# block 1

===== config.mk =====
export PLATFORM = sky130hd
export DESIGN_NAME = ps2_mouse_packet_engine
export DESIGN_NICKNAME = d
export VERILOG_FILES = /design/src/rtl/ps2_mouse_packet_engine.sv
export SDC_FILE = /design/constraint.sdc
export NUM_CORES = 1
export LEC_CHECK = 0
export CORE_MARGIN = 5
export CORE_UTILIZATION = 57
export CTS_CLUSTER_SIZE = 25
export DETAILED_ROUTE_END_ITERATION = 10
export PLACE_DENSITY_LB_ADDON = 0.12
export SYNTH_ARGS = -nofsm -noshare
export SYNTH_HDL_FRONTEND = slang
export SYNTH_SLANG_ARGS = --single-unit

===== constraint.sdc =====
create_clock -name CLK -period 3.9 [get_ports CLK]
set_input_delay 0.39 -clock CLK [delete_from_list [all_inputs] [get_ports CLK]]
set_output_delay 0.39 -clock CLK [all_outputs]
set_load 0.03 [all_outputs]

===== src/rtl/ps2_mouse_packet_engine.sv =====
// ps2_mouse_packet_engine
//   Packet layer behind the PS/2 byte receiver. Assembles 3-byte (standard) or
//   4-byte (wheel) mouse packets, keeps a clamped absolute X/Y pointer position,
//   a wrapping wheel accumulator and the button/overflow status. Drops partial
//   packets on receive errors, lost header sync, inter-byte timeout or when
//   streaming is disabled.
// Ports
//   CLK, RESET          clock, asynchronous active-low reset
//   STREAM_EN           mouse initialised; when low all bytes are ignored
//   WHEEL_MODE          1: 4-byte packets, 0: 3-byte packets (sampled at header)
//   BYTE_IN/VALID/ERROR received byte, 1-cycle strobe, nonzero error = bad byte
//   MOUSE_X/Y/Z         absolute position and wheel accumulator
//   MOUSE_STATUS        {L, R, M, X|Y overflow} of the last committed packet
//   SEND_INTERRUPT      1-cycle pulse when a packet is committed
//   PKT_ERR             1-cycle pulse when a packet (or stray byte) is discarded
//   current_state       debug view of the packet FSM
module ps2_mouse_packet_engine #(
    parameter int X_W         = 8,
    parameter int Y_W         = 8,
    parameter int Z_W         = 8,
    parameter int LIMIT_X     = 160,
    parameter int LIMIT_Y     = 120,
    parameter int INVERT_Y    = 1,
    parameter int TIMEOUT_CYC = 2_000_000
) (
    input  logic           CLK,
    input  logic           RESET,
    input  logic           STREAM_EN,
    input  logic           WHEEL_MODE,
    input  logic [7:0]     BYTE_IN,
    input  logic           BYTE_VALID,
    input  logic [1:0]     BYTE_ERROR,
    output logic [X_W-1:0] MOUSE_X,
    output logic [Y_W-1:0] MOUSE_Y,
    output logic [Z_W-1:0] MOUSE_Z,
    output logic [3:0]     MOUSE_STATUS,
    output logic           SEND_INTERRUPT,
    output logic           PKT_ERR,
    output logic [7:0]     current_state
);

    // Signed working widths leave headroom for a 9-bit delta and the sign.
    localparam int XS = ((X_W > 9) ? X_W : 9) + 2;
    localparam int YS = ((Y_W > 9) ? Y_W : 9) + 2;
    localparam int TW = $clog2(TIMEOUT_CYC + 1);
    localparam logic signed [XS-1:0] X_MAX = XS'(LIMIT_X - 1);
    localparam logic signed [YS-1:0] Y_MAX = YS'(LIMIT_Y - 1);

    if (LIMIT_X > (2 ** X_W) || LIMIT_X < 1) begin : g_bad_limit_x
        $error("LIMIT_X does not fit in X_W bits");
    end
    if (LIMIT_Y > (2 ** Y_W) || LIMIT_Y < 1) begin : g_bad_limit_y
        $error("LIMIT_Y does not fit in Y_W bits");
    end

    typedef enum logic [1:0] {
        B0 = 2'd0,
        B1 = 2'd1,
        B2 = 2'd2,
        B3 = 2'd3
    } state_t;

    state_t         state_q, state_d;
    logic [TW-1:0]  cnt_q, cnt_d;
    logic [7:0]     hdr_q, hdr_d;
    logic [7:0]     dx_q, dx_d;
    logic [7:0]     dy_q, dy_d;
    logic           wm_q, wm_d;
    logic [X_W-1:0] x_q, x_d;
    logic [Y_W-1:0] y_q, y_d;
    logic [Z_W-1:0] z_q, z_d;
    logic [3:0]     st_q, st_d;
    logic           int_q, int_d;
    logic           err_q, err_d;

    logic signed [8:0]    dx_s, dy_s;
    logic [7:0]           dy_src_s;
    logic signed [XS-1:0] x_sum_s;
    logic signed [YS-1:0] y_sum_s;
    logic [X_W-1:0]       x_new_s;
    logic [Y_W-1:0]       y_new_s;
    logic [Z_W-1:0]       z_new_s;
    logic                 good_s, bad_s, tmo_s, commit_s;
    state_t               eff_state_s;

    // Candidate position/wheel values for a commit happening this cycle.
    always_comb begin
        // In B2 the dy byte is on BYTE_IN right now; in B3 it was latched earlier.
        dy_src_s = (state_q == B2) ? BYTE_IN : dy_q;
        // An overflow flag saturates the delta to the extreme of its sign.
        if (hdr_q[6]) begin
            dx_s = hdr_q[4] ? 9'h100 : 9'h0FF;
        end else begin
            dx_s = {hdr_q[4], dx_q};
        end
        if (hdr_q[7]) begin
            dy_s = hdr_q[5] ? 9'h100 : 9'h0FF;
        end else begin
            dy_s = {hdr_q[5], dy_src_s};
        end
        x_sum_s = $signed(XS'(x_q)) + XS'(dx_s);
        if (INVERT_Y != 0) begin
            y_sum_s = $signed(YS'(y_q)) - YS'(dy_s);
        end else begin
            y_sum_s = $signed(YS'(y_q)) + YS'(dy_s);
        end
        if (x_sum_s[XS-1]) begin
            x_new_s = '0;
        end else if (x_sum_s > X_MAX) begin
            x_new_s = X_MAX[X_W-1:0];
        end else begin
            x_new_s = x_sum_s[X_W-1:0];
        end
        if (y_sum_s[YS-1]) begin
            y_new_s = '0;
        end else if (y_sum_s > Y_MAX) begin
            y_new_s = Y_MAX[Y_W-1:0];
        end else begin
            y_new_s = y_sum_s[Y_W-1:0];
        end
        z_new_s = z_q + Z_W'($signed(BYTE_IN[3:0]));
    end

    // Packet FSM: next state, byte latches, commit and pulse generation.
    always_comb begin
        state_d  = state_q;
        cnt_d    = cnt_q;
        hdr_d    = hdr_q;
        dx_d     = dx_q;
        dy_d     = dy_q;
        wm_d     = wm_q;
        x_d      = x_q;
        y_d      = y_q;
        z_d      = z_q;
        st_d     = st_q;
        int_d    = 1'b0;
        err_d    = 1'b0;
        commit_s = 1'b0;
        good_s   = BYTE_VALID && (BYTE_ERROR == 2'b00);
        bad_s    = BYTE_VALID && (BYTE_ERROR != 2'b00);
        tmo_s    = (state_q != B0) && (cnt_q == TW'(TIMEOUT_CYC));
        // A timeout abandons the packet; a byte in that cycle is seen as a header.
        eff_state_s = tmo_s ? B0 : state_q;

        if (!STREAM_EN) begin
            state_d = B0;
            cnt_d   = '0;
        end else begin
            if (tmo_s) begin
                err_d = 1'b1;
            end else begin
                err_d = 1'b0;
            end
            case (eff_state_s)
                B0: begin
                    cnt_d   = '0;
                    state_d = B0;
                    if (bad_s || (good_s && !BYTE_IN[3])) begin
                        err_d = 1'b1;
                    end else if (good_s) begin
                        hdr_d   = BYTE_IN;
                        wm_d    = WHEEL_MODE;
                        state_d = B1;
                    end else begin
                        state_d = B0;
                    end
                end
                B1: begin
                    if (bad_s) begin
                        err_d   = 1'b1;
                        state_d = B0;
                    end else if (good_s) begin
                        dx_d    = BYTE_IN;
                        cnt_d   = '0;
                        state_d = B2;
                    end else begin
                        cnt_d = cnt_q + TW'(1);
                    end
                end
                B2: begin
                    if (bad_s) begin
                        err_d   = 1'b1;
                        state_d = B0;
                    end else if (good_s) begin
                        dy_d  = BYTE_IN;
                        cnt_d = '0;
                        if (wm_q) begin
                            state_d = B3;
                        end else begin
                            commit_s = 1'b1;
                            state_d  = B0;
                        end
                    end else begin
                        cnt_d = cnt_q + TW'(1);
                    end
                end
                B3: begin
                    if (bad_s) begin
                        err_d   = 1'b1;
                        state_d = B0;
                    end else if (good_s) begin
                        cnt_d    = '0;
                        commit_s = 1'b1;
                        state_d  = B0;
                    end else begin
                        cnt_d = cnt_q + TW'(1);
                    end
                end
                default: begin
                    state_d = B0;
                    cnt_d   = '0;
                end
            endcase
            if (commit_s) begin
                x_d   = x_new_s;
                y_d   = y_new_s;
                z_d   = wm_q ? z_new_s : z_q;
                st_d  = {hdr_q[0], hdr_q[1], hdr_q[2], hdr_q[6] | hdr_q[7]};
                int_d = 1'b1;
            end else begin
                int_d = 1'b0;
            end
        end
    end

    // State and output registers.
    always_ff @(posedge CLK or negedge RESET) begin
        if (!RESET) begin
            state_q <= B0;
            cnt_q   <= '0;
            hdr_q   <= 8'h00;
            dx_q    <= 8'h00;
            dy_q    <= 8'h00;
            wm_q    <= 1'b0;
            x_q     <= X_W'(LIMIT_X / 2);
            y_q     <= Y_W'(LIMIT_Y / 2);
            z_q     <= '0;
            st_q    <= 4'h0;
            int_q   <= 1'b0;
            err_q   <= 1'b0;
        end else begin
            state_q <= state_d;
            cnt_q   <= cnt_d;
            hdr_q   <= hdr_d;
            dx_q    <= dx_d;
            dy_q    <= dy_d;
            wm_q    <= wm_d;
            x_q     <= x_d;
            y_q     <= y_d;
            z_q     <= z_d;
            st_q    <= st_d;
            int_q   <= int_d;
            err_q   <= err_d;
        end
    end

    assign MOUSE_X        = x_q;
    assign MOUSE_Y        = y_q;
    assign MOUSE_Z        = z_q;
    assign MOUSE_STATUS   = st_q;
    assign SEND_INTERRUPT = int_q;
    assign PKT_ERR        = err_q;
    assign current_state  = {6'b000000, state_q};

endmodule

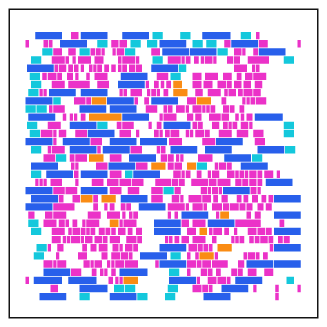
*Placement by cell class, block 1*
Drawn at 3 px/um.
| class | colour | cells | share of their area |
|---|---|---|---|
| remaining logic cells | magenta | 418 | 52% |
| remaining buffers and delay cells | cyan | 49 | 8.9% |
| clock drivers and dummy loads | orange | 16 | 3.8% |
| sequential cells | blue | 77 | 36% |

==> flow_metrics.env <==
# yosys + openroad results
export IMPL_ff_count=77
export IMPL_fp_util_pct=58.9
export IMPL_final_setup_worst_slack_ps=475
export IMPL_drc=0
export IMPL_fp_dieW_um=102
export IMPL_drt_iter0_drc=184
export IMPL_finalPower_w=0.00190
export IMPL_grt_max_degree=78
export IMPL_placed_area_um2=5340
export IMPL_outcome="finished, final reports clean"
export IMPL_port_buffers=46
export IMPL_final_cell_mix="dfrtp_1, nand2_1, o21ai_0, clkdlybuf4s50_1, nor2_1"
export IMPL_synthCells=514
export IMPL_final_clk_cell_share_pct=3.74
export IMPL_synth_logic_top_family="simple AND/OR/NAND/NOR gates"
export IMPL_fin_skew_ps=10.4
export IMPL_postCtsHoldBufs=0
export IMPL_dp_hpwl_um=7960
export IMPL_p_leak_nw=2.46
export IMPL_max_vdd_ir_drop_mv=0.255
export IMPL_rsz0062_at_grt="no"
export IMPL_die_h_um=102
export IMPL_die_area_um2=10500
export IMPL_critPathRequiredTime_ps=4110
export IMPL_power_clock_w=0.000642
export IMPL_top_area_cell_class="logic gates"
export IMPL_first_pass_iters=6
export IMPL_regArea_um2=1930
export IMPL_n_all_inverters=30
export IMPL_ios=53
export IMPL_diodes=0
export IMPL_grt_first_pass_wirelength_um=18700
export IMPL_grt_ovfl_total=0
export IMPL_yosys_most_used_dff="dfrtp_1"
export IMPL_fin_nets=598
export IMPL_cts_htree_levels=3
export IMPL_syn_to_final_growth_pct=14.2
export IMPL_avgSynthCellArea_um2=9.46
export IMPL_stdcell_area_um2=5550
export IMPL_clock_sinks=77
export IMPL_yosys_top_cells_count="dfrtp_1, nand2_1, o21ai_0"
export IMPL_cts_resized=0
export IMPL_cts_buffers=9
export IMPL_crit_family="AND-OR/OR-AND gates"
export IMPL_via_count=3994
export IMPL_ys_seq_share_pct=39.8
export IMPL_yosys_area_top_type="dfrtp_1"
export IMPL_largest_reg_flops=21
export IMPL_cts_setup_buffers=0
export IMPL_path_clk_slew_ps=90
export IMPL_whs_ps=157
export IMPL_cts_max_path_buffers=2
export IMPL_tightestPinTransition_ps=964
export IMPL_pg_comb_w=0.000408
export IMPL_place_ws_ps=436
export IMPL_clkbuf_count=9
## worst paths after layout
| path | start | endpoint | slack, ps | cells after the start |
|---|---|---|---|---|
| worst min register to register | hdr_q[0]$_DFFE_PN0P_ | MOUSE_STATUS[3]$_DFFE_PN0P_ | 470 | 2 |
| worst max register to register | state_q[1]$_DFFE_PN0P_ | MOUSE_Y[1]$_DFFE_PN0P_ | 480 | 11 |
| max in group asynchronous | RESET | hdr_q[5]$_DFFE_PN0P_ | 3100 | 1 |
| worst max-delay path | state_q[1]$_DFFE_PN0P_ | MOUSE_Y[1]$_DFFE_PN0P_ | 480 | 11 |
| worst min-delay path | RESET | cnt_q[10]$_DFFE_PN0P_ | 160 | 1 |
| min in group CLK | hdr_q[0]$_DFFE_PN0P_ | MOUSE_STATUS[3]$_DFFE_PN0P_ | 470 | 2 |
## per-layer routing
layer  vias to the layer above  wire length [um]  global-route usage (%)  part of all wire, %
met4                         0               147                    7.47                  1.3
met1                      1941              5020                    30.5                   45
li1                       1930                 -                       -                    -
met5                         -                 0                       0                    0
met3                        11               574                    5.32                  5.2
met2                       112              5330                    36.3                   48

# block 2

### Wires at chosen ports, followed through buffers, block 2

Drawn at 3 px/um.
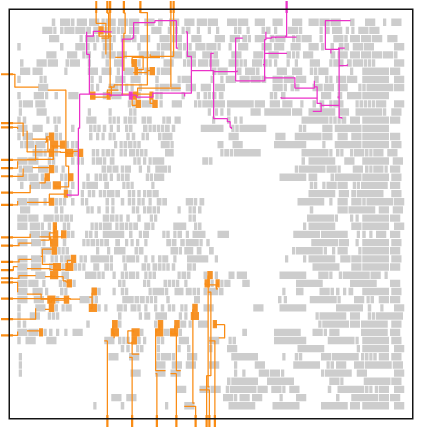
### Placement by cell class, block 2

Drawn at 2 px/um.
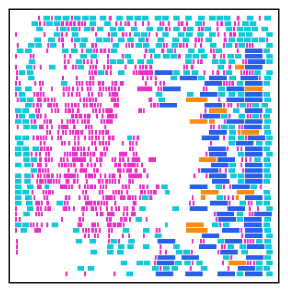
### Clock wires, drivers and flops, block 2

Drawn at 2 px/um.
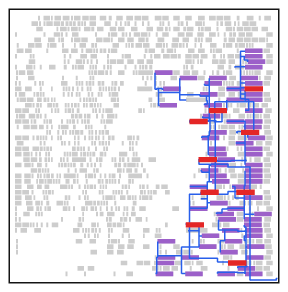
**config.mk**
```make
export PLATFORM = sky130hd
export DESIGN_NAME = dmem_arbiter
export DESIGN_NICKNAME = d
export VERILOG_FILES = /design/src/rtl/dmem_arbiter.sv
export SDC_FILE = /design/constraint.sdc
export NUM_CORES = 1
export LEC_CHECK = 0
export ABC_AREA = 1
export ABC_CLOCK_PERIOD_IN_PS = 18800
export CAP_MARGIN = 25
export CORE_AREA = 2 2 132 134
export DETAILED_ROUTE_END_ITERATION = 6
export DIE_AREA = 0 0 134 136
export PLACE_DENSITY = 0.72
export SYNTH_ARGS = -nofsm -noshare
export SYNTH_HDL_FRONTEND = slang
export SYNTH_SLANG_ARGS = --single-unit
```
**constraint.sdc**
```tcl
create_clock -name clk -period 18.8 [get_ports clk]
set_input_delay 5.64 -clock clk [delete_from_list [all_inputs] [get_ports clk]]
set_output_delay 5.64 -clock clk [all_outputs]
set_load 0.05 [all_outputs]
```
**src/rtl/dmem_arbiter.sv**
```systemverilog
// dmem_arbiter: shares one byte-addressed data memory between two requesters.
// It arbitrates one access per cycle, checks range and alignment, and returns a registered response.
module dmem_arbiter #(
  parameter int DEPTH     = 16384,
  parameter bit RR_EN     = 1'b1,
  parameter bit ALIGN_CHK = 1'b1
) (
  input  logic        clk,
  input  logic        rst_n,
  input  logic        p0_req_valid,
  output logic        p0_req_ready,
  input  logic        p0_req_we,
  input  logic [2:0]  p0_req_funct3,
  input  logic [31:0] p0_req_addr,
  input  logic [31:0] p0_req_wdata,
  output logic        p0_resp_valid,
  output logic [31:0] p0_resp_rdata,
  output logic        p0_resp_err,
  input  logic        p1_req_valid,
  output logic        p1_req_ready,
  input  logic        p1_req_we,
  input  logic [2:0]  p1_req_funct3,
  input  logic [31:0] p1_req_addr,
  input  logic [31:0] p1_req_wdata,
  output logic        p1_resp_valid,
  output logic [31:0] p1_resp_rdata,
  output logic        p1_resp_err,
  output logic        mem_read,
  output logic        mem_write,
  output logic [31:0] mem_addr,
  output logic [31:0] mem_wdata,
  output logic [31:0] mem_instr,
  input  logic [31:0] mem_rdata
);
  logic        rr_q, rr_d;
  logic        v0_q, v0_d, e0_q, e0_d, v1_q, v1_d, e1_q, e1_d;
  logic [31:0] d0_q, d0_d, d1_q, d1_d;
  logic        g0, g1, any, we, f3_ok, in_rng, algn, ok;
  logic [2:0]  f3, sz;
  logic [31:0] addr, wdata;
  always_comb begin
    // rr_q = 1 hands the tie to port 1; grants are suppressed while in reset
    g1     = rst_n & p1_req_valid & (~p0_req_valid | (RR_EN & rr_q));
    g0     = rst_n & p0_req_valid & ~g1;
    any    = g0 | g1;
    we     = g1 ? p1_req_we : p0_req_we;
    f3     = g1 ? p1_req_funct3 : p0_req_funct3;
    addr   = g1 ? p1_req_addr : p0_req_addr;
    wdata  = g1 ? p1_req_wdata : p0_req_wdata;
    sz     = f3[1] ? 3'd4 : f3[0] ? 3'd2 : 3'd1;
    f3_ok  = (f3[1:0] != 2'b11) & (we ? ~f3[2] : ~(f3[2] & f3[1]));
    in_rng = ({1'b0, addr} + {30'b0, sz}) <= 33'(DEPTH);
    algn   = f3[1] ? (addr[1:0] == 2'b00) : f3[0] ? ~addr[0] : 1'b1;
    ok     = f3_ok & in_rng & (algn | ~ALIGN_CHK);
    mem_read  = any & ~we & ok;
    mem_write = any & we & ok;
    mem_addr  = any ? addr : '0;
    mem_wdata = any ? wdata : '0;
    mem_instr = any ? {17'b0, f3, 12'b0} : '0;
    p0_req_ready = g0;
    p1_req_ready = g1;
    rr_d = g0 ? 1'b1 : g1 ? 1'b0 : rr_q;
    v0_d = g0;
    e0_d = g0 & ~ok;
    d0_d = (g0 & mem_read) ? mem_rdata : '0;
    v1_d = g1;
    e1_d = g1 & ~ok;
    d1_d = (g1 & mem_read) ? mem_rdata : '0;
  end
  always_ff @(posedge clk or negedge rst_n)
    if (!rst_n) begin
      rr_q <= 1'b0;
      v0_q <= 1'b0;
      e0_q <= 1'b0;
      d0_q <= '0;
      v1_q <= 1'b0;
      e1_q <= 1'b0;
      d1_q <= '0;
    end else begin
      rr_q <= rr_d;
      v0_q <= v0_d;
      e0_q <= e0_d;
      d0_q <= d0_d;
      v1_q <= v1_d;
      e1_q <= e1_d;
      d1_q <= d1_d;
    end
  assign p0_resp_valid = v0_q;
  assign p0_resp_err   = e0_q;
  assign p0_resp_rdata = d0_q;
  assign p1_resp_valid = v1_q;
  assign p1_resp_err   = e1_q;
  assign p1_resp_rdata = d1_q;
endmodule

```
==> flow_metrics.env <==
# yosys + openroad results
export IMPL_core_area_um2=16900
export IMPL_outcome="finished, final reports clean"
export IMPL_cts_max_path_buffers=2
export IMPL_sh_comb_area_pct=32.8
export IMPL_final_cell_mix="clkdlybuf4s50_1, nand2_1, nor2_1"
export IMPL_max_vdd_ir_drop_mv=0.0550
export IMPL_top_layer_used="met4"
export IMPL_port_buffers=310
export IMPL_tightestPinTransition_ps=979
export IMPL_critical_path_peak_fanout=80
export IMPL_crit_family="simple AND/OR/NAND/NOR gates"
export IMPL_r2r_end="p1_resp_rdata[4]$_DFF_PN0_"
export IMPL_yosys_area_share_aoi_pct=5.37
export IMPL_regArea_um2=1730
export IMPL_async_reset_ff_share_pct=100
export IMPL_fin_skew_ps=7.08
export IMPL_fp_util_pct=31.7
export IMPL_comb_cells=634
export IMPL_placed_area_um2=8390
export IMPL_place_ws_ps=1970
export IMPL_clkbuf_count=10
export IMPL_drt_iter0_drc=420
export IMPL_fin_nets=1310
export IMPL_clock_sinks=69
export IMPL_route_met2_wl_um=9510
export IMPL_finalSetupViolCount=0
export IMPL_ys_seq_share_pct=32.2
export IMPL_endpoint="mem_write"
export IMPL_grt_ovfl_total=0
export IMPL_critPathBufInv=5
export IMPL_p_leak_nw=4.35
export IMPL_finalPower_w=0.000532
export IMPL_n_fill_cell=1642
export IMPL_n_all_inverters=107
export IMPL_slowest_delay_ps=900
export IMPL_crit_top_cell="nand2_1"
export IMPL_yosysUniqueCellTypes=31
export IMPL_warning_count=26
export IMPL_drc=0
export IMPL_stdcell_area_um2=8720
export IMPL_clock_fmax_mhz=59.3
export IMPL_synth_flops=69
export IMPL_max_cap_violations=0
export IMPL_edf_count=0
export IMPL_cts_setup_buffers=0
export IMPL_cts_buffers=9
export IMPL_ys_cells=847
export IMPL_yosys_area_top_type="dfrtp_1"
export IMPL_min_from="rr_q$_DFFE_PN0N_"
export IMPL_rsz0062_at_grt="no"
export IMPL_antenna_found_initial=0
About 'Wires at chosen ports, followed through buffers' of block 2:
| port | colour | direction | edge | end cells | buffers | wire |
|---|---|---|---|---|---|---|
| `p1_req_addr` | orange | input | 17 left, 8 bottom, 7 top | 52 | 32 | 926 um |
| `p1_req_ready` | magenta | output | top | 1 | 1 | 412 um |

About 'Placement by cell class' of block 2:
| class | colour | cells | share of their area |
|---|---|---|---|
| remaining buffers and delay cells | cyan | 313 | 37% |
| clock drivers and dummy loads | orange | 16 | 3.9% |
| remaining logic cells | magenta | 741 | 39% |
| sequential cells | blue | 69 | 20% |

About 'Clock wires, drivers and flops' of block 2:
[clock wires] blue | length: 834 um
[clock-net drivers] red | count: 9
[flip-flops] purple | count: 69
routed clock nets: 10

## power by group through the flow
stage / sequential (W) / clock, W / combinational [W]
2_1_floorplan: 0.000154 / 0 / 0.000127
3_3_place_gp: 0.000152 / 0 / 0.000203
3_5_place_dp: 0.000152 / 0 / 0.000203
4_1_cts: 0.000150 / 0.000182 / 0.000204
5_1_grt: 0.000150 / 0.000190 / 0.000219
6_report: 0.000150 / 0.000179 / 0.000203
## worst reg2reg max path, stage by stage (launching register included)
cell     delay, ps
dfrtp_1        340
inv_1           50
nand2_2        530
nand2_4        610
o21ai_1        590
inv_1          120
ha_1           360
nand2_1         90
o21ai_1        290
inv_1          100
nor2_1         210
nand2_1        140
nor2_2         160
nand2_1         70
nand2_1         70
nand2_1         50
nor2_1         100
nand2_1         60
nor2_1          90
nand2_1        100
nor2_4         170
nand4_4        420
nor2_1         360
## sequential cells by signal (all words and copies together), names as in the netlist
name           cells
rr_q               1
p1_resp_err        1
p0_resp_rdata     32
p0_resp_err        1
p1_resp_valid      1
p1_resp_rdata     32
p0_resp_valid      1
## layer usage
layer / vias to the layer above / track usage, %
met5: - / 0
met4: 0 / 5.32
met3: 22 / 4.21
met2: 276 / 35.7
met1: 2703 / 24.9
li1: 3069 / -

# block 3

### Placement by cell class, block 3

Drawn at 3 px/um.
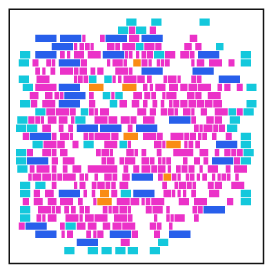
### Wires at chosen ports, followed through buffers, block 3

Drawn at 6 px/um.
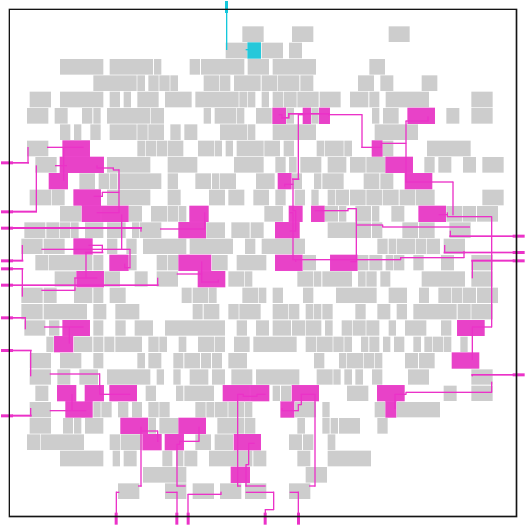
==> src/rtl/product_accumulator.sv <==
// Signed product accumulator: sums NUM_TERMS products, then holds the result until accepted.
// Define PRODUCT_ACCUMULATOR_SATURATE_EN to clamp on overflow instead of wrapping.
module product_accumulator #(
  parameter int WIDTH_IN  = 18,
  parameter int WIDTH_ACC = 24,
  parameter int NUM_TERMS = 16
) (
  input  logic                        clk,
  input  logic                        rst_n,
  input  logic                        in_valid,
  output logic                        in_ready,
  input  logic signed [WIDTH_IN-1:0]  in_data,
  output logic                        out_valid,
  input  logic                        out_ready,
  output logic signed [WIDTH_ACC-1:0] out_data,
  output logic                        out_overflow
);

  localparam int CNT_W = $clog2(NUM_TERMS + 1);
  localparam logic signed [WIDTH_ACC-1:0] ACC_MAX = {1'b0, {(WIDTH_ACC-1){1'b1}}};
  localparam logic signed [WIDTH_ACC-1:0] ACC_MIN = {1'b1, {(WIDTH_ACC-1){1'b0}}};
  localparam logic [CNT_W-1:0] LAST_CNT = CNT_W'(NUM_TERMS - 1);

  typedef enum logic [1:0] {
    IDLE,
    ACCUM,
    DONE
  } state_e;

  state_e                        state_q, state_d;
  logic signed [WIDTH_ACC-1:0]   acc_q, acc_d;
  logic [CNT_W-1:0]              count_q, count_d;
  logic                          ovf_q, ovf_d;

  logic signed [WIDTH_ACC-1:0]   in_ext;
  logic signed [WIDTH_ACC-1:0]   sum;
  logic signed [WIDTH_ACC-1:0]   acc_add;
  logic                          add_ovf;
  logic                          in_fire;

  assign in_ext  = WIDTH_ACC'(in_data);
  assign sum     = acc_q + in_ext;
  // Same-sign operands producing an opposite-sign result is the only way a signed add overflows.
  assign add_ovf = (acc_q[WIDTH_ACC-1] == in_ext[WIDTH_ACC-1]) &&
                   (sum[WIDTH_ACC-1] != acc_q[WIDTH_ACC-1]);

`ifdef PRODUCT_ACCUMULATOR_SATURATE_EN
  assign acc_add = add_ovf ? (acc_q[WIDTH_ACC-1] ? ACC_MIN : ACC_MAX) : sum;
`else
  assign acc_add = sum;
`endif

  assign in_ready     = rst_n && (state_q != DONE);
  assign in_fire      = in_valid && in_ready;
  assign out_valid    = (state_q == DONE);
  assign out_data     = out_valid ? acc_q : '0;
  assign out_overflow = out_valid && ovf_q;

  always_comb begin
    // NOTE: every next-state signal gets its hold value first so no path can infer a latch.
    state_d = state_q;
    acc_d   = acc_q;
    count_d = count_q;
    ovf_d   = ovf_q;
    unique case (state_q)
      IDLE: begin
        if (in_fire) begin
          acc_d   = in_ext;
          count_d = CNT_W'(1);
          ovf_d   = 1'b0;
          state_d = (NUM_TERMS == 1) ? DONE : ACCUM;
        end
      end
      ACCUM: begin
        if (in_fire) begin
          acc_d   = acc_add;
          count_d = count_q + CNT_W'(1);
          ovf_d   = ovf_q | add_ovf;
          if (count_q == LAST_CNT) state_d = DONE;
        end
      end
      DONE: begin
        if (out_ready) begin
          state_d = IDLE;
          acc_d   = '0;
          count_d = '0;
          ovf_d   = 1'b0;
        end
      end
      default: state_d = IDLE;
    endcase
  end

  // NOTE: reset is sampled on the clock edge and all state uses non-blocking assignments.
  always_ff @(posedge clk) begin
    if (!rst_n) begin
      state_q <= IDLE;
      acc_q   <= '0;
      count_q <= '0;
      ovf_q   <= 1'b0;
    end else begin
      state_q <= state_d;
      acc_q   <= acc_d;
      count_q <= count_d;
      ovf_q   <= ovf_d;
    end
  end

endmodule

==> config.mk <==
export PLATFORM = sky130hd
export DESIGN_NAME = product_accumulator
export DESIGN_NICKNAME = d
export VERILOG_FILES = /design/src/rtl/product_accumulator.sv
export SDC_FILE = /design/constraint.sdc
export NUM_CORES = 1
export LEC_CHECK = 0
export CAP_MARGIN = 25
export CORE_MARGIN = 1.5
export CORE_UTILIZATION = 45
export DETAILED_ROUTE_END_ITERATION = 7
export PLACE_DENSITY = 0.75
export SLEW_MARGIN = 20
export SYNTH_ARGS = -nofsm -noshare
export SYNTH_HDL_FRONTEND = slang
export SYNTH_SLANG_ARGS = --single-unit
==> constraint.sdc <==
create_clock -name clk -period 3.5 [get_ports clk]
set_input_delay 0.7 -clock clk [delete_from_list [all_inputs] [get_ports clk]]
set_output_delay 0.7 -clock clk [all_outputs]
set_load 0.02 [all_outputs]
==> flow_metrics.env <==
# yosys + openroad results
export IMPL_outcome="finished, final reports clean"
export IMPL_min_period_over_period_pct=88.0
export IMPL_cts_max_path_buffers=2
export IMPL_synth_logic_top_family="AND-OR/OR-AND gates"
export IMPL_grt_use_total_pct=24.4
export IMPL_synth_adder_area_share_pct=12.5
export IMPL_final_clk_cell_share_pct=2.54
export IMPL_drt_total_wl_um=8530
export IMPL_drt_iter0_drc=200
export IMPL_warning_count=28
export IMPL_critPathBufInv=1
export IMPL_async_reset_ff_share_pct=0
export IMPL_ff_count=32
export IMPL_regArea_um2=641
export IMPL_muxShareOfSynthArea_pct=1.68
export IMPL_xor_area_share_pct=4.42
export IMPL_sh_comb_area_pct=60.9
export IMPL_critPathKind="in -> reg"
export IMPL_critPathRequiredTime_ps=3690
export IMPL_grt_first_pass_wirelength_um=14200
export IMPL_top_power_group="combinational cells"
About 'Placement by cell class' of block 3:
| class | colour | cells | share of their area |
|---|---|---|---|
| sequential cells | blue | 32 | 18% |
| remaining logic cells | magenta | 340 | 64% |
| remaining buffers and delay cells | cyan | 58 | 16% |
| clock drivers and dummy loads | orange | 8 | 2.6% |

About 'Wires at chosen ports, followed through buffers' of block 3:
| port | colour | direction | edge | end cells | buffers | wire |
|---|---|---|---|---|---|---|
| `out_ready` | cyan | input | top | 1 | 1 | 6.80 um |
| `in_data` | magenta | input | 9 left, 5 bottom, 4 right | 47 | 19 | 599 um |

[cells in the mapped netlist, types with 2 or more instances]
library cell   n
inv_1          9
nor3b_1        2
a21boi_0       2
o211a_1        3
a31oi_1        4
a21o_1         9
clkbuf_1      15
a211oi_1       2
xor2_1         4
nor2b_1        2
a21oi_1       40
o211ai_1       3
dfxtp_1       32
and3_1         9
o31ai_1        4
nor3_1        13
xnor2_1       11
and3_2         2
nand2_1       27
o21a_1         4
nor2_1        39
ha_1          28
nand3_1        9
o21ai_0       29
and2_1        26
nand4_1        7
o21bai_1       5
nand2b_1       2
or3_1          4
mux2i_1        5
a221oi_1      12
[through the flow]
stage / setup slack, ps / power (W) / std cells / hold WS, ps
3_3_place_gp: 134 / 0.00125 / 507 / 463
3_5_place_dp: 93.9 / 0.00127 / 507 / 483
6_report: 420 / 0.00160 / 515 / 495
2_1_floorplan: 658 / 0.00107 / 390 / 449
5_1_grt: 278 / 0.00171 / 515 / 522
4_1_cts: 414 / 0.00159 / 515 / 495
[routing by layer]
layer	wire [um]	GRT usage (%)	up-vias
met4	118	6.86	0
met3	494	4.42	12
met2	4080	41.0	103
li1	-	-	1535
met5	0	0	-
met1	3840	32.0	1459

# block 4

### Placement by cell class, block 4

Drawn at 1 px/um.
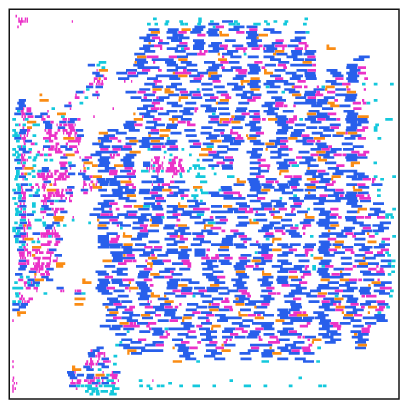
### Cell placement, block 4

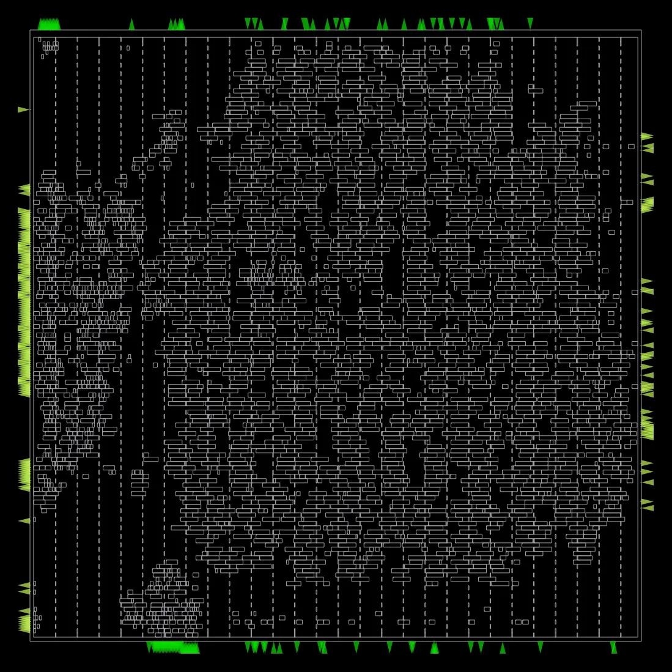
`config.mk`:
```
export PLATFORM = sky130hd
export DESIGN_NAME = cert_ledger
export DESIGN_NICKNAME = d
export VERILOG_FILES = /design/src/rtl/cert_ledger_pkg.sv /design/src/rtl/cert_ledger_fifo.sv /design/src/rtl/cert_ledger.sv
export SDC_FILE = /design/constraint.sdc
export NUM_CORES = 1
export LEC_CHECK = 0
export CORE_MARGIN = 2
export CORE_UTILIZATION = 30
export DETAILED_ROUTE_END_ITERATION = 8
export PLACE_DENSITY_LB_ADDON = 0.2
export SETUP_SLACK_MARGIN = 0.15
export SYNTH_ARGS = -nofsm -noshare
export SYNTH_HDL_FRONTEND = slang
export SYNTH_SLANG_ARGS = --single-unit
```
`constraint.sdc`:
```
create_clock -name clk -period 6.8 [get_ports clk]
set_input_delay 1.02 -clock clk [delete_from_list [all_inputs] [get_ports clk]]
set_output_delay 1.02 -clock clk [all_outputs]
set_load 0.01 [all_outputs]
```
`src/rtl/cert_ledger_pkg.sv`:
```
// cert_ledger_pkg: shared state encoding, widths and digest fold (THIELE_CERT_CHAIN_EN selects chained fold)
package thiele_cert_pkg;
  localparam int DATA_W = 32;
  localparam int CERT_ROT = 5;
  typedef enum logic [2:0] {RUN = 3'd0, FLUSH = 3'd1, SEAL = 3'd2} state_t;
  function automatic logic [DATA_W-1:0] cert_fold(input logic [DATA_W-1:0] d, input logic [DATA_W-1:0] data, input logic [7:0] addr);
`ifdef THIELE_CERT_CHAIN_EN
    return {d[DATA_W-1-CERT_ROT:0], d[DATA_W-1:DATA_W-CERT_ROT]} ^ data ^ {{(DATA_W-8){1'b0}}, addr};
`else
    return d ^ data ^ {DATA_W{1'b0 & addr[0]}};
`endif
  endfunction
endpackage

```
`src/rtl/cert_ledger_fifo.sv`:
```
// cert_fifo: synchronous first-word-fall-through FIFO of {addr, data} entries with occupancy count
module cert_fifo #(
  parameter int DEPTH = 16
) (
  input  logic                     clk,
  input  logic                     rst,
  input  logic                     push,
  input  logic [63:0]              wdata,
  input  logic                     pop,
  output logic [63:0]              rdata,
  output logic                     valid,
  output logic [$clog2(DEPTH):0]   occ
);
  localparam int AW = $clog2(DEPTH);
  logic [63:0] mem [DEPTH];
  logic [AW-1:0] wp, rp;
  assign valid = occ != '0;
  assign rdata = valid ? mem[rp] : '0;
  // storage array, written only on accepted pushes
  always_ff @(posedge clk)
    if (push) mem[wp] <= wdata;
  // pointers wrap naturally modulo DEPTH; the extra count bit separates full from empty
  always_ff @(posedge clk)
    if (rst) begin
      wp  <= '0;
      rp  <= '0;
      occ <= '0;
    end else begin
      if (push) wp <= wp + 1'b1;
      if (pop) rp <= rp + 1'b1;
      occ <= occ + (AW+1)'(push) - (AW+1)'(pop);
    end
endmodule

```
`src/rtl/cert_ledger.sv`:
```
// cert_ledger: captures LEI certificate writes, drains them, keeps a folded digest and a counted flush/seal (THIELE_CERT_CHAIN_EN)
module cert_ledger
  import thiele_cert_pkg::*;
#(
  parameter int DEPTH = 16,
  parameter int CNT_W = 16
) (
  input  logic              clk,
  input  logic              rst,
  input  logic              cert_write,
  input  logic [31:0]       cert_addr,
  input  logic [31:0]       cert_data,
  output logic              drain_valid,
  output logic [31:0]       drain_addr,
  output logic [31:0]       drain_data,
  input  logic              drain_ready,
  input  logic              flush_req,
  output logic              flush_done,
  input  logic              clear,
  output logic [31:0]       digest,
  output logic [31:0]       sealed_digest,
  output logic [CNT_W-1:0]  accepted_cnt,
  output logic [CNT_W-1:0]  dropped_cnt,
  output logic              overflow,
  output logic [31:0]       ledger_status
);
  localparam int AW = $clog2(DEPTH);
  localparam logic [AW:0] FULL = DEPTH[AW:0];
  logic [AW:0] occ, left, left_nx;
  logic [63:0] head;
  logic full, hs, accept, drop;
  logic [DATA_W-1:0] dig_base, dig_nx;
  logic [CNT_W-1:0] acc_base, drop_base;
  state_t state, state_nx;
  assign full   = occ == FULL;
  assign hs     = drain_valid && drain_ready;
  assign accept = cert_write && !full;
  assign drop   = cert_write && full;
  assign {drain_addr, drain_data} = head;
  assign ledger_status = {16'h0, 8'(occ), 5'h0, state};
  cert_fifo #(.DEPTH(DEPTH)) u_fifo (
    .clk   (clk),
    .rst   (rst),
    .push  (accept),
    .wdata ({cert_addr, cert_data}),
    .pop   (hs),
    .rdata (head),
    .valid (drain_valid),
    .occ   (occ)
  );
  // clear takes effect before this cycle's fold and count, so a colliding write starts from zero
  always_comb begin
    dig_base  = clear ? '0 : digest;
    dig_nx    = accept ? cert_fold(dig_base, cert_data, cert_addr[7:0]) : dig_base;
    acc_base  = clear ? '0 : accepted_cnt;
    drop_base = clear ? '0 : dropped_cnt;
  end
  // flush sequencing: only entries queued at the request are counted down
  always_comb begin
    state_nx = state;
    left_nx  = left;
    if (state == RUN && flush_req) begin
      left_nx  = occ;
      state_nx = occ == '0 ? SEAL : FLUSH;
    end else if (state == FLUSH && hs) begin
      left_nx  = left - 1'b1;
      state_nx = left == (AW+1)'(1) ? SEAL : FLUSH;
    end else if (state == SEAL) begin
      state_nx = RUN;
    end
  end
  // ledger registers; the seal captures the post-fold digest of the SEAL cycle
  always_ff @(posedge clk)
    if (rst) begin
      state         <= RUN;
      left          <= '0;
      digest        <= '0;
      sealed_digest <= '0;
      accepted_cnt  <= '0;
      dropped_cnt   <= '0;
      overflow      <= 1'b0;
      flush_done    <= 1'b0;
    end else begin
      state         <= state_nx;
      left          <= left_nx;
      digest        <= dig_nx;
      sealed_digest <= state == SEAL ? dig_nx : sealed_digest;
      accepted_cnt  <= accept && !(&acc_base) ? acc_base + 1'b1 : acc_base;
      dropped_cnt   <= drop && !(&drop_base) ? drop_base + 1'b1 : drop_base;
      overflow      <= (overflow && !clear) || drop;
      flush_done    <= state == SEAL;
    end
endmodule

```
==> flow_metrics.env <==
# yosys + openroad results
export IMPL_r2r_start="u_fifo.occ[3]$_SDFF_PP0_"
export IMPL_hold_class="reg -> reg"
export IMPL_layout_top_cell="edfxtp_1"
export IMPL_crit_path_start="u_fifo.occ[2]$_SDFF_PP0_"
export IMPL_via_per_inst=4.91
export IMPL_top_cell="edfxtp_1"
export IMPL_crit_top_cell="inv_1"
export IMPL_switching_share_pct=27.1
export IMPL_fin_crit_ps=5330
export IMPL_wl_met3_um=6670
export IMPL_critPathBufInv=4
export IMPL_regArea_um2=33200
export IMPL_slew_headroom_pct=18.9
export IMPL_avgSynthCellArea_um2=19.7
export IMPL_critPathRequiredTime_ps=5780
export IMPL_grt_use_met2_pct=24.6
export IMPL_warning_count=32
export IMPL_n_all_inverters=20
export IMPL_nWellTaps=1917
export IMPL_finalPower_w=0.0189
export IMPL_async_reset_ff_share_pct=0
export IMPL_grt_ovfl_total=0
export IMPL_synth_chip_area_um2=44300
export IMPL_endpoint_kind="primary output"
export IMPL_via_count=22447
export IMPL_yosys_most_used_dff="edfxtp_1"
export IMPL_cts_tree="built"
export IMPL_p_int_w=0.0138
export IMPL_synth_logic_top_family="multiplexers"
export IMPL_ff2ff_path_depth=8
export IMPL_clkbuf_count=157
export IMPL_fp_dieW_um=388
export IMPL_instances_no_fill=4572
export IMPL_slew_violations=0
export IMPL_p_sw_w=0.00510
export IMPL_final_cell_mix="edfxtp_1, mux4_2, clkdlybuf4s50_1"
export IMPL_cts_max_path_buffers=3
export IMPL_cts_htree_levels=4
export IMPL_tightestPinTransition_ps=1210
export IMPL_drc=0
export IMPL_antenna_found_initial=4
export IMPL_yosysWarningCount=0
export IMPL_use_met1_pct=20.9
export IMPL_outcome="finished, final reports clean"
export IMPL_worst_endpoint_arrival_ps=4310
export IMPL_ant_nets=0
export IMPL_r2r_end="u_fifo.mem[13][12]$_DFFE_PP_"
export IMPL_grt_first_pass_wirelength_um=169000
export IMPL_comb_power_share_pct=21.1
export IMPL_final_clk_cell_share_pct=7.81
export IMPL_cts_buffers=132
export IMPL_finalSetupViolCount=0
Notes on 'Placement by cell class' of block 4 above:
| class | colour | cells | share of their area |
|---|---|---|---|
| clock drivers and dummy loads | orange | 233 | 8.2% |
| sequential cells | blue | 1146 | 65% |
| remaining logic cells | magenta | 977 | 21% |
| remaining buffers and delay cells | cyan | 297 | 5.9% |

Notes on 'Cell placement' of block 4 above:
final design utilization: 36.5%
Core Box Area: 146000 um^2
FF+latch count: 1146
Filler Cells Inserted: 13494
Site Rows: 140

flip-flops by register name, indices dropped and copies added (netlist names), named ones only:
signal	count
u_fifo.mem	1024
digest	32
sealed_digest	32
accepted_cnt	16
dropped_cnt	16
left	5
u_fifo.occ	5
u_fifo.rp	4
u_fifo.wp	4
state	2
flush_done	1
overflow	1
per-stage QoR:
| stage | area (um^2) | utilization [%] | setup slack [ps] | hold WS [ps] |
|---|---|---|---|---|
| final | 53400 | 36.5 | 1470 | 492 |
| after global routing | 53400 | 36.5 | 1170 | 501 |
| after CTS | 53400 | 36.5 | 1370 | 485 |
| after detailed placement | 49200 | 33.7 | 2210 | 465 |
| after global placement | 49200 | 33.7 | 2260 | 466 |
| after floorplan | 44400 | - | 176 | 472 |
power by group through the flow:
stage,Sequential (W),Combinational [W],Clock [W]
2_1_floorplan,0.00819,0.00242,0
3_3_place_gp,0.00825,0.00406,0
3_5_place_dp,0.00826,0.00408,0
4_1_cts,0.00812,0.00410,0.00700
5_1_grt,0.00814,0.00428,0.00727
6_report,0.00811,0.00397,0.00678

# block 5

==> config.mk <==
export PLATFORM = sky130hd
export DESIGN_NAME = vga_frame_scanner
export DESIGN_NICKNAME = d
export VERILOG_FILES = /design/src/rtl/vga_frame_scanner.sv
export SDC_FILE = /design/constraint.sdc
export NUM_CORES = 1
export LEC_CHECK = 0
export ABC_AREA = 1
export CAP_MARGIN = 20
export CORE_UTILIZATION = 52
export CTS_CLUSTER_DIAMETER = 80
export DETAILED_ROUTE_END_ITERATION = 8
export PLACE_DENSITY = 0.81
export SYNTH_ARGS = -nofsm -noshare
export SYNTH_HDL_FRONTEND = slang
export SYNTH_SLANG_ARGS = --single-unit
==> constraint.sdc <==
create_clock -name clk -period 2.6 [get_ports clk]
set_input_delay 0.65 -clock clk [delete_from_list [all_inputs] [get_ports clk]]
set_output_delay 0.65 -clock clk [all_outputs]
set_load 0.01 [all_outputs]
==> src/rtl/vga_frame_scanner.sv <==
// vga_frame_scanner: walks a full-frame or windowed region of the VGA active
// area, drives pix_x/pix_y into a pixel generator, samples rgb_in after
// PIPE_LAT cycles and streams each pixel out over valid/ready while folding
// it into a rotate-xor frame signature.
module vga_frame_scanner #(
    parameter int H_ACTIVE = 640,
    parameter int V_ACTIVE = 480,
    parameter int X_W      = 10,
    parameter int Y_W      = 9,
    parameter int RGB_W    = 12,
    parameter int PIPE_LAT = 0
) (
    input  logic             clk,
    input  logic             rst_n,
    input  logic             start,
    input  logic             abort,
    input  logic             mode,
    input  logic [X_W-1:0]   win_x0,
    input  logic [X_W-1:0]   win_x1,
    input  logic [Y_W-1:0]   win_y0,
    input  logic [Y_W-1:0]   win_y1,
    output logic [X_W-1:0]   pix_x,
    output logic [Y_W-1:0]   pix_y,
    input  logic [RGB_W-1:0] rgb_in,
    output logic             out_valid,
    input  logic             out_ready,
    output logic [X_W-1:0]   out_x,
    output logic [Y_W-1:0]   out_y,
    output logic [RGB_W-1:0] out_rgb,
    output logic             busy,
    output logic             done,
    output logic             err,
    output logic [31:0]      sig,
    output logic [19:0]      pix_cnt
);

    localparam int               LAT_W    = (PIPE_LAT > 0) ? $clog2(PIPE_LAT + 1) : 1;
    localparam logic [LAT_W-1:0] LAT_LOAD = LAT_W'(PIPE_LAT);

    typedef enum logic [1:0] {
        S_IDLE,
        S_SETTLE,
        S_HOLD,
        S_DONE
    } state_t;

    state_t             r_state;
    logic [LAT_W-1:0]   r_settle;
    logic [X_W-1:0]     r_x0, r_x1, r_pix_x, r_out_x;
    logic [Y_W-1:0]     r_y0, r_y1, r_pix_y, r_out_y;
    logic [RGB_W-1:0]   r_out_rgb;
    logic               r_out_valid, r_busy, r_done, r_err;
    logic [31:0]        r_sig;
    logic [19:0]        r_pix_cnt;

    logic               w_win_bad;
    logic [X_W-1:0]     w_x0, w_x1;
    logic [Y_W-1:0]     w_y0, w_y1;
    logic               w_handshake;
    logic               w_last;
    logic [31:0]        w_sig_next;
    logic [19:0]        w_cnt_next;

    // A window is only validated in mode 1; mode 0 always scans the whole active area.
    assign w_win_bad = mode & ((win_x0 > win_x1) | (win_y0 > win_y1) |
                               (32'(win_x1) >= H_ACTIVE) | (32'(win_y1) >= V_ACTIVE));
    assign w_x0 = mode ? win_x0 : '0;
    assign w_x1 = mode ? win_x1 : X_W'(H_ACTIVE - 1);
    assign w_y0 = mode ? win_y0 : '0;
    assign w_y1 = mode ? win_y1 : Y_W'(V_ACTIVE - 1);

    assign w_handshake = r_out_valid & out_ready;
    assign w_last      = (r_pix_x == r_x1) && (r_pix_y == r_y1);
    assign w_sig_next  = {r_sig[30:0], r_sig[31]} ^ 32'(r_out_rgb);
    assign w_cnt_next  = (&r_pix_cnt) ? r_pix_cnt : r_pix_cnt + 20'd1;

    // Scan FSM: bounds latch, settle countdown, output hold and signature update.
    always_ff @(posedge clk or negedge rst_n) begin
        if (!rst_n) begin
            r_state     <= S_IDLE;
            r_settle    <= '0;
            r_x0        <= '0;
            r_x1        <= '0;
            r_y0        <= '0;
            r_y1        <= '0;
            r_pix_x     <= '0;
            r_pix_y     <= '0;
            r_out_x     <= '0;
            r_out_y     <= '0;
            r_out_rgb   <= '0;
            r_out_valid <= 1'b0;
            r_busy      <= 1'b0;
            r_done      <= 1'b0;
            r_err       <= 1'b0;
            r_sig       <= '0;
            r_pix_cnt   <= '0;
        end else begin
            // NOTE: non-blocking throughout so every branch sees pre-edge state;
            // the pulse outputs default low here and are raised for one cycle below.
            r_done <= 1'b0;
            r_err  <= 1'b0;
            case (r_state)
                S_IDLE: begin
                    if (start) begin
                        if (w_win_bad) begin
                            r_err <= 1'b1;
                        end else begin
                            r_x0      <= w_x0;
                            r_x1      <= w_x1;
                            r_y0      <= w_y0;
                            r_y1      <= w_y1;
                            r_pix_x   <= w_x0;
                            r_pix_y   <= w_y0;
                            r_sig     <= '0;
                            r_pix_cnt <= '0;
                            r_busy    <= 1'b1;
                            r_settle  <= LAT_LOAD;
                            r_state   <= S_SETTLE;
                        end
                    end
                end
                S_SETTLE: begin
                    if (abort) begin
                        r_busy  <= 1'b0;
                        r_state <= S_IDLE;
                    end else if (r_settle == '0) begin
                        r_out_x     <= r_pix_x;
                        r_out_y     <= r_pix_y;
                        r_out_rgb   <= rgb_in;
                        r_out_valid <= 1'b1;
                        r_state     <= S_HOLD;
                    end else begin
                        r_settle <= r_settle - 1'b1;
                    end
                end
                S_HOLD: begin
                    // A beat accepted in the abort cycle still counts.
                    if (w_handshake) begin
                        r_sig       <= w_sig_next;
                        r_pix_cnt   <= w_cnt_next;
                        r_out_valid <= 1'b0;
                    end
                    if (abort) begin
                        r_out_valid <= 1'b0;
                        r_busy      <= 1'b0;
                        r_state     <= S_IDLE;
                    end else if (w_handshake) begin
                        if (w_last) begin
                            r_state <= S_DONE;
                        end else begin
                            if (r_pix_x == r_x1) begin
                                r_pix_x <= r_x0;
                                r_pix_y <= r_pix_y + 1'b1;
                            end else begin
                                r_pix_x <= r_pix_x + 1'b1;
                            end
                            r_settle <= LAT_LOAD;
                            r_state  <= S_SETTLE;
                        end
                    end
                end
                S_DONE: begin
                    r_busy  <= 1'b0;
                    r_done  <= ~abort;
                    r_state <= S_IDLE;
                end
                default: r_state <= S_IDLE;
            endcase
        end
    end

    assign pix_x     = r_pix_x;
    assign pix_y     = r_pix_y;
    assign out_valid = r_out_valid;
    assign out_x     = r_out_x;
    assign out_y     = r_out_y;
    assign out_rgb   = r_out_rgb;
    assign busy      = r_busy;
    assign done      = r_done;
    assign err       = r_err;
    assign sig       = r_sig;
    assign pix_cnt   = r_pix_cnt;

endmodule
==> flow_metrics.env <==
# yosys + openroad results
export IMPL_final_comb_area_um2=3980
export IMPL_yosys_top_cells_count="nand2_1, dfrtp_1, nor2_1"
export IMPL_n_fill_cell=1018
export IMPL_rsz0062_at_grt="yes"
export IMPL_yosysWarningCount=0
export IMPL_violations="DRC"
export IMPL_clkbuf_count=17
export IMPL_ff_count=137
export IMPL_grt_use_total_pct=28.5
export IMPL_slew_violations=0
export IMPL_nWellTaps=184
export IMPL_crit_top_cell="nand2_1"
export IMPL_max_cap_violations=0
export IMPL_crit_family="simple AND/OR/NAND/NOR gates"
export IMPL_wl_met1_um=9310
export IMPL_slowest_stage="clkdlybuf4s50_1"
export IMPL_ys_seq_share_pct=43.6
export IMPL_yosysUniqueCellTypes=39
export IMPL_sh_comb_area_pct=36.4
export IMPL_final_clk_cell_share_pct=6.37
export IMPL_cts_tree="built"
export IMPL_grt_busiest_layer="met2"
export IMPL_comb_cells=746
export IMPL_fin_skew_ps=6.79
export IMPL_r2r_end="pix_cnt[17]$_DFFE_PN0P_"
export IMPL_postCtsHoldBufs=0
export IMPL_wire_per_inst_um=16.2
export IMPL_hold_class="in -> async"
export IMPL_path_clk_slew_ps=60
export IMPL_n_all_inverters=82
export IMPL_synth_cell_area_um2=7870
export IMPL_dp_hpwl_um=14800
export IMPL_yosys_area_top_type="dfrtp_1"
export IMPL_buffer_area_share_pct=20.9
export IMPL_layout_top_cell="nand2_1"
export IMPL_critical_path_peak_fanout=9
export IMPL_async_reset_ff_share_pct=100
export IMPL_edf_count=0
export IMPL_grt_first_pass_wirelength_um=35500
export IMPL_muxShareOfSynthArea_pct=2.58
export IMPL_synth_chip_area_um2=7870
export IMPL_outcome="finished, violations left"
export IMPL_top_power_group="combinational cells"
export IMPL_critPathRequiredTime_ps=2910
export IMPL_worst_endpoint_arrival_ps=2840
export IMPL_syn_to_final_growth_pct=38.8
export IMPL_drc=16
export IMPL_grt_ovfl_total=0
metrics by stage:
step                      std cells  cell area [um^2]  TNS, ps  hold slack (ps)  power (W)
after floorplan                1011              7870        0              354    0.00575
after global placement         1372             10000   -25610              467    0.00758
after detailed placement       1372             10000   -32130              472    0.00769
after CTS                      1404             10700        0              187     0.0106
after global routing           1410             10900     -215              209     0.0113
final                          1410             10900        0              168     0.0108
state kept, by name, indices dropped and copies added, names as in the netlist:
register   flops
pix_cnt       20
out_rgb       12
r_state        2
r_x0          10
out_valid      1
sig           32
pix_y          9
r_x1          10
out_y          9
r_y1           9
busy           1
out_x         10
err            1
pix_x         10
done           1
worst max path at each step:
stage	start	end	cells past startpoint
floorplan	win_x1[9]	r_x1[8]$_DFFE_PN0P_	13
global placement	win_x1[5]	sig[13]$_DFFE_PN0P_	16
detailed placement	win_y1[8]	sig[23]$_DFFE_PN0P_	16
CTS	win_y1[8]	pix_x[4]$_DFFE_PN0P_	16
global route	win_y1[4]	r_x0[7]$_DFFE_PN0P_	16
finish	win_y1[6]	pix_x[1]$_DFFE_PN0P_	16
what timing repair did:
item / in CTS / in global routing
hold endpoints to repair: 0 / 0
gates resized: 0 / 15
endpoints found under the setup margin: 0 / 100
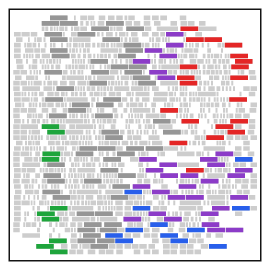
*Register map, names as in the netlist, block 5*
Drawn at 2 px/um. Other sequential cells in the stronger grey, the rest of the logic in the fainter grey.
| netlist name | colour | sequential cells |
|---|---|---|
| `r_x1` | green | 10 |
| `pix_cnt` | red | 20 |
| `out_rgb` | blue | 12 |
| `sig` | purple | 32 |


# block 6

### Cell placement, block 6

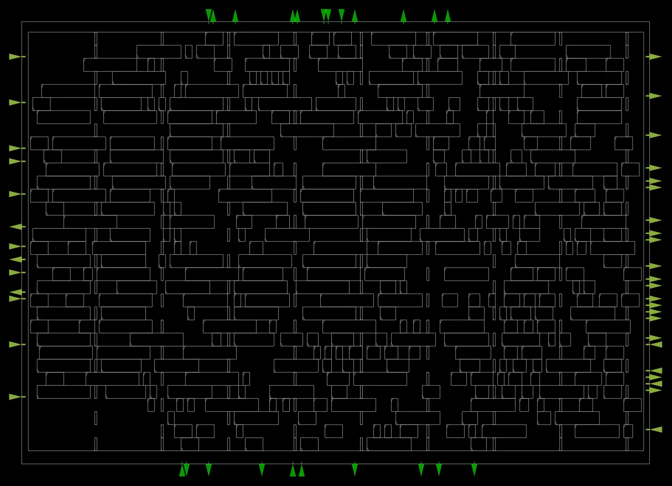
<file path="src/rtl/inst_loader.sv">
// Boot-time instruction loader: buffers host words in a small FIFO and streams them
// into synchronous main memory, then releases the CPU sequencer once the program is in.
module inst_loader #(
  parameter int ADDR_W     = 8,
  parameter int FIFO_DEPTH = 4
) (
  input  logic              clock,
  input  logic              resetn,
  input  logic [15:0]       instr,
  input  logic              instr_valid,
  input  logic              load_last,
  output logic              instr_ready,
  input  logic              mem_stall,
  output logic              memwe,
  output logic [ADDR_W-1:0] memaddr,
  output logic [15:0]       memdata,
  output logic [ADDR_W:0]   words_loaded,
  output logic              cpu_run,
  output logic              err
);

  localparam int              PTR_W     = $clog2(FIFO_DEPTH);
  localparam logic [PTR_W:0]  FULL_CNT  = (PTR_W + 1)'(FIFO_DEPTH);
  localparam logic [ADDR_W:0] MAX_WORDS = {1'b1, {ADDR_W{1'b0}}};

  typedef enum logic [1:0] {
    LOAD,
    DRAIN,
    RUN,
    ERR
  } state_t;

  state_t            state;
  logic [15:0]       fifo_mem [FIFO_DEPTH];
  logic [PTR_W-1:0]  wr_ptr;
  logic [PTR_W-1:0]  rd_ptr;
  logic [PTR_W:0]    fifo_cnt;
  logic [ADDR_W-1:0] addr_cnt;

  logic fifo_full;
  logic fifo_empty;
  logic push;
  logic pop_due;
  logic overflow;
  logic pop;

  always_comb begin
    // NOTE: every signal driven here gets a default first, so no path can infer a latch.
    fifo_full   = 1'b0;
    fifo_empty  = 1'b0;
    instr_ready = 1'b0;
    push        = 1'b0;
    pop_due     = 1'b0;
    overflow    = 1'b0;
    pop         = 1'b0;

    fifo_full  = (fifo_cnt == FULL_CNT);
    fifo_empty = (fifo_cnt == '0);

    // Readiness looks only at the registered occupancy: a full FIFO refuses a word
    // even when a pop frees a slot in the same cycle.
    instr_ready = (state == LOAD) && !fifo_full;
    push        = instr_valid && instr_ready;

    pop_due  = ((state == LOAD) || (state == DRAIN)) && !fifo_empty && !mem_stall;
    overflow = pop_due && (words_loaded == MAX_WORDS);
    pop      = pop_due && !overflow;
  end

  // NOTE: the buffer storage has no reset; emptiness is defined by the pointers and count alone.
  always_ff @(posedge clock) begin
    if (push) begin
      fifo_mem[wr_ptr] <= instr;
    end
  end

  always_ff @(posedge clock or negedge resetn) begin
    if (!resetn) begin
      state        <= LOAD;
      wr_ptr       <= '0;
      rd_ptr       <= '0;
      fifo_cnt     <= '0;
      addr_cnt     <= '0;
      words_loaded <= '0;
      memwe        <= 1'b0;
      memaddr      <= '0;
      memdata      <= '0;
      cpu_run      <= 1'b0;
      err          <= 1'b0;
    end else begin
      // NOTE: state uses non-blocking assignments so every read sees the pre-edge value.
      if (push) begin
        wr_ptr <= wr_ptr + PTR_W'(1);
      end
      if (pop) begin
        rd_ptr <= rd_ptr + PTR_W'(1);
      end

      case ({push, pop})
        2'b10:   fifo_cnt <= fifo_cnt + (PTR_W + 1)'(1);
        2'b01:   fifo_cnt <= fifo_cnt - (PTR_W + 1)'(1);
        default: fifo_cnt <= fifo_cnt;
      endcase

      memwe <= pop;
      if (pop) begin
        memaddr      <= addr_cnt;
        memdata      <= fifo_mem[rd_ptr];
        words_loaded <= words_loaded + (ADDR_W + 1)'(1);
        // Saturate rather than wrap; the overflow check stops any write past the top.
        if (addr_cnt != '1) begin
          addr_cnt <= addr_cnt + ADDR_W'(1);
        end
      end

      unique case (state)
        LOAD: begin
          if (overflow) begin
            state <= ERR;
            err   <= 1'b1;
          end else if (push && load_last) begin
            state <= DRAIN;
          end
        end
        DRAIN: begin
          if (overflow) begin
            state <= ERR;
            err   <= 1'b1;
          end else if (fifo_empty) begin
            state   <= RUN;
            cpu_run <= 1'b1;
          end
        end
        RUN: begin
          state <= RUN;
        end
        ERR: begin
          state <= ERR;
        end
      endcase
    end
  end

endmodule

</file>
<file path="config.mk">
export PLATFORM = sky130hd
export DESIGN_NAME = inst_loader
export DESIGN_NICKNAME = d
export VERILOG_FILES = /design/src/rtl/inst_loader.sv
export SDC_FILE = /design/constraint.sdc
export NUM_CORES = 1
export LEC_CHECK = 0
export CAP_MARGIN = 20
export CELL_PAD_IN_SITES_DETAIL_PLACEMENT = 1
export CELL_PAD_IN_SITES_GLOBAL_PLACEMENT = 2
export CORE_ASPECT_RATIO = 0.7
export CORE_UTILIZATION = 40
export DETAILED_ROUTE_END_ITERATION = 6
export GPL_ROUTABILITY_DRIVEN = 0
export PLACE_DENSITY_LB_ADDON = 0.1
export SLEW_MARGIN = 40
export SYNTH_ARGS = -nofsm -noshare
export SYNTH_HDL_FRONTEND = slang
export SYNTH_SLANG_ARGS = --single-unit
</file>
<file path="constraint.sdc">
create_clock -name clock -period 3 [get_ports clock]
set_input_delay 0.45 -clock clock [delete_from_list [all_inputs] [get_ports clock]]
set_output_delay 0.45 -clock clock [all_outputs]
set_load 0.05 [all_outputs]
</file>
==> flow_metrics.env <==
# yosys + openroad results
export IMPL_postCtsHoldBufs=0
export IMPL_slowest_delay_ps=710
export IMPL_via_per_inst=4.84
export IMPL_p_int_w=0.00287
export IMPL_regArea_um2=3250
export IMPL_pg_comb_w=0.0000632
export IMPL_pg_seq_w=0.00170
export IMPL_hold_class="in -> async"
export IMPL_insertion_delay_ps=410
export IMPL_yosysUniqueCellTypes=39
export IMPL_drt_iter0_drc=93
export IMPL_ys_cells=293
export IMPL_power_density_nw_per_um2=611
export IMPL_drt_total_wl_um=8880
export IMPL_clkbuf_count=17
export IMPL_core_area_um2=11100
export IMPL_final_hold_viol_count=0
export IMPL_die_h_um=91.9
export IMPL_finalSetupViolCount=0
export IMPL_final_layout_size_suffix_gt1_share_pct=19.8
export IMPL_worst_endpoint_arrival_ps=2030
export IMPL_edf_count=64
export IMPL_slew_violations=0
export IMPL_cts_max_path_buffers=2
export IMPL_grt_max_degree=30
export IMPL_syn_to_final_growth_pct=29.1
export IMPL_synth_flops=117
export IMPL_stdcell_area_um2=5970
export IMPL_comb_power_share_pct=1.7
export IMPL_rrSetupSlack_ps=660
export IMPL_max_vdd_ir_drop_mv=0.583
export IMPL_synth_top_area_share_pct=41.6
export IMPL_p_sw_w=0.000778
export IMPL_sh_comb_area_pct=21.9
export IMPL_critPathKind="reg -> out"
export IMPL_crit_path_start="fifo_cnt[0]$_DFFE_PN0P_"
export IMPL_grt_use_total_pct=16.9
export IMPL_outcome="finished, final reports clean"
export IMPL_slowest_stage="clkdlybuf4s50_1"
export IMPL_clock_fmax_mhz=403
export IMPL_fin_crit_ps=2480
export IMPL_ys_top_cells_by_area="edfxtp_1, dfrtp_1, mux4_2, nand2_1, xnor2_1"
export IMPL_endpoint="instr_ready"
export IMPL_buffers=67
export IMPL_synth_chip_area_um2=4620
export IMPL_cp_start_kind="flip-flop"
export IMPL_r2r_end="fifo_cnt[2]$_DFFE_PN0P_"
export IMPL_path_clk_slew_ps=60
export IMPL_n_fill_cell=1111
export IMPL_core_rowCount=32
export IMPL_xor_area_share_pct=3.60
export IMPL_final_comb_area_um2=1310
export IMPL_via_count=2592
## Picture notes: 'Cell placement' of block 6
tap cells: 153
Seq area share: 54.4%

-- worst register-to-register path, delay by kind of cell (launching register included) --
kind / cells / cell delay, ps
and+or+nand+nor: 2 / 640
DFF: 1 / 430
xor gates and xnor gates: 2 / 310
adders and majority gates: 2 / 590
buffers and inverters: 1 / 60
AOI/OAI and AO/OA: 1 / 190
-- cells in the final DEF (no fill, tap or decap), drive strengths merged, types with 2 or more instances in the layout --
cell / synthesis / routed
nand2b: 2 / 2
or4: 2 / 2
nand4: 6 / 6
nor4: 2 / 2
nor3: 5 / 5
nand2: 58 / 58
clkbuf: 3 / 17
xnor2: 14 / 14
clkinv: 0 / 9
and2: 5 / 5
o21ai: 4 / 4
clkdlybuf4s50: 0 / 56
xor2: 5 / 5
clkinvlp: 0 / 3
inv: 6 / 8
mux4: 16 / 16
mux2: 11 / 11
nor2: 5 / 5
edfxtp: 64 / 64
buf: 6 / 11
dfrtp: 53 / 53
nand3: 5 / 5
ha: 8 / 8
-- layer usage --
layer	track usage [%]	wire length (um)	share of wire, %	vias up
li1	-	-	-	1219
met5	0	0	0	-
met3	6.71	425	4.8	8
met4	6.03	93	1.0	0
met2	25.6	4190	47	54
met1	22.1	4180	47	1311

# block 7

### Wires at chosen ports, followed through buffers, block 7

Drawn at 3 px/um.
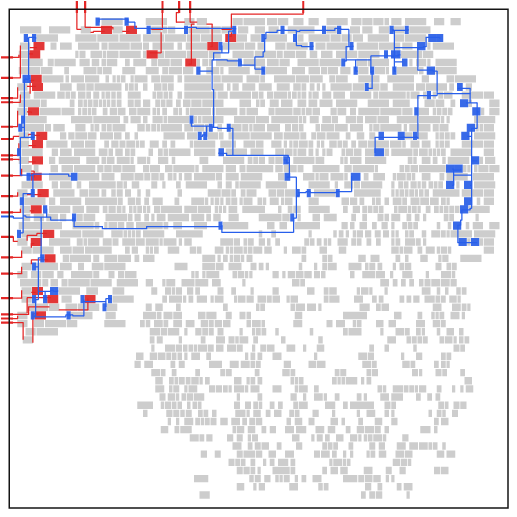
### Clock wires, drivers and flops, block 7

Drawn at 1.5 px/um.
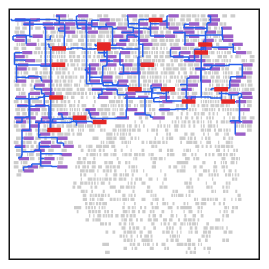
<file path="config.mk">
export PLATFORM = sky130hd
export DESIGN_NAME = dds_nco
export DESIGN_NICKNAME = d
export VERILOG_FILES = /design/src/rtl/dds_pkg.sv /design/src/rtl/dds_sine_lut.sv /design/src/rtl/dds_nco.sv
export SDC_FILE = /design/constraint.sdc
export NUM_CORES = 1
export LEC_CHECK = 0
export CORE_MARGIN = 2
export CORE_UTILIZATION = 50
export DETAILED_ROUTE_END_ITERATION = 8
export PLACE_DENSITY = 0.81
export SETUP_SLACK_MARGIN = 0.4
export SYNTH_ARGS = -nofsm -noshare
export SYNTH_HDL_FRONTEND = slang
export SYNTH_HIERARCHICAL = 1
export SYNTH_SLANG_ARGS = --single-unit
</file>
<file path="constraint.sdc">
create_clock -name clk -period 6.5 [get_ports clk]
set_clock_uncertainty 0.05 [all_clocks]
set_input_delay 1.95 -clock clk [delete_from_list [all_inputs] [get_ports clk]]
set_output_delay 1.95 -clock clk [all_outputs]
set_load 0.005 [all_outputs]
</file>
<file path="src/rtl/dds_pkg.sv">
// Shared types and constants for the phase-accumulator NCO.
// Optional build macro: DDS_PHASE_DITHER_EN (LFSR phase dither on the sine path).
package dds_pkg;

  typedef enum logic [1:0] {
    WAVE_SINE   = 2'd0,
    WAVE_SQUARE = 2'd1,
    WAVE_TRI    = 2'd2,
    WAVE_SAW    = 2'd3
  } wave_e;

  // 16-bit Fibonacci LFSR, taps 16,14,13,11 -> bits 15,13,12,10
  localparam logic [15:0] LFSR_SEED = 16'hACE1;
  localparam logic [15:0] LFSR_TAPS = 16'hB400;

  // Largest positive sample; the negative full-scale code is never produced by sine/square
  function automatic int max_amp(input int out_w);
    return (1 << (out_w - 1)) - 1;
  endfunction

endpackage

</file>
<file path="src/rtl/dds_sine_lut.sv">
// Full-wave sine ROM, filled at elaboration with round(MAX*sin), clamped to +/-MAX.
module dds_sine_lut
  import dds_pkg::*;
#(
  parameter int LUT_AW = 8,
  parameter int OUT_W  = 16
) (
  input  logic [LUT_AW-1:0]       addr,
  output logic signed [OUT_W-1:0] data
);

  localparam int N   = 1 << LUT_AW;
  localparam int MAX = max_amp(OUT_W);

  function automatic logic [OUT_W-1:0] entry(input int k);
    real r;
    int  v;
    r = real'(MAX) * $sin(2.0 * 3.14159265358979 * real'(k) / real'(N));
    v = (r >= 0.0) ? $rtoi(r + 0.5) : -$rtoi(0.5 - r);
    if (v > MAX)  v = MAX;
    if (v < -MAX) v = -MAX;
    return OUT_W'(v);
  endfunction

  logic [OUT_W-1:0] rom [N];

  // One constant per table entry
  for (genvar k = 0; k < N; k++) begin : g_rom
    assign rom[k] = entry(k);
  end

  assign data = signed'(rom[addr]);

endmodule

</file>
<file path="src/rtl/dds_nco.sv">
// Phase-accumulator NCO: double-buffered config, 2-clock pipeline,
// sine/square/triangle/saw. Optional macro DDS_PHASE_DITHER_EN adds LFSR
// dither below the sine table address.
module dds_nco
  import dds_pkg::*;
#(
  parameter int PHASE_W = 24,
  parameter int LUT_AW  = 8,
  parameter int OUT_W   = 16
) (
  input  logic                    clk,
  input  logic                    rst,
  input  logic                    en,
  input  logic [PHASE_W-1:0]      fcw_in,
  input  logic [PHASE_W-1:0]      pow_in,
  input  logic [1:0]              wave_sel,
  input  logic                    cfg_load,
  input  logic                    sync_clr,
  output logic signed [OUT_W-1:0] out,
  output logic                    out_valid
);

  localparam int LAT = 2;
  localparam logic signed [OUT_W-1:0] MAX = OUT_W'(max_amp(OUT_W));

  typedef struct packed {
    logic [PHASE_W-1:0] fcw;
    logic [PHASE_W-1:0] pow;
    wave_e              wave;
  } cfg_t;

  cfg_t                    cfg_act, cfg_sh, cfg_eff;
  logic                    pending;
  logic [PHASE_W-1:0]      acc, ph_next;
  logic [OUT_W:0]          ph_top;   // phase bits the non-sine shapes need
  logic [LUT_AW-1:0]       lut_addr;
  wave_e                   wave_p;
  logic [LAT-1:0]          vld_pipe;
  logic signed [OUT_W-1:0] lut_data, wave_out;
  logic [OUT_W-1:0]        tri_t;

  // A pending shadow is consumed by the first en edge and already drives that sample
  always_comb begin
    cfg_eff = cfg_act;
    if (en && pending) cfg_eff = cfg_sh;
  end

  assign ph_next = acc + cfg_eff.pow;

  // Shadow capture and hand-over to the active set
  always_ff @(posedge clk) begin
    if (rst) begin
      cfg_act <= cfg_t'('0);
      cfg_sh  <= cfg_t'('0);
      pending <= 1'b0;
    end else begin
      if (en && pending) cfg_act <= cfg_sh;
      if (cfg_load) begin
        cfg_sh  <= '{fcw: fcw_in, pow: pow_in, wave: wave_e'(wave_sel)};
        pending <= 1'b1;
      end else if (en) begin
        pending <= 1'b0;
      end
    end
  end

  // Phase accumulator; the sample on this edge sees the pre-increment value
  always_ff @(posedge clk) begin
    if (rst)           acc <= '0;
    else if (sync_clr) acc <= '0;
    else if (en)       acc <= acc + cfg_eff.fcw;
  end

`ifdef DDS_PHASE_DITHER_EN
  localparam int D = (PHASE_W - LUT_AW < 16) ? (PHASE_W - LUT_AW) : 16;
  logic [15:0] lfsr;

  // Dither source steps once per sample
  always_ff @(posedge clk) begin
    if (rst)     lfsr <= LFSR_SEED;
    else if (en) lfsr <= {lfsr[14:0], ^(lfsr & LFSR_TAPS)};
  end
`endif

  // Stage 1: offset phase, table address and waveform select
  always_ff @(posedge clk) begin
    if (rst) begin
      ph_top   <= '0;
      lut_addr <= '0;
      wave_p   <= WAVE_SINE;
    end else if (en) begin
      ph_top   <= ph_next[PHASE_W-1 -: OUT_W+1];
`ifdef DDS_PHASE_DITHER_EN
      lut_addr <= LUT_AW'((ph_next + PHASE_W'(lfsr[D-1:0])) >> (PHASE_W - LUT_AW));
`else
      lut_addr <= ph_next[PHASE_W-1 -: LUT_AW];
`endif
      wave_p   <= cfg_eff.wave;
    end
  end

  dds_sine_lut #(.LUT_AW(LUT_AW), .OUT_W(OUT_W)) u_lut (
    .addr (lut_addr),
    .data (lut_data)
  );

  // Waveform shaping from the registered phase
  always_comb begin
    tri_t    = ph_top[OUT_W] ? ~ph_top[OUT_W-1:0] : ph_top[OUT_W-1:0];
    wave_out = lut_data;
    unique case (wave_p)
      WAVE_SINE:   wave_out = lut_data;
      WAVE_SQUARE: wave_out = ph_top[OUT_W] ? -MAX : MAX;
      WAVE_TRI:    wave_out = signed'({~tri_t[OUT_W-1], tri_t[OUT_W-2:0]});
      WAVE_SAW:    wave_out = signed'({~ph_top[OUT_W], ph_top[OUT_W-1:1]});
      default:     wave_out = lut_data;
    endcase
  end

  // Stage 2 output register plus matching valid shift register
  always_ff @(posedge clk) begin
    if (rst) begin
      out      <= '0;
      vld_pipe <= '0;
    end else begin
      if (vld_pipe[0]) out <= wave_out;
      vld_pipe <= {vld_pipe[LAT-2:0], en};
    end
  end

  assign out_valid = vld_pipe[LAT-1];

endmodule

</file>
==> flow_metrics.env <==
# yosys + openroad results
export IMPL_p_clk_share_pct=41.4
export IMPL_postCtsHoldBufs=0
export IMPL_clock_sinks=162
export IMPL_grt_pass1_vias=12468
export IMPL_ys_seq_share_pct=24.8
export IMPL_outcome="finished, final reports clean"
export IMPL_wl_met1_um=19700
export IMPL_drt_iter0_drc=1894
export IMPL_max_vdd_ir_drop_mv=0.153
export IMPL_yosys_area_share_aoi_pct=28.1
export IMPL_critPathKind="in -> reg"
export IMPL_cts_tree="built"
export IMPL_core_area_um2=25800
export IMPL_syn_to_final_growth_pct=8.80
export IMPL_power_density_nw_per_um2=173
export IMPL_core_rowCount=59
export IMPL_max_cap_violations=0
export IMPL_slew_violations=0
export IMPL_layout_top_cell="nor2_1"
export IMPL_final_layout_size_suffix_gt1_share_pct=8.67
export IMPL_first_pass_iters=6
export IMPL_clock_fmax_mhz=212
export IMPL_die_h_um=166
export IMPL_synthCells=1715
export IMPL_warning_count=37
export IMPL_yosysUniqueCellTypes=101
export IMPL_grtUsageMet3_pct=8.56
export IMPL_antenna_found_initial=1
export IMPL_route_met2_wl_um=19800
export IMPL_cts_htree_levels=4
export IMPL_instances_no_fill=2030
export IMPL_r2r_start="ph_top[9]$_SDFFE_PP0P_"
export IMPL_critical_path_peak_fanout=49
export IMPL_grt_ovfl_total=0
export IMPL_min_to="cfg_act[0]$_SDFF_PP0_"
About 'Wires at chosen ports, followed through buffers' of block 7:
| port | colour | direction | edge | end cells | buffers | wire |
|---|---|---|---|---|---|---|
| `rst` | blue | input | left | 92 | 1 | 841 um |
| `fcw_in` | red | input | 18 left, 6 top | 24 | 24 | 324 um |

About 'Clock wires, drivers and flops' of block 7:
[flip-flops] purple | count: 162
[clock wires] blue | length: 1960 um
[clock-net drivers] red | count: 17
routed clock nets: 18

[worst max path at each step]
stage / to / slack (ps) / cells past startpoint
finish: acc[17]$_SDFFE_PP0P_ / 1780 / 14
global route: acc[17]$_SDFFE_PP0P_ / 1590 / 14
CTS: acc[17]$_SDFFE_PP0P_ / 1840 / 14
detailed placement: ph_top[16]$_SDFFE_PP0P_ / 1410 / 13
global placement: ph_top[16]$_SDFFE_PP0P_ / 1490 / 13
floorplan: ph_top[16]$_SDFFE_PP0P_ / 1140 / 14
[power by group through the flow]
stage / clock network, W / logic, W / registers [W]
finish: 0.00102 / 0.000378 / 0.00106
global route: 0.00106 / 0.000405 / 0.00106
CTS: 0.00102 / 0.000367 / 0.00106
detailed placement: 0 / 0.000363 / 0.00108
global placement: 0 / 0.000359 / 0.00108
floorplan: 0 / 0.000252 / 0.00107
[final cells by class]
| cell class | count | area, um^2 |
|---|---|---|
| fill | 2360 | 11600 |
| multi-input combinational | 1378 | 8970 |
| sequential | 162 | 3250 |
| timing repair buffer | 95 | 891 |
| clock buffer | 18 | 439 |
| tap | 335 | 419 |
| clock inverter | 13 | 150 |
| inverter | 29 | 109 |

# block 8

### Clock wires, drivers and flops, block 8

Drawn at 2 px/um.
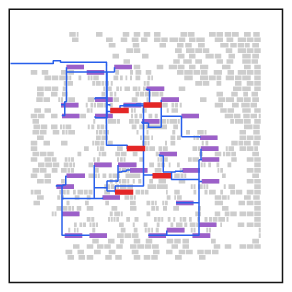
### Met2 routing, block 8

Drawn at 3 px/um.
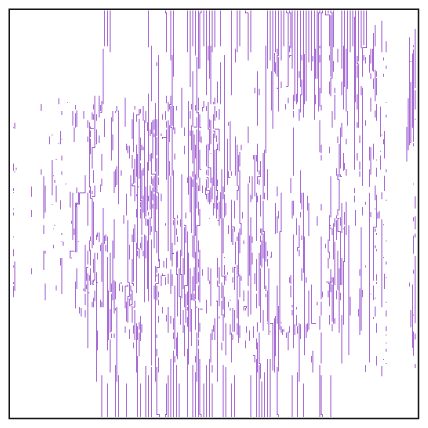
### Placement by cell class, block 8

Drawn at 2 px/um.
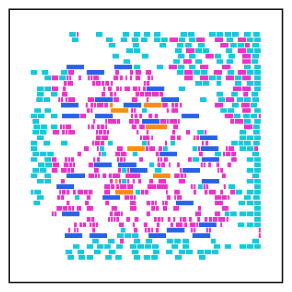
===== config.mk =====
export PLATFORM = sky130hd
export DESIGN_NAME = stage_f
export DESIGN_NICKNAME = d
export VERILOG_FILES = /design/src/rtl/stage_f_pkg.sv /design/src/rtl/stage_f_fetch_npc.sv /design/src/rtl/stage_f.sv
export SDC_FILE = /design/constraint.sdc
export NUM_CORES = 1
export LEC_CHECK = 0
export CAP_MARGIN = 10
export CELL_PAD_IN_SITES_DETAIL_PLACEMENT = 0
export CELL_PAD_IN_SITES_GLOBAL_PLACEMENT = 1
export CORE_MARGIN = 10
export CORE_UTILIZATION = 28
export CTS_CLUSTER_SIZE = 8
export DETAILED_ROUTE_END_ITERATION = 10
export PLACE_DENSITY_LB_ADDON = 0.12
export SLEW_MARGIN = 20
export SYNTH_ARGS = -nofsm -noshare
export SYNTH_HDL_FRONTEND = slang
export SYNTH_HIERARCHICAL = 1
export SYNTH_SLANG_ARGS = --single-unit

===== constraint.sdc =====
create_clock -name clk -period 3.1 [get_ports clk]
set_input_delay 0.62 -clock clk [delete_from_list [all_inputs] [get_ports clk]]
set_output_delay 0.62 -clock clk [all_outputs]
set_load 0.005 [all_outputs]

===== src/rtl/stage_f_pkg.sv =====
// Shared fetch definitions for the P8 pipeline (used by StageF, StageD and CP0).
//   - Exception codes carried down the pipe (EXC_NONE, EXC_ADEL).
//   - Default reset / exception-handler PCs and the legal instruction window.
//   - The fetch bundle handed to the F/D register, plus small PC helpers.
package stage_f_pkg;

  localparam int unsigned XLEN    = 32;
  localparam int unsigned EXC_W   = 5;
  localparam int unsigned PC_STEP = 4;

  localparam logic [EXC_W-1:0] EXC_NONE = 5'd0;
  localparam logic [EXC_W-1:0] EXC_ADEL = 5'd4;

  localparam logic [XLEN-1:0] RESET_PC_DEFAULT   = 32'h0000_3000;
  localparam logic [XLEN-1:0] HANDLER_PC_DEFAULT = 32'h0000_4180;
  localparam logic [XLEN-1:0] IM_LO_DEFAULT      = 32'h0000_3000;
  localparam logic [XLEN-1:0] IM_HI_DEFAULT      = 32'h0000_6FFC;

  // Payload presented to the F/D pipeline register.
  typedef struct packed {
    logic [XLEN-1:0]  instr;
    logic [XLEN-1:0]  pc;
    logic [EXC_W-1:0] exc;
    logic             slot;
  } fetch_bundle_t;

  // Sequential successor; wraps modulo 2^32 by construction.
  function automatic logic [XLEN-1:0] pc_seq(input logic [XLEN-1:0] pc);
    return pc + XLEN'(PC_STEP);
  endfunction

  // Instruction fetches must be word aligned.
  function automatic logic pc_misaligned(input logic [XLEN-1:0] pc);
    return |pc[1:0];
  endfunction

endpackage


===== src/rtl/stage_f_fetch_npc.sv =====
// fetch_npc: pure combinational next-PC selection for the fetch stage.
// Priority (highest first): req > stall > eret > br_taken > pc+4.
// Ports:
//   pc_i         current fetch PC
//   req_i        exception/interrupt entry -> handler_pc_i (beats stall)
//   stall_i      hold the current PC
//   eret_i       return-from-exception -> epc_i
//   epc_i        CP0 EPC
//   br_taken_i   branch/jump resolved taken -> br_target_i
//   br_target_i  branch/jump target
//   handler_pc_i exception vector
//   npc_o        PC to load on the next rising edge
module fetch_npc
  import stage_f_pkg::*;
(
  input  logic [XLEN-1:0] pc_i,
  input  logic            req_i,
  input  logic            stall_i,
  input  logic            eret_i,
  input  logic [XLEN-1:0] epc_i,
  input  logic            br_taken_i,
  input  logic [XLEN-1:0] br_target_i,
  input  logic [XLEN-1:0] handler_pc_i,
  output logic [XLEN-1:0] npc_o
);

  // Priority chain; the default is the sequential successor.
  always_comb begin
    npc_o = pc_seq(pc_i);
    if (req_i) begin
      npc_o = handler_pc_i;
    end else if (stall_i) begin
      npc_o = pc_i;
    end else if (eret_i) begin
      npc_o = epc_i;
    end else if (br_taken_i) begin
      npc_o = br_target_i;
    end
  end

endmodule


===== src/rtl/stage_f.sv =====
// stage_f: fetch stage of the P8 MIPS pipeline, directly upstream of StageD.
// Owns the fetch PC, drives the instruction-memory address and tags each
// fetched word with its PC, an address-error code and a delay-slot flag.
// Build option: define FETCH_RANGE_CHECK_EN to also raise AdEL when the PC
// falls outside [IM_LO, IM_HI]; otherwise only misalignment raises AdEL.
// Ports:
//   clk, rst          clock / asynchronous active-low reset
//   stall             hold the PC (shared with StageD)
//   req               exception entry from CP0 (overrides stall)
//   eret, epc         eret in D and its return address
//   br_taken,br_target resolved branch/jump redirect
//   d_is_jump         instruction in D is a branch/jump
//   im_addr, im_rdata instruction memory address / combinational read data
//   instr_out, pc_out, exc_out, slot_out   fetch bundle to StageD
//   jumpto            eret redirect PC for StageD's flush path
module stage_f
  import stage_f_pkg::*;
#(
  parameter logic [XLEN-1:0] RESET_PC   = RESET_PC_DEFAULT,
  parameter logic [XLEN-1:0] HANDLER_PC = HANDLER_PC_DEFAULT,
  parameter logic [XLEN-1:0] IM_LO      = IM_LO_DEFAULT,
  parameter logic [XLEN-1:0] IM_HI      = IM_HI_DEFAULT
) (
  input  logic             clk,
  input  logic             rst,
  input  logic             stall,
  input  logic             req,
  input  logic             eret,
  input  logic [XLEN-1:0]  epc,
  input  logic             br_taken,
  input  logic [XLEN-1:0]  br_target,
  input  logic             d_is_jump,
  output logic [XLEN-1:0]  im_addr,
  input  logic [XLEN-1:0]  im_rdata,
  output logic [XLEN-1:0]  instr_out,
  output logic [XLEN-1:0]  pc_out,
  output logic [EXC_W-1:0] exc_out,
  output logic             slot_out,
  output logic [XLEN-1:0]  jumpto
);

  logic [XLEN-1:0] pc_q;
  logic [XLEN-1:0] pc_d;
  logic            out_of_range;
  logic            adel;
  fetch_bundle_t   bundle;

  // Next-PC priority mux.
  fetch_npc u_npc (
    .pc_i         (pc_q),
    .req_i        (req),
    .stall_i      (stall),
    .eret_i       (eret),
    .epc_i        (epc),
    .br_taken_i   (br_taken),
    .br_target_i  (br_target),
    .handler_pc_i (HANDLER_PC),
    .npc_o        (pc_d)
  );

  // Fetch PC register; reset drops any pending redirect.
  always_ff @(posedge clk or negedge rst) begin
    if (!rst) begin
      pc_q <= RESET_PC;
    end else begin
      pc_q <= pc_d;
    end
  end

`ifdef FETCH_RANGE_CHECK_EN
  // Legal instruction window, both bounds inclusive.
  assign out_of_range = (pc_q < IM_LO) || (pc_q > IM_HI);
`else
  logic unused_im_window;
  assign unused_im_window = ^{IM_LO, IM_HI};
  assign out_of_range     = 1'b0;
`endif

  assign adel = pc_misaligned(pc_q) || out_of_range;

  // Faulting fetches still address memory but hand StageD a zero word.
  always_comb begin
    bundle.pc    = pc_q;
    bundle.exc   = adel ? EXC_ADEL : EXC_NONE;
    bundle.instr = adel ? '0 : im_rdata;
    bundle.slot  = d_is_jump & ~eret;  // eret has no delay slot
  end

  assign im_addr   = pc_q;
  assign instr_out = bundle.instr;
  assign pc_out    = bundle.pc;
  assign exc_out   = bundle.exc;
  assign slot_out  = bundle.slot;
  assign jumpto    = epc;

endmodule

==> flow_metrics.env <==
# yosys + openroad results
export IMPL_outcome="finished, final reports clean"
export IMPL_ys_cells=468
export IMPL_final_comb_area_um2=2320
export IMPL_rrSetupSlack_ps=910
export IMPL_slew_headroom_pct=42.0
export IMPL_dp_hpwl_um=13500
export IMPL_crit_family="flip-flops"
export IMPL_cts_root_buffer="clkbuf_16"
export IMPL_drc=0
export IMPL_grt_use_total_pct=17.0
export IMPL_buffers=253
export IMPL_final_hold_viol_count=0
export IMPL_yosys_area_top_type="dfrtp_1"
export IMPL_grt_use_met2_pct=27.6
export IMPL_fin_nets=762
export IMPL_p_leak_nw=2.32
## Picture notes: 'Clock wires, drivers and flops' of block 8
[clock-net drivers] red | count: 5
[clock wires] blue | length: 621 um
[flip-flops] purple | count: 32
routed clock nets: 6

## Picture notes: 'Met2 routing' of block 8
nets with wire on the layer: 633
share of all routed wire: 47%

## Picture notes: 'Placement by cell class' of block 8
| class | colour | cells | share of their area |
|---|---|---|---|
| clock drivers and dummy loads | orange | 8 | 2.8% |
| remaining logic cells | magenta | 366 | 41% |
| sequential cells | blue | 32 | 14% |
| remaining buffers and delay cells | cyan | 253 | 43% |

where the power goes:
| part | internal [W] | switching [W] |
|---|---|---|
| logic | 0.000494 | 0.000316 |
| clock network | 0.000378 | 0.000192 |
| registers | 0.000464 | 0.000104 |
| total | 0.00134 | 0.000612 |
through the flow:
stage | instances | worst slack (ps) | util [%] | area [um^2] | hold slack [ps]
after floorplan | 502 | 1220 | - | 3890 | 324
after global placement | 827 | 613 | 44.5 | 5860 | 663
after detailed placement | 827 | 545 | 44.5 | 5860 | 660
after CTS | 835 | 311 | 45.7 | 6030 | 668
after global routing | 835 | 186 | 45.7 | 6030 | 702
final | 835 | 336 | 45.7 | 6030 | 671
kinds of logic (layout without fill, tap and decap cells):
family,count (synthesis),count (layout),synth area share [%]
XOR/XNOR,10,10,2.33
adder cells (fa/ha/maj),1,1,0.332
buffers and inverters,117,274,20.5
multiplexers,12,12,3.19
flip-flops,32,32,21.3
AND-OR/OR-AND,123,123,21.6
AND/OR/NAND/NOR,171,171,30.5
other,2,36,0.200
tightest hold or removal path, cell delays in order (launching register included):
cell	delay [ps]
dfrtp_1	430
xnor2_1	140
o31ai_1	60

# block 9

### Wires at chosen ports, followed through buffers, block 9

Drawn at 6 px/um.
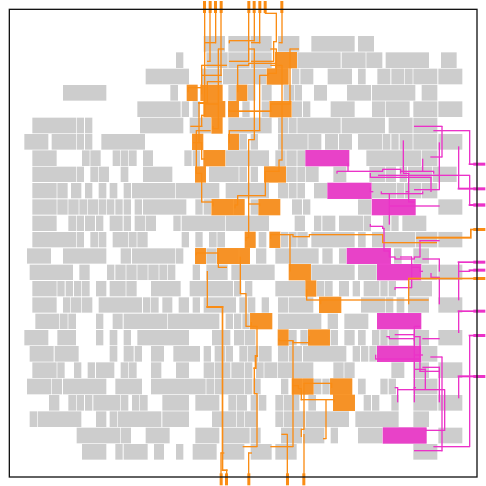
[src/rtl/decode_issue_ctrl.sv]
// Decode-stage sequencer: two-entry (main + skid) instruction buffer between
// fetch and execute, halt parking with resume, flush, and a wrapping count of
// issued instructions.
//
// Handshakes: a transfer happens on a rising edge where valid and ready are
// both high. Fetch side: accept = i_fetchValid & o_fetchReady. Execute side:
// issue = o_decValid & i_execReady. o_fetchReady is a register that depends
// only on state, so there is no combinational path from i_execReady to it.
module decode_issue_ctrl #(
    parameter int          CNT_W      = 16,
    parameter logic [15:0] HALT_INSTR = 16'hFFFF
) (
    input  logic             i_clk,
    input  logic             i_rst,
    input  logic             i_fetchValid,
    input  logic [15:0]      i_fetchInstr,
    output logic             o_fetchReady,
    output logic             o_decValid,
    input  logic             i_execReady,
    output logic [15:0]      o_instr,
    output logic [3:0]       o_instrOpcode,
    output logic [7:0]       o_instrImm,
    input  logic             i_flush,
    input  logic             i_resume,
    output logic             o_halted,
    output logic [CNT_W-1:0] o_issueCnt,
    output logic [1:0]       o_state
);

    typedef enum logic [1:0] {
        EMPTY  = 2'd0,
        FULL   = 2'd1,
        SKID   = 2'd2,
        HALTED = 2'd3
    } state_t;

    state_t           state_q, state_d;
    logic [15:0]      main_q, main_d;
    logic [15:0]      skid_q, skid_d;
    logic             ready_q, ready_d;
    logic [CNT_W-1:0] cnt_q;

    logic accept;
    logic issue;
    logic halt_issue;
    logic dec_valid;

    assign dec_valid  = (state_q == FULL) || (state_q == SKID);
    assign accept     = i_fetchValid & ready_q;
    assign issue      = dec_valid & i_execReady;
    assign halt_issue = issue && (main_q == HALT_INSTR);

    // Next-state and buffer data: halt issue beats flush beats normal flow.
    always_comb begin
        state_d = state_q;
        main_d  = main_q;
        skid_d  = skid_q;
        if (halt_issue) begin
            // Anything younger than the halt (skid or same-cycle accept) is dropped.
            state_d = HALTED;
        end else if (i_flush && state_q != HALTED) begin
            state_d = EMPTY;
        end else begin
            case (state_q)
                EMPTY: begin
                    if (accept) begin
                        state_d = FULL;
                        main_d  = i_fetchInstr;
                    end
                end
                FULL: begin
                    if (accept && issue) begin
                        main_d = i_fetchInstr;
                    end else if (accept) begin
                        state_d = SKID;
                        skid_d  = i_fetchInstr;
                    end else if (issue) begin
                        state_d = EMPTY;
                    end
                end
                SKID: begin
                    if (issue) begin
                        state_d = FULL;
                        main_d  = skid_q;
                    end
                end
                HALTED: begin
                    if (i_resume) begin
                        state_d = EMPTY;
                    end
                end
                default: state_d = EMPTY;
            endcase
        end
        // Fetch may send whenever the next state still has a free slot.
        ready_d = (state_d == EMPTY) || (state_d == FULL);
    end

    // State, buffer and fetch-ready registers.
    always_ff @(posedge i_clk) begin
        if (i_rst) begin
            state_q <= EMPTY;
            main_q  <= '0;
            skid_q  <= '0;
            ready_q <= 1'b1;
        end else begin
            state_q <= state_d;
            main_q  <= main_d;
            skid_q  <= skid_d;
            ready_q <= ready_d;
        end
    end

    // Issue counter; wraps naturally and survives flush and halt.
    always_ff @(posedge i_clk) begin
        if (i_rst) begin
            cnt_q <= '0;
        end else if (issue) begin
            cnt_q <= cnt_q + 1'b1;
        end
    end

    assign o_fetchReady  = ready_q;
    assign o_decValid    = dec_valid;
    assign o_instr       = main_q;
    assign o_instrOpcode = main_q[15:12];
    assign o_instrImm    = main_q[7:0];
    assign o_halted      = (state_q == HALTED);
    assign o_issueCnt    = cnt_q;
    assign o_state       = state_q;

endmodule

[config.mk]
export PLATFORM = sky130hd
export DESIGN_NAME = decode_issue_ctrl
export DESIGN_NICKNAME = d
export VERILOG_FILES = /design/src/rtl/decode_issue_ctrl.sv
export SDC_FILE = /design/constraint.sdc
export NUM_CORES = 1
export LEC_CHECK = 0
export ABC_AREA = 1
export CORE_MARGIN = 2
export CORE_UTILIZATION = 48
export DETAILED_ROUTE_END_ITERATION = 8
export GPL_TIMING_DRIVEN = 0
export HOLD_SLACK_MARGIN = 0.06
export PLACE_DENSITY = 0.82
export SLEW_MARGIN = 25
export SYNTH_ARGS = -nofsm -noshare
export SYNTH_HDL_FRONTEND = slang
export SYNTH_SLANG_ARGS = --single-unit
[constraint.sdc]
create_clock -name i_clk -period 2.15 [get_ports i_clk]
set_clock_uncertainty 0.15 [all_clocks]
set_input_delay 0.5375 -clock i_clk [delete_from_list [all_inputs] [get_ports i_clk]]
set_output_delay 0.5375 -clock i_clk [all_outputs]
set_load 0.1 [all_outputs]
==> flow_metrics.env <==
# yosys + openroad results
export IMPL_grt_use_met2_pct=34.5
export IMPL_antenna_found_initial=0
export IMPL_critPathRequiredTime_ps=1460
export IMPL_top_power_group="registers"
export IMPL_gp_congestion=0.866
export IMPL_n_fill_cell=407
export IMPL_p_sw_w=0.000811
export IMPL_cts_htree_levels=2
export IMPL_cp_start_kind="flip-flop"
export IMPL_endpoint_kind="primary output"
export IMPL_outcome="finished, final reports clean"
export IMPL_cts_resized=149
export IMPL_yosys_area_top_type="dfxtp_1"
export IMPL_diodes=0
export IMPL_drt_iter0_drc=111
export IMPL_synth_chip_area_um2=2610
export IMPL_whs_ps=341
export IMPL_comb_power_share_pct=30.4
export IMPL_worstPathCellList="inv_2 > ha_4 > buf_2"
export IMPL_rrSetupSlack_ps=110
export IMPL_fp_util_pct=50.4
export IMPL_die_area_um2=6040
export IMPL_r2r_start="o_state[0]$_SDFF_PP0_"
export IMPL_critPathKind="reg -> out"
export IMPL_grt_max_degree=16
export IMPL_min_from="skid_q[8]$_SDFFE_PP0P_"
export IMPL_via_count=2523
export IMPL_holdPathStages=2
export IMPL_slowest_delay_ps=420
export IMPL_n_all_inverters=31
## Picture notes: 'Wires at chosen ports, followed through buffers' of block 9
| port | colour | direction | edge | end cells | buffers | wire |
|---|---|---|---|---|---|---|
| `i_fetchInstr` | orange | input | 9 top, 5 bottom, 2 right | 32 | 16 | 543 um |
| `o_instrImm` | magenta | output | right | 8 | 16 | 330 um |

-- metal layers --
layer  vias up  share of wire [%]  wire length [um]
met2        84                 49              3000
li1       1312                  -                 -
met4         0                1.3                82
met1      1117                 44              2680
met3        10                5.5               337
met5         -                  0                 0
-- logic make-up (layout without fill, tap and decap cells) --
kind of cell / count (synthesis) / count (layout) / synth area share (%)
adders and majority gates: 5 / 5 / 2.40
and+or+nand+nor: 194 / 195 / 32.6
AOI/OAI and AO/OA: 40 / 40 / 7.72
DFF: 51 / 51 / 39.1
buffers and inverters: 57 / 138 / 11.4
muxes: 16 / 16 / 6.14
xor gates and xnor gates: 2 / 2 / 0.672
-- critical path, delay by kind of cell, from the launching register on --
kind / cells / cell delay (ps)
DFF: 1 / 390
buffers and inverters: 2 / 480
adders and majority gates: 1 / 280
-- registers in the layout (all words and copies together), names as in the netlist --
name / count
o_issueCnt: 16
o_fetchReady: 1
skid_q: 16
o_state: 2
o_instr: 16
-- per-stage QoR --
stage                     util [%]  setup slack (ps)  total power [W]
after global routing          71.0             -48.0          0.00231
after global placement        66.6              -354          0.00168
after detailed placement      66.6              -351          0.00169
final                         71.0              19.2          0.00220
after floorplan                  -              -244          0.00153
after CTS                     69.3              1.39          0.00219

# block 10

File: src/rtl/neonfox_int_pkg.sv
// Shared definitions for the NeonFox interrupt controller:
// register word offsets, FSM state encoding and CLAIM word layout.
package neonfox_int_pkg;

  // Word offsets from BASE_ADDR
  localparam logic [2:0] REG_PENDING = 3'd0;
  localparam logic [2:0] REG_ENABLE  = 3'd1;
  localparam logic [2:0] REG_CLAIM   = 3'd2;
  localparam logic [2:0] REG_EOI     = 3'd3;
  localparam logic [2:0] REG_EDGE    = 3'd4;
  localparam logic [2:0] REG_SWTRIG  = 3'd5;
  localparam int unsigned NUM_REGS   = 6;

  // Bit position of the valid flag in the CLAIM word
  localparam int unsigned CLAIM_VALID_BIT = 15;

  typedef enum logic [1:0] {
    IDLE    = 2'd0,
    ASSERT  = 2'd1,
    SERVICE = 2'd2
  } int_state_t;

endpackage

File: src/rtl/neonfox_int_prio_enc.sv
// 16->4 priority encoder: the lowest set index wins; valid flags any set bit.
module neonfox_int_prio_enc (
  input  logic [15:0] req,
  output logic [3:0]  id,
  output logic        valid
);

  // Scan from the top down so the lowest set index is the last one written
  always_comb begin
    // NOTE: every output gets a default before any conditional write, so no latch is inferred.
    id    = '0;
    valid = 1'b0;
    for (int i = 15; i >= 0; i--) begin
      if (req[i]) begin
        id    = 4'(i);
        valid = 1'b1;
      end
    end
  end

endmodule

File: src/rtl/neonfox_int_ctrl.sv
// NeonFox interrupt controller: latches 16 sources as pending, masks them,
// and presents one request level (int_rq/int_addr) to the core until it is
// claimed over the IO bus and later retired with EOI.
// Build option: define NEONFOX_INT_SYNC_EN to insert a 2-flop synchronizer
// on irq_in (adds two cycles of latency).
module neonfox_int_ctrl
  import neonfox_int_pkg::*;
#(
  parameter logic [15:0] BASE_ADDR    = 16'hFFE0,
  parameter logic [15:0] RESET_ENABLE = 16'h0000
) (
  input  logic        clk,
  input  logic        reset,
  input  logic [15:0] irq_in,
  input  logic [15:0] IO_address,
  input  logic        IO_wren,
  input  logic        IO_ren,
  input  logic        H_en,
  input  logic        L_en,
  input  logic [15:0] IO_wdata,
  output logic [15:0] IO_rdata,
  output logic        int_rq,
  output logic [3:0]  int_addr
);

  logic [15:0] irq_s;        // irq_in as seen by the edge detector
  logic [15:0] irq_prev;     // irq_s one cycle ago; also the sampled level
  logic [15:0] pend_reg;     // edge-pending bits plus sticky software triggers
  logic [15:0] enable_reg;
  logic [15:0] edge_reg;
  logic [15:0] pending;
  logic [15:0] cand;
  logic [15:0] wmask;
  logic [15:0] set_bits;
  logic [15:0] clr_bits;
  logic [15:0] offset;
  logic        hit;
  logic        wr_pending, wr_enable, wr_eoi, wr_edge, wr_swtrig, rd_claim;
  logic        claim_take;
  logic [3:0]  win_id;
  logic        win_valid;
  logic [3:0]  addr_q;
  int_state_t  state, state_next;

`ifdef NEONFOX_INT_SYNC_EN
  logic [15:0] sync1, sync2;

  // Two-flop synchronizer for asynchronous sources
  always_ff @(posedge clk) begin
    if (reset) begin
      sync1 <= '0;
      sync2 <= '0;
    end else begin
      sync1 <= irq_in;
      sync2 <= sync1;
    end
  end

  assign irq_s = sync2;
`else
  assign irq_s = irq_in;
`endif

  // Address decode and byte-lane mask
  assign offset     = IO_address - BASE_ADDR;
  assign hit        = (offset < 16'(NUM_REGS));
  assign wmask      = {{8{H_en}}, {8{L_en}}};
  assign wr_pending = IO_wren && hit && (offset[2:0] == REG_PENDING);
  assign wr_enable  = IO_wren && hit && (offset[2:0] == REG_ENABLE);
  assign wr_eoi     = IO_wren && hit && (offset[2:0] == REG_EOI);
  assign wr_edge    = IO_wren && hit && (offset[2:0] == REG_EDGE);
  assign wr_swtrig  = IO_wren && hit && (offset[2:0] == REG_SWTRIG);
  assign rd_claim   = IO_ren  && hit && (offset[2:0] == REG_CLAIM);

  // Level sources show the sampled input; sticky bits cover edges and SWTRIG
  assign pending = pend_reg | (irq_prev & ~edge_reg);
  assign cand    = pending & enable_reg;

  // Only edge-mode bits are cleared by a claim; set wins over any clear
  assign set_bits = (irq_s & ~irq_prev & edge_reg)
                  | (wr_swtrig ? (IO_wdata & wmask) : 16'h0000);
  assign clr_bits = (wr_pending ? (IO_wdata & wmask) : 16'h0000)
                  | (claim_take ? (edge_reg & (16'h0001 << addr_q)) : 16'h0000);

  neonfox_int_prio_enc u_prio_enc (
    .req   (cand),
    .id    (win_id),
    .valid (win_valid)
  );

  // Register file, input history and pending latches
  always_ff @(posedge clk) begin
    // NOTE: state is updated with non-blocking assignments so every flop samples pre-edge values.
    if (reset) begin
      irq_prev   <= '0;
      pend_reg   <= '0;
      enable_reg <= RESET_ENABLE;
      edge_reg   <= 16'hFFFF;
    end else begin
      irq_prev <= irq_s;
      pend_reg <= (pend_reg & ~clr_bits) | set_bits;
      if (wr_enable) enable_reg <= (enable_reg & ~wmask) | (IO_wdata & wmask);
      if (wr_edge)   edge_reg   <= (edge_reg & ~wmask) | (IO_wdata & wmask);
    end
  end

  // FSM state and latched vector
  always_ff @(posedge clk) begin
    if (reset) begin
      state  <= IDLE;
      addr_q <= '0;
    end else begin
      state <= state_next;
      if (state == IDLE && win_valid) addr_q <= win_id;
    end
  end

  // Next-state logic; a claim takes priority over a lost source
  always_comb begin
    state_next = state;
    claim_take = 1'b0;
    case (state)
      IDLE:    if (win_valid) state_next = ASSERT;
      ASSERT: begin
        if (rd_claim) begin
          state_next = SERVICE;
          claim_take = 1'b1;
        end else if (!cand[addr_q]) begin
          state_next = IDLE;
        end
      end
      SERVICE: if (wr_eoi) state_next = IDLE;
      default: state_next = IDLE;
    endcase
  end

  // Request is high exactly while in ASSERT, straight from the state flops
  assign int_rq   = (state == ASSERT);
  assign int_addr = addr_q;

  // Combinational read mux; unselected or write-only registers read zero
  always_comb begin
    IO_rdata = 16'h0000;
    if (IO_ren && hit) begin
      case (offset[2:0])
        REG_PENDING: IO_rdata = pending;
        REG_ENABLE:  IO_rdata = enable_reg;
        REG_EDGE:    IO_rdata = edge_reg;
        REG_CLAIM: begin
          if (state == ASSERT) begin
            IO_rdata = {12'h000, addr_q};
            IO_rdata[CLAIM_VALID_BIT] = 1'b1;
          end
        end
        default:     IO_rdata = 16'h0000;
      endcase
    end
  end

endmodule

File: config.mk
export PLATFORM = sky130hd
export DESIGN_NAME = neonfox_int_ctrl
export DESIGN_NICKNAME = d
export VERILOG_FILES = /design/src/rtl/neonfox_int_pkg.sv /design/src/rtl/neonfox_int_prio_enc.sv /design/src/rtl/neonfox_int_ctrl.sv
export SDC_FILE = /design/constraint.sdc
export NUM_CORES = 1
export LEC_CHECK = 0
export CAP_MARGIN = 20
export CORE_ASPECT_RATIO = 2
export CORE_UTILIZATION = 45
export CTS_CLUSTER_DIAMETER = 100
export DETAILED_ROUTE_END_ITERATION = 7
export PLACE_DENSITY = 0.71
export SLEW_MARGIN = 20
export SYNTH_ARGS = -nofsm -noshare
export SYNTH_HDL_FRONTEND = slang
export SYNTH_SLANG_ARGS = --single-unit
File: constraint.sdc
create_clock -name clk -period 3.55 [get_ports clk]
set_input_delay 0.71 -clock clk [delete_from_list [all_inputs] [get_ports clk]]
set_output_delay 0.71 -clock clk [all_outputs]
set_load 0.05 [all_outputs]
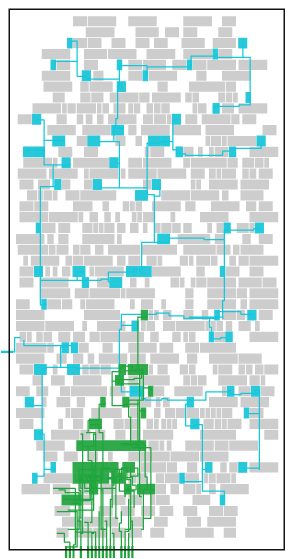
*Wires at chosen ports, followed through buffers, block 10*
Drawn at 4 px/um.
| port | colour | direction | edge | end cells | buffers | wire |
|---|---|---|---|---|---|---|
| `IO_address` | green | input | bottom | 28 | 20 | 662 um |
| `reset` | cyan | input | left | 64 | 2 | 658 um |

==> flow_metrics.env <==
# yosys + openroad results
export IMPL_outcome="finished, violations left"
export IMPL_violations="DRC"
export IMPL_top_power_group="clock"
export IMPL_buffer_area_share_pct=20.3
export IMPL_yosysUniqueCellTypes=53
export IMPL_crit_path_start="IO_address[6]"
export IMPL_clock_fmax_mhz=286
export IMPL_drc=1
export IMPL_final_setup_worst_slack_ps=53.7
export IMPL_grt_use_total_pct=30.2
export IMPL_cp_start_kind="input port"
export IMPL_power_clock_w=0.000913
export IMPL_min_to="pend_reg[10]$_SDFF_PP0_"
export IMPL_critPathRequiredTime_ps=2840
export IMPL_max_vdd_ir_drop_mv=0.271
export IMPL_top_cell="dfxtp_1"
export IMPL_grt_ovfl_total=0
export IMPL_grt_pass1_vias=4132
export IMPL_edf_count=0
export IMPL_drt_total_wl_um=12900
export IMPL_insertion_delay_ps=340
export IMPL_grt_max_degree=42
export IMPL_postCtsHoldBufs=0
export IMPL_buffers=103
export IMPL_n_all_inverters=22
export IMPL_min_period_over_period_pct=98.5
export IMPL_die_area_um2=9210
export IMPL_p_seq_share_pct=42.6
export IMPL_yosys_top_cells_count="dfxtp_1, nand2_1, nor2b_1, o21ai_0, mux2i_1"
export IMPL_ys_top_cells_by_area="dfxtp_1, mux2i_1, nor2b_1, nand2_1, o21ai_0"
export IMPL_instances_no_fill=674
export IMPL_ys_seq_share_pct=35.3
export IMPL_clkbuf_count=13
export IMPL_via_per_inst=6.15
export IMPL_port_buffers=74
export IMPL_cts_tree="built"
[per-stage QoR]
stage	cell area (um^2)	total power, W
after global routing	5690	0.00200
after CTS	5670	0.00195
final	5690	0.00195
after detailed placement	5320	0.00104
after global placement	5320	0.00104
after floorplan	4140	0.000933
[cells by family after synthesis]
family | Yosys count | share of synthesized area, %
buffers and inverters | 44 | 4.17
adder cells (fa/ha/maj) | 1 | 0.316
flip-flops | 70 | 35.3
AND/OR/NAND/NOR | 176 | 23.8
multiplexers | 37 | 10.6
AND-OR/OR-AND | 149 | 25.8
[critical path, stage by stage]
cell      delay [ps]
buf_2            120
ha_4             200
or4b_4           500
a221oi_4         260
nand2_4           90
nor2_4           110
o211ai_1         190
buf_4            250
a31oi_4          180
buf_12           160
[layer usage]
| layer | share of wire [%] | wire length [um] | track usage, % |
|---|---|---|---|
| met5 | 0 | 0 | 0 |
| met4 | 4.5 | 578 | 18.4 |
| met3 | 4.0 | 510 | 4.14 |
| met2 | 54 | 7030 | 53.1 |
| met1 | 37 | 4790 | 32.3 |

# block 11

### Placement by cell class, block 11

Drawn at 1 px/um.
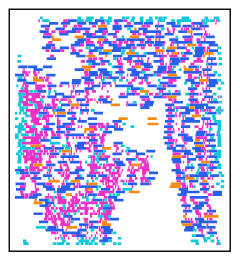
### Cell placement, block 11

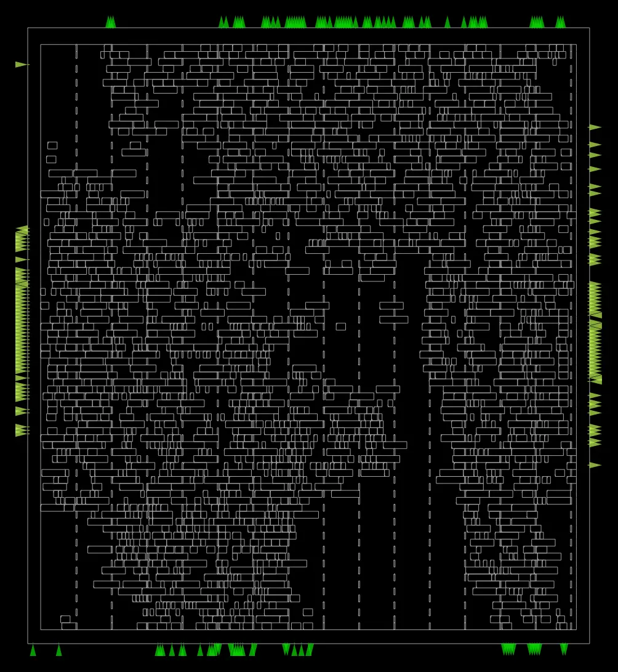
File: src/rtl/sd_cmd_engine.sv
// SD command-line engine: SD clock divider, 48-bit command serialiser with CRC7,
// 48/136-bit response receiver with timeout/CRC/end-bit/index checks, enable/ack delivery.
// Optional receive CRC7 checker: define SDHOST_CMD_CRC_CHECK_EN to include it.
module sd_cmd_engine #(
  parameter int DIV_W = 8,
  parameter int TO_W  = 16
) (
  input  logic             clock,
  input  logic             reset,
  input  logic [DIV_W-1:0] clk_div,
  input  logic             new_command,
  input  logic [5:0]       cmd_index,
  input  logic [31:0]      cmd_argument,
  input  logic [1:0]       response_type,
  input  logic             crc_check_enable,
  input  logic             index_check_enable,
  input  logic [TO_W-1:0]  timeout_value,
  input  logic             cmd_pin_in,
  output logic             cmd_pin_out,
  output logic             cmd_oe,
  output logic             sd_clk_out,
  output logic             busy,
  output logic [127:0]     response,
  output logic [3:0]       error_status,
  output logic             enable_response,
  input  logic             ack_response,
  output logic             enable_command_complete,
  input  logic             ack_command_complete
);

  typedef enum logic [2:0] {
    IDLE, SEND, WAIT_RSP, RECV, CHECK, RSP_HS, DONE
  } state_t;

  state_t           state;
  logic [DIV_W-1:0] div_cnt;
  logic [DIV_W-1:0] div_q;
  logic [46:0]      tx_sr;     // frame bits 1..47, bit 0 (start) is driven on entry
  logic [5:0]       tx_cnt;
  logic [127:0]     rx_sr;     // last 128 received bits; enough for both frame lengths
  logic [7:0]       rx_cnt;
  logic [TO_W-1:0]  wait_cnt;
  logic [TO_W-1:0]  to_q;
  logic [5:0]       idx_q;
  logic [1:0]       rtype_q;
  logic             idx_en_q;

  logic             div_term;
  logic             rise_tick;
  logic             fall_tick;
  logic [6:0]       tx_crc;
  logic             rsp_long;
  logic [7:0]       rx_total;
  logic [TO_W-1:0]  wait_nxt;
  logic             crc_err;
  logic             idx_err;
  logic             end_err;

  // CRC7 (x^7 + x^3 + 1), MSB first, zero initial value
  function automatic logic [6:0] crc7_fn(input logic [39:0] d);
    logic [6:0] c;
    logic       fb;
    c = 7'h00;
    for (int i = 39; i >= 0; i--) begin
      fb = d[i] ^ c[6];
      c  = {c[5:0], 1'b0};
      if (fb) c = c ^ 7'h09;
    end
    return c;
  endfunction

  assign div_term  = (div_cnt == div_q);
  assign rise_tick = (state != IDLE) && div_term && !sd_clk_out;
  assign fall_tick = (state != IDLE) && div_term &&  sd_clk_out;
  assign tx_crc    = crc7_fn({2'b01, cmd_index, cmd_argument});
  assign rsp_long  = (rtype_q == 2'b01);
  assign rx_total  = rsp_long ? 8'd136 : 8'd48;
  assign wait_nxt  = wait_cnt + TO_W'(1);
  assign end_err   = ~rx_sr[0];
  assign idx_err   = idx_en_q && (rx_sr[45:40] != idx_q);

`ifdef SDHOST_CMD_CRC_CHECK_EN
  logic crc_en_q;

  // Receive CRC enable is latched with the rest of the command
  always_ff @(posedge clock or negedge reset) begin
    if (!reset) begin
      crc_en_q <= 1'b0;
    end else if (state == IDLE && new_command) begin
      crc_en_q <= crc_check_enable;
    end
  end

  assign crc_err = crc_en_q && (rx_sr[7:1] != crc7_fn(rx_sr[47:8]));
`else
  logic crc_unused;
  assign crc_unused = crc_check_enable ^ (^rx_sr[7:1]);
  assign crc_err    = 1'b0;
`endif

  // Command FSM with SD clock divider, serialiser, receiver and handshakes
  always_ff @(posedge clock or negedge reset) begin
    if (!reset) begin
      state                   <= IDLE;
      div_cnt                 <= '0;
      div_q                   <= '0;
      sd_clk_out              <= 1'b0;
      cmd_pin_out             <= 1'b1;
      cmd_oe                  <= 1'b0;
      busy                    <= 1'b0;
      tx_sr                   <= '0;
      tx_cnt                  <= '0;
      rx_sr                   <= '0;
      rx_cnt                  <= '0;
      wait_cnt                <= '0;
      to_q                    <= '0;
      idx_q                   <= '0;
      rtype_q                 <= '0;
      idx_en_q                <= 1'b0;
      response                <= '0;
      error_status            <= '0;
      enable_response         <= 1'b0;
      enable_command_complete <= 1'b0;
    end else begin
      if (state != IDLE) begin
        if (div_term) begin
          div_cnt    <= '0;
          sd_clk_out <= ~sd_clk_out;
        end else begin
          div_cnt <= div_cnt + DIV_W'(1);
        end
      end

      case (state)
        IDLE: begin
          if (new_command) begin
            div_q        <= clk_div;
            div_cnt      <= '0;
            idx_q        <= cmd_index;
            rtype_q      <= response_type;
            idx_en_q     <= index_check_enable;
            to_q         <= timeout_value;
            error_status <= '0;
            tx_sr        <= {1'b1, cmd_index, cmd_argument, tx_crc, 1'b1};
            tx_cnt       <= '0;
            wait_cnt     <= '0;
            cmd_oe       <= 1'b1;
            cmd_pin_out  <= 1'b0;
            busy         <= 1'b1;
            state        <= SEND;
          end
        end

        SEND: begin
          if (fall_tick) begin
            if (tx_cnt == 6'd47) begin
              cmd_oe      <= 1'b0;
              cmd_pin_out <= 1'b1;
              if (rtype_q == 2'b00) begin
                enable_command_complete <= 1'b1;
                state                   <= DONE;
              end else begin
                state <= WAIT_RSP;
              end
            end else begin
              tx_cnt      <= tx_cnt + 6'd1;
              cmd_pin_out <= tx_sr[46];
              tx_sr       <= {tx_sr[45:0], 1'b0};
            end
          end
        end

        WAIT_RSP: begin
          if (rise_tick) begin
            if (!cmd_pin_in) begin
              rx_sr  <= {rx_sr[126:0], 1'b0};
              rx_cnt <= 8'd1;
              state  <= RECV;
            end else begin
              wait_cnt <= wait_nxt;
              if (to_q != '0 && wait_nxt == to_q) begin
                error_status[0]         <= 1'b1;
                enable_command_complete <= 1'b1;
                state                   <= DONE;
              end
            end
          end
        end

        RECV: begin
          if (rise_tick) begin
            rx_sr  <= {rx_sr[126:0], cmd_pin_in};
            rx_cnt <= rx_cnt + 8'd1;
            if (rx_cnt + 8'd1 == rx_total) state <= CHECK;
          end
        end

        CHECK: begin
          if (rsp_long) begin
            response     <= {8'h00, rx_sr[127:8]};
            error_status <= {1'b0, end_err, 2'b00};
          end else begin
            response     <= {96'h0, rx_sr[39:8]};
            error_status <= {idx_err, end_err, crc_err, 1'b0};
          end
          enable_response <= 1'b1;
          state           <= RSP_HS;
        end

        RSP_HS: begin
          if (ack_response) begin
            enable_response         <= 1'b0;
            enable_command_complete <= 1'b1;
            state                   <= DONE;
          end
        end

        DONE: begin
          if (ack_command_complete) begin
            enable_command_complete <= 1'b0;
            busy                    <= 1'b0;
            div_cnt                 <= '0;
            sd_clk_out              <= 1'b0;
            state                   <= IDLE;
          end
        end

        default: state <= IDLE;
      endcase
    end
  end

endmodule

File: config.mk
export PLATFORM = sky130hd
export DESIGN_NAME = sd_cmd_engine
export DESIGN_NICKNAME = d
export VERILOG_FILES = /design/src/rtl/sd_cmd_engine.sv
export SDC_FILE = /design/constraint.sdc
export NUM_CORES = 1
export LEC_CHECK = 0
export ABC_CLOCK_PERIOD_IN_PS = 2600
export CAP_MARGIN = 40
export CORE_ASPECT_RATIO = 1.1
export CORE_MARGIN = 5
export CORE_UTILIZATION = 35
export DETAILED_ROUTE_END_ITERATION = 16
export GPL_TIMING_DRIVEN = 0
export PLACE_DENSITY = 0.55
export SYNTH_ARGS = -nofsm -noshare
export SYNTH_HDL_FRONTEND = slang
export SYNTH_SLANG_ARGS = --single-unit
File: constraint.sdc
create_clock -name clock -period 2.6 [get_ports clock]
set_clock_uncertainty 0.2 [all_clocks]
set_input_delay 0.78 -clock clock [delete_from_list [all_inputs] [get_ports clock]]
set_output_delay 0.78 -clock clock [all_outputs]
set_load 0.005 [all_outputs]
==> flow_metrics.env <==
# yosys + openroad results
export IMPL_p_seq_share_pct=38.2
export IMPL_drt_total_wl_um=41300
export IMPL_yosysUniqueCellTypes=70
export IMPL_ant_nets=0
export IMPL_min_from="cmd_index[4]"
export IMPL_endpoint="enable_command_complete$_DFFE_PN0P_"
export IMPL_rsz0062_at_grt="yes"
export IMPL_wire_per_inst_um=16.6
export IMPL_nWellTaps=645
export IMPL_fin_crit_ps=2820
export IMPL_violations="setup timing"
export IMPL_yosys_most_used_dff="dfrtp_1"
export IMPL_final_comb_area_um2=7450
export IMPL_pg_comb_w=0.00564
export IMPL_clkbuf_count=64
export IMPL_hold_class="in -> reg"
export IMPL_grt_pass1_vias=12421
export IMPL_synth_logic_top_family="multiplexers"
export IMPL_via_per_inst=4.81
export IMPL_crit_family="AND-OR/OR-AND gates"
export IMPL_holdPathStages=3
export IMPL_p_sw_w=0.00627
export IMPL_grt_first_pass_wirelength_um=66700
export IMPL_finalPower_w=0.0190
export IMPL_first_pass_iters=5
export IMPL_die_h_um=240
export IMPL_comb_power_share_pct=29.8
export IMPL_synth_chip_area_um2=16900
export IMPL_n_fill_cell=4464
export IMPL_final_hold_viol_count=0
export IMPL_yosys_area_share_aoi_pct=8.52
export IMPL_p_clk_share_pct=32.1
export IMPL_outcome="finished, violations left"
export IMPL_sh_comb_area_pct=33.7
export IMPL_muxShareOfSynthArea_pct=13.0
export IMPL_synth_top_area_share_pct=55.8
export IMPL_r2r_end="enable_command_complete$_DFFE_PN0P_"
export IMPL_diodes=0
export IMPL_critical_path_peak_fanout=5
export IMPL_die_area_um2=52800
export IMPL_grt_max_degree=125
export IMPL_buffers=337
export IMPL_top_area_cell_class="sequential cells"
export IMPL_fp_util_pct=35.3
export IMPL_synth_cell_area_um2=16900
export IMPL_clock_fmax_mhz=354
export IMPL_switching_share_pct=33.1
export IMPL_finalSetupViolCount=4
export IMPL_final_setup_worst_slack_ps=-222
export IMPL_crit_path_start="wait_cnt[0]$_DFFE_PN0P_"
export IMPL_synthCells=1530
export IMPL_edf_count=0
export IMPL_min_to="idx_q[4]$_DFFE_PN0P_"
export IMPL_power_clock_w=0.00608
export IMPL_final_clk_cell_share_pct=6.45
export IMPL_seq_area_share_pct=42.8
export IMPL_synth_flops=378
export IMPL_tightestPinTransition_ps=705
Notes on 'Placement by cell class' of block 11 above:
| class | colour | cells | share of their area |
|---|---|---|---|
| remaining buffers and delay cells | cyan | 337 | 14% |
| sequential cells | blue | 378 | 44% |
| clock drivers and dummy loads | orange | 75 | 6.7% |
| remaining logic cells | magenta | 1060 | 35% |

Notes on 'Cell placement' of block 11 above:
FF+latch count: 378
post-route insts no fill: 2495
Site Rows: 84
Core Box Area: 47800 um^2

## Yosys cell counts (8+ instances only)
master and count:
xnor3_1 12, xor2_1 26, nand4_1 11, nand3_1 18
buf_4 10, and3_1 8, o31ai_1 15, o21ai_0 166
inv_1 12, mux2_2 155, nor2_1 35, mux2i_1 41
xnor2_1 52, buf_2 20, clkbuf_1 64, dfrtp_1 377
nand2_1 354, nor3_1 16, a21oi_1 14
## routing by layer
layer | track usage (%) | part of all wire, %
met5 | 0 | 0
met4 | 4.40 | 2.1
met2 | 26.6 | 49
met3 | 3.21 | 4.5
met1 | 20.3 | 44
## through the flow
step	hold slack, ps	setup WS [ps]	util [%]	TNS (ps)	instance area (um^2)
finish	240	-222	46.2	-473	22100
global route	222	-307	46.2	-904	22100
CTS	274	-180	45.5	-429	21800
detailed placement	270	-1300	41.6	-261090	19900
global placement	262	-16220	41.3	-6360890	19800
floorplan	246	-249	-	-1480	17000
## flip-flops by register name, indices dropped and copies added, names as in the netlist, 8 cells and up
signal    count
tx_sr        47
to_q         16
rx_sr       128
response    120
div_q         8
rx_cnt        8
div_cnt       8
wait_cnt     16

# block 12

### Placement by cell class, block 12

Drawn at 3 px/um.
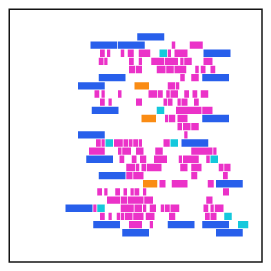
### Register map, names as in the netlist, block 12

Drawn at 3 px/um. Other sequential cells in the stronger grey, the rest of the logic in the fainter grey.
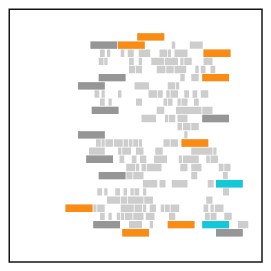
### Clock wires, drivers and flops, block 12

Drawn at 3 px/um.
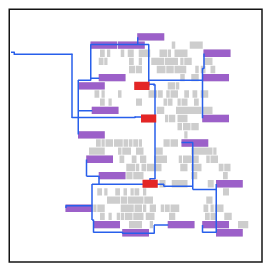
[config.mk]
export PLATFORM = sky130hd
export DESIGN_NAME = bcd_countdown
export DESIGN_NICKNAME = d
export VERILOG_FILES = /design/src/rtl/stopwatch_pkg.sv /design/src/rtl/bcd_digit_dec.sv /design/src/rtl/bcd_countdown.sv
export SDC_FILE = /design/constraint.sdc
export NUM_CORES = 1
export LEC_CHECK = 0
export CORE_MARGIN = 4
export CORE_UTILIZATION = 25
export DETAILED_ROUTE_END_ITERATION = 10
export DONT_BUFFER_PORTS = 1
export PLACE_DENSITY = 0.36
export SYNTH_ARGS = -nofsm -noshare
export SYNTH_HDL_FRONTEND = slang
export SYNTH_SLANG_ARGS = --single-unit
[constraint.sdc]
create_clock -name clk -period 2.7 [get_ports clk]
set_input_delay 0.54 -clock clk [delete_from_list [all_inputs] [get_ports clk]]
set_output_delay 0.54 -clock clk [all_outputs]
set_load 0.01 [all_outputs]
[src/rtl/stopwatch_pkg.sv]
// Shared types and constants for the stopwatch / countdown family of BCD blocks.
package stopwatch_pkg;

  typedef logic [3:0] bcd_digit_t;

  typedef struct packed {
    bcd_digit_t tens;
    bcd_digit_t ones;
  } bcd2_t;

  typedef enum logic [1:0] {
    SET   = 2'd0,
    RUN   = 2'd1,
    PAUSE = 2'd2,
    DONE  = 2'd3
  } cd_state_t;

  localparam bcd_digit_t BCD_MAX  = 4'd9;
  localparam bcd2_t      BCD_ZERO = 8'h00;

  // Wrapping single-digit increment used while the user dials in a preset.
  function automatic bcd_digit_t bcdInc(input bcd_digit_t d, input bcd_digit_t maxVal);
    return (d >= maxVal) ? 4'd0 : d + 4'd1;
  endfunction

endpackage

[src/rtl/bcd_digit_dec.sv]
// Combinational single BCD digit decrement with borrow chaining.
module bcd_digit_dec
  import stopwatch_pkg::*;
(
  input  bcd_digit_t digit,
  input  logic       borrow_in,
  output bcd_digit_t digit_out,
  output logic       borrow_out
);

  always_comb begin
    digit_out  = digit;
    borrow_out = 1'b0;
    if (borrow_in) begin
      if (digit == 4'd0) begin
        digit_out  = BCD_MAX;
        borrow_out = 1'b1;
      end else begin
        digit_out = digit - 4'd1;
      end
    end
  end

endmodule

[src/rtl/bcd_countdown.sv]
// Two-digit BCD countdown timer: set a preset, run on second ticks, alarm at 00.
module bcd_countdown
  import stopwatch_pkg::*;
#(
  parameter int unsigned TENS_MAX = 9
) (
  input  logic       clk,
  input  logic       n_rst,
  input  logic       second_tick,
  input  logic       one_inc,
  input  logic       ten_inc,
  input  logic       start_stop,
  input  logic       clear,
  output logic [7:0] number,
  output logic [1:0] state,
  output logic       done,
  output logic       alarm
);

  localparam bcd_digit_t TensMax = bcd_digit_t'(TENS_MAX);

  cd_state_t state_q, state_d;
  bcd2_t     number_q, number_d;
  bcd2_t     preset_q, preset_d;
  logic      done_q, done_d;
  logic      alarm_q, alarm_d;

  bcd2_t numberDec;
  logic  onesBorrow;
  logic  tensBorrow;

  bcd_digit_dec onesDec (
    .digit      (number_q.ones),
    .borrow_in  (1'b1),
    .digit_out  (numberDec.ones),
    .borrow_out (onesBorrow)
  );

  bcd_digit_dec tensDec (
    .digit      (number_q.tens),
    .borrow_in  (onesBorrow),
    .digit_out  (numberDec.tens),
    .borrow_out (tensBorrow)
  );

  always_ff @(posedge clk or negedge n_rst) begin
    if (!n_rst) begin
      state_q  <= SET;
      number_q <= BCD_ZERO;
      preset_q <= BCD_ZERO;
      done_q   <= 1'b0;
      alarm_q  <= 1'b0;
    end else begin
      state_q  <= state_d;
      number_q <= number_d;
      preset_q <= preset_d;
      done_q   <= done_d;
      alarm_q  <= alarm_d;
    end
  end

  // Only the highest-priority applicable event acts: clear, start_stop, tick, inc.
  always_comb begin
    state_d = state_q;
    if (clear) begin
      state_d = SET;
    end else begin
      case (state_q)
        SET:   if (start_stop && number_q != BCD_ZERO) state_d = RUN;
        RUN: begin
          if (start_stop)                                   state_d = PAUSE;
          else if (second_tick && number_q == bcd2_t'(8'h01)) state_d = DONE;
        end
        PAUSE: if (start_stop) state_d = RUN;
        DONE:  if (start_stop) state_d = SET;
        default: state_d = SET;
      endcase
    end
  end

  // tensBorrow flags a decrement from 00, which must never wrap to 99.
  always_comb begin
    number_d = number_q;
    preset_d = preset_q;
    done_d   = 1'b0;
    if (clear) begin
      number_d = BCD_ZERO;
    end else begin
      case (state_q)
        SET: begin
          if (start_stop && number_q != BCD_ZERO) begin
            preset_d = number_q;
          end else begin
            if (one_inc) number_d.ones = bcdInc(number_q.ones, BCD_MAX);
            if (ten_inc) number_d.tens = bcdInc(number_q.tens, TensMax);
          end
        end
        RUN: begin
          if (!start_stop && second_tick && !tensBorrow) begin
            number_d = numberDec;
            done_d   = (numberDec == BCD_ZERO);
          end
        end
        DONE: if (start_stop) number_d = preset_q;
        default: number_d = number_q;
      endcase
    end
    alarm_d = (state_d == DONE);
  end

  assign number = number_q;
  assign state  = state_q;
  assign done   = done_q;
  assign alarm  = alarm_q;

endmodule

==> flow_metrics.env <==
# yosys + openroad results
export IMPL_wl_met1_um=1880
export IMPL_crit_path_start="number[5]$_DFFE_PN0P_"
export IMPL_grt_ovfl_total=0
export IMPL_route_met2_wl_um=1860
export IMPL_yosysWarningCount=0
export IMPL_fp_util_pct=25.9
export IMPL_cts_tree="built"
export IMPL_power_density_nw_per_um2=1210
export IMPL_yosys_area_share_aoi_pct=24.1
export IMPL_sh_comb_area_pct=53.7
export IMPL_use_met1_pct=14.5
export IMPL_hold_class="in -> reg"
export IMPL_comb_cells=121
export IMPL_dp_hpwl_um=2980
export IMPL_grt_use_met2_pct=19.2
export IMPL_buffer_area_share_pct=3.98
export IMPL_core_area_um2=5540
export IMPL_endpoint="number[3]$_DFFE_PN0P_"
export IMPL_min_period_over_period_pct=87.2
export IMPL_drt_iter0_drc=92
export IMPL_p_leak_nw=0.639
export IMPL_cts_max_path_buffers=2
export IMPL_cp_start_kind="flip-flop"
export IMPL_fin_crit_ps=2350
export IMPL_max_vdd_ir_drop_mv=0.276
export IMPL_top_layer_used="met4"
export IMPL_outcome="finished, final reports clean"
export IMPL_syn_to_final_growth_pct=9.59
export IMPL_synth_flops=20
export IMPL_fin_util_pct=28.4
export IMPL_final_clk_cell_share_pct=2.63
export IMPL_diodes=0
export IMPL_ys_cells=160
export IMPL_tns_ps=0
export IMPL_synth_cell_area_um2=1440
export IMPL_buffers=8
export IMPL_worst_endpoint_arrival_ps=2540
export IMPL_grt_use_total_pct=11.5
export IMPL_r2r_end="number[3]$_DFFE_PN0P_"
export IMPL_wl_met3_um=185
export IMPL_cts_setup_buffers=0
export IMPL_clock_sinks=20
export IMPL_finalSetupViolCount=0
export IMPL_yosysUniqueCellTypes=52
Notes on 'Placement by cell class' of block 12 above:
| class | colour | cells | share of their area |
|---|---|---|---|
| remaining buffers and delay cells | cyan | 8 | 4.2% |
| clock-net drivers | orange | 3 | 2.8% |
| remaining logic cells | magenta | 130 | 59% |
| sequential cells | blue | 20 | 34% |

Notes on 'Register map, names as in the netlist' of block 12 above:
| netlist name | colour | sequential cells |
|---|---|---|
| `state` | cyan | 2 |
| `number` | orange | 8 |
not coloured: 10

Notes on 'Clock wires, drivers and flops' of block 12 above:
[flip-flops] purple | count: 20
[clock-net drivers] red | count: 3
[clock wires] blue | length: 377 um
routed clock nets: 4

## metrics by stage
step	setup WS, ps	hold slack [ps]	total power (W)
final	345	323	0.00190
after global routing	227	318	0.00203
after CTS	344	315	0.00190
after detailed placement	373	245	0.00167
after global placement	329	245	0.00170
after floorplan	490	244	0.00137
## flip-flops by register name, indices dropped and copies added (netlist names)
signal / count
number: 8
alarm: 1
preset_q: 8
state: 2
done: 1
## cells in the mapped netlist (2+ instances only)
cell type	number	share of area, %
nor4_1	4	1.7
nor2b_1	3	1.3
buf_6	2	1.6
a21oi_1	11	3.8
o311ai_1	2	1.2
buf_2	3	1.0
nand2_1	19	5.0
o211ai_1	4	2.1
nand3_1	2	0.70
nand2b_1	6	2.6
nor2_1	9	2.4
clkbuf_1	5	1.3
o21ai_0	6	2.1
o22ai_1	2	0.87
ha_1	7	6.1
nor3_1	3	1.0
o21ai_1	7	2.4
inv_1	9	2.4
o31ai_1	3	1.6
a211oi_1	2	1.0
dfrtp_1	20	35
## power breakdown
group / leakage (nW) / internal, W / switching [W]
Clock: 0.0216 / 0.0000998 / 0.000108
Sequential: 0.273 / 0.000393 / 0.000133
Combinational: 0.344 / 0.000480 / 0.000685


==> screenshots <==
Placement by cell class.
picture 1
Drawn at 4 px/um.
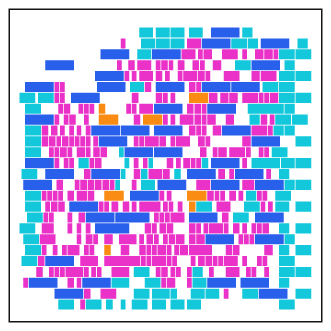
picture 2
Drawn at 2 px/um.
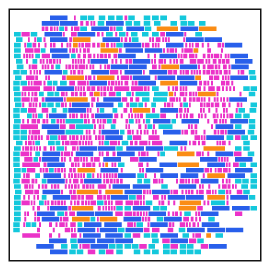
picture 3
Drawn at 2 px/um.
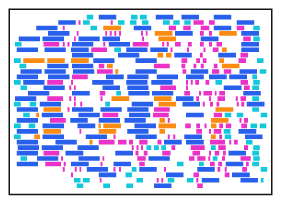
picture 4
Drawn at 3 px/um.
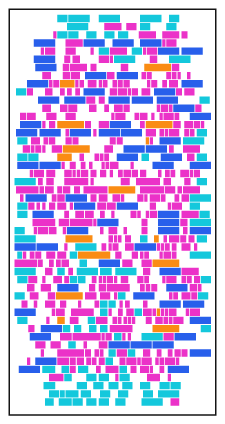
picture 5
Drawn at 1.5 px/um.
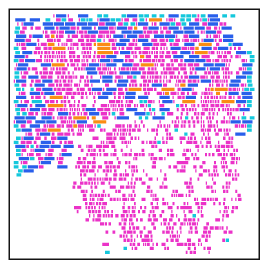
- block 5 = picture 2
- block 9 = picture 1
- block 10 = picture 4
- block 7 = picture 5
- block 6 = picture 3

Key to picture 5:
| class | colour | cells | share of their area |
|---|---|---|---|
| remaining buffers and delay cells | cyan | 95 | 6.5% |
| clock drivers and dummy loads | orange | 31 | 4.3% |
| remaining logic cells | magenta | 1407 | 66% |
| sequential cells | blue | 162 | 24% |


==> layout pictures side by side <==
Wires at chosen ports, followed through buffers.
Plate I
Drawn at 1 px/um.
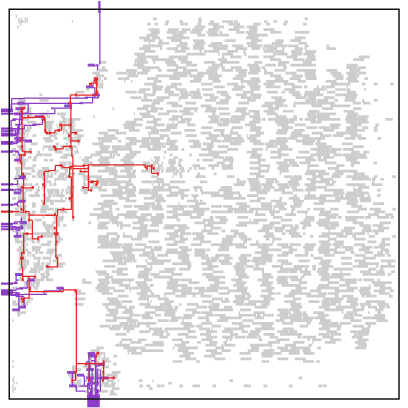
Plate II
Drawn at 3 px/um.
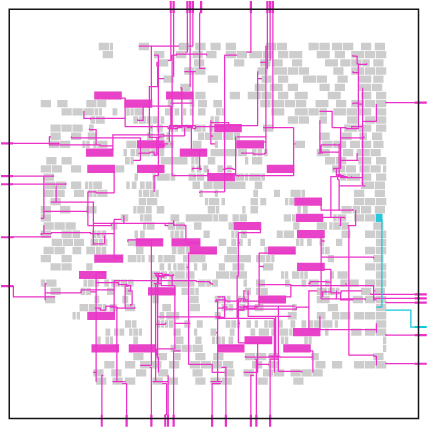
Plate III
Drawn at 4 px/um.
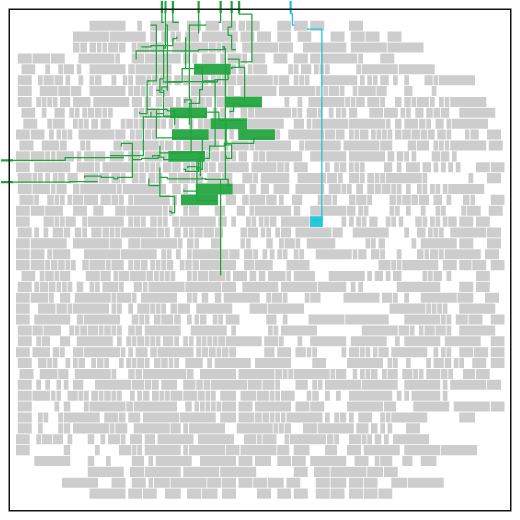
Plate IV
Drawn at 6 px/um.
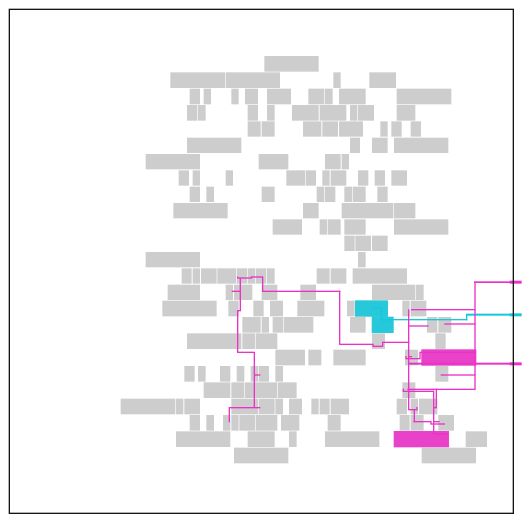
Plate V
Drawn at 4 px/um.
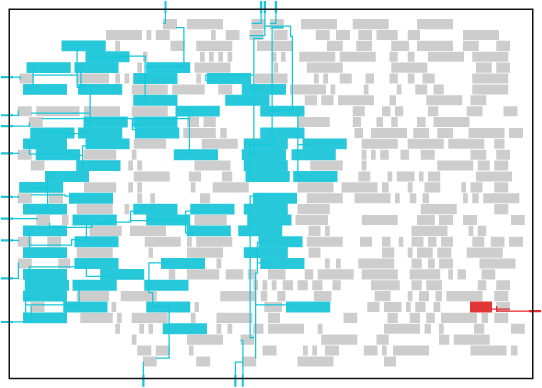
Plate VI
Drawn at 4 px/um.
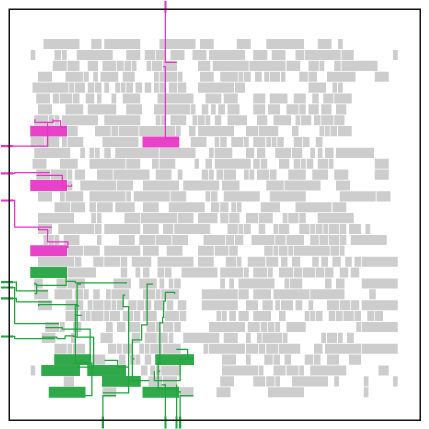
- Plate IV = block 12
- Plate I = block 4
- Plate II = block 8
- Plate V = block 6
- Plate III = block 5
- Plate VI = block 1

Key to Plate IV:
| port | colour | direction | edge | end cells | buffers | wire |
|---|---|---|---|---|---|---|
| `state` | magenta | output | right | 2 | 1 | 210 um |
| `one_inc` | cyan | input | right | 2 | 0 | 26.3 um |

Power is estimated from default activity; no workload was simulated.
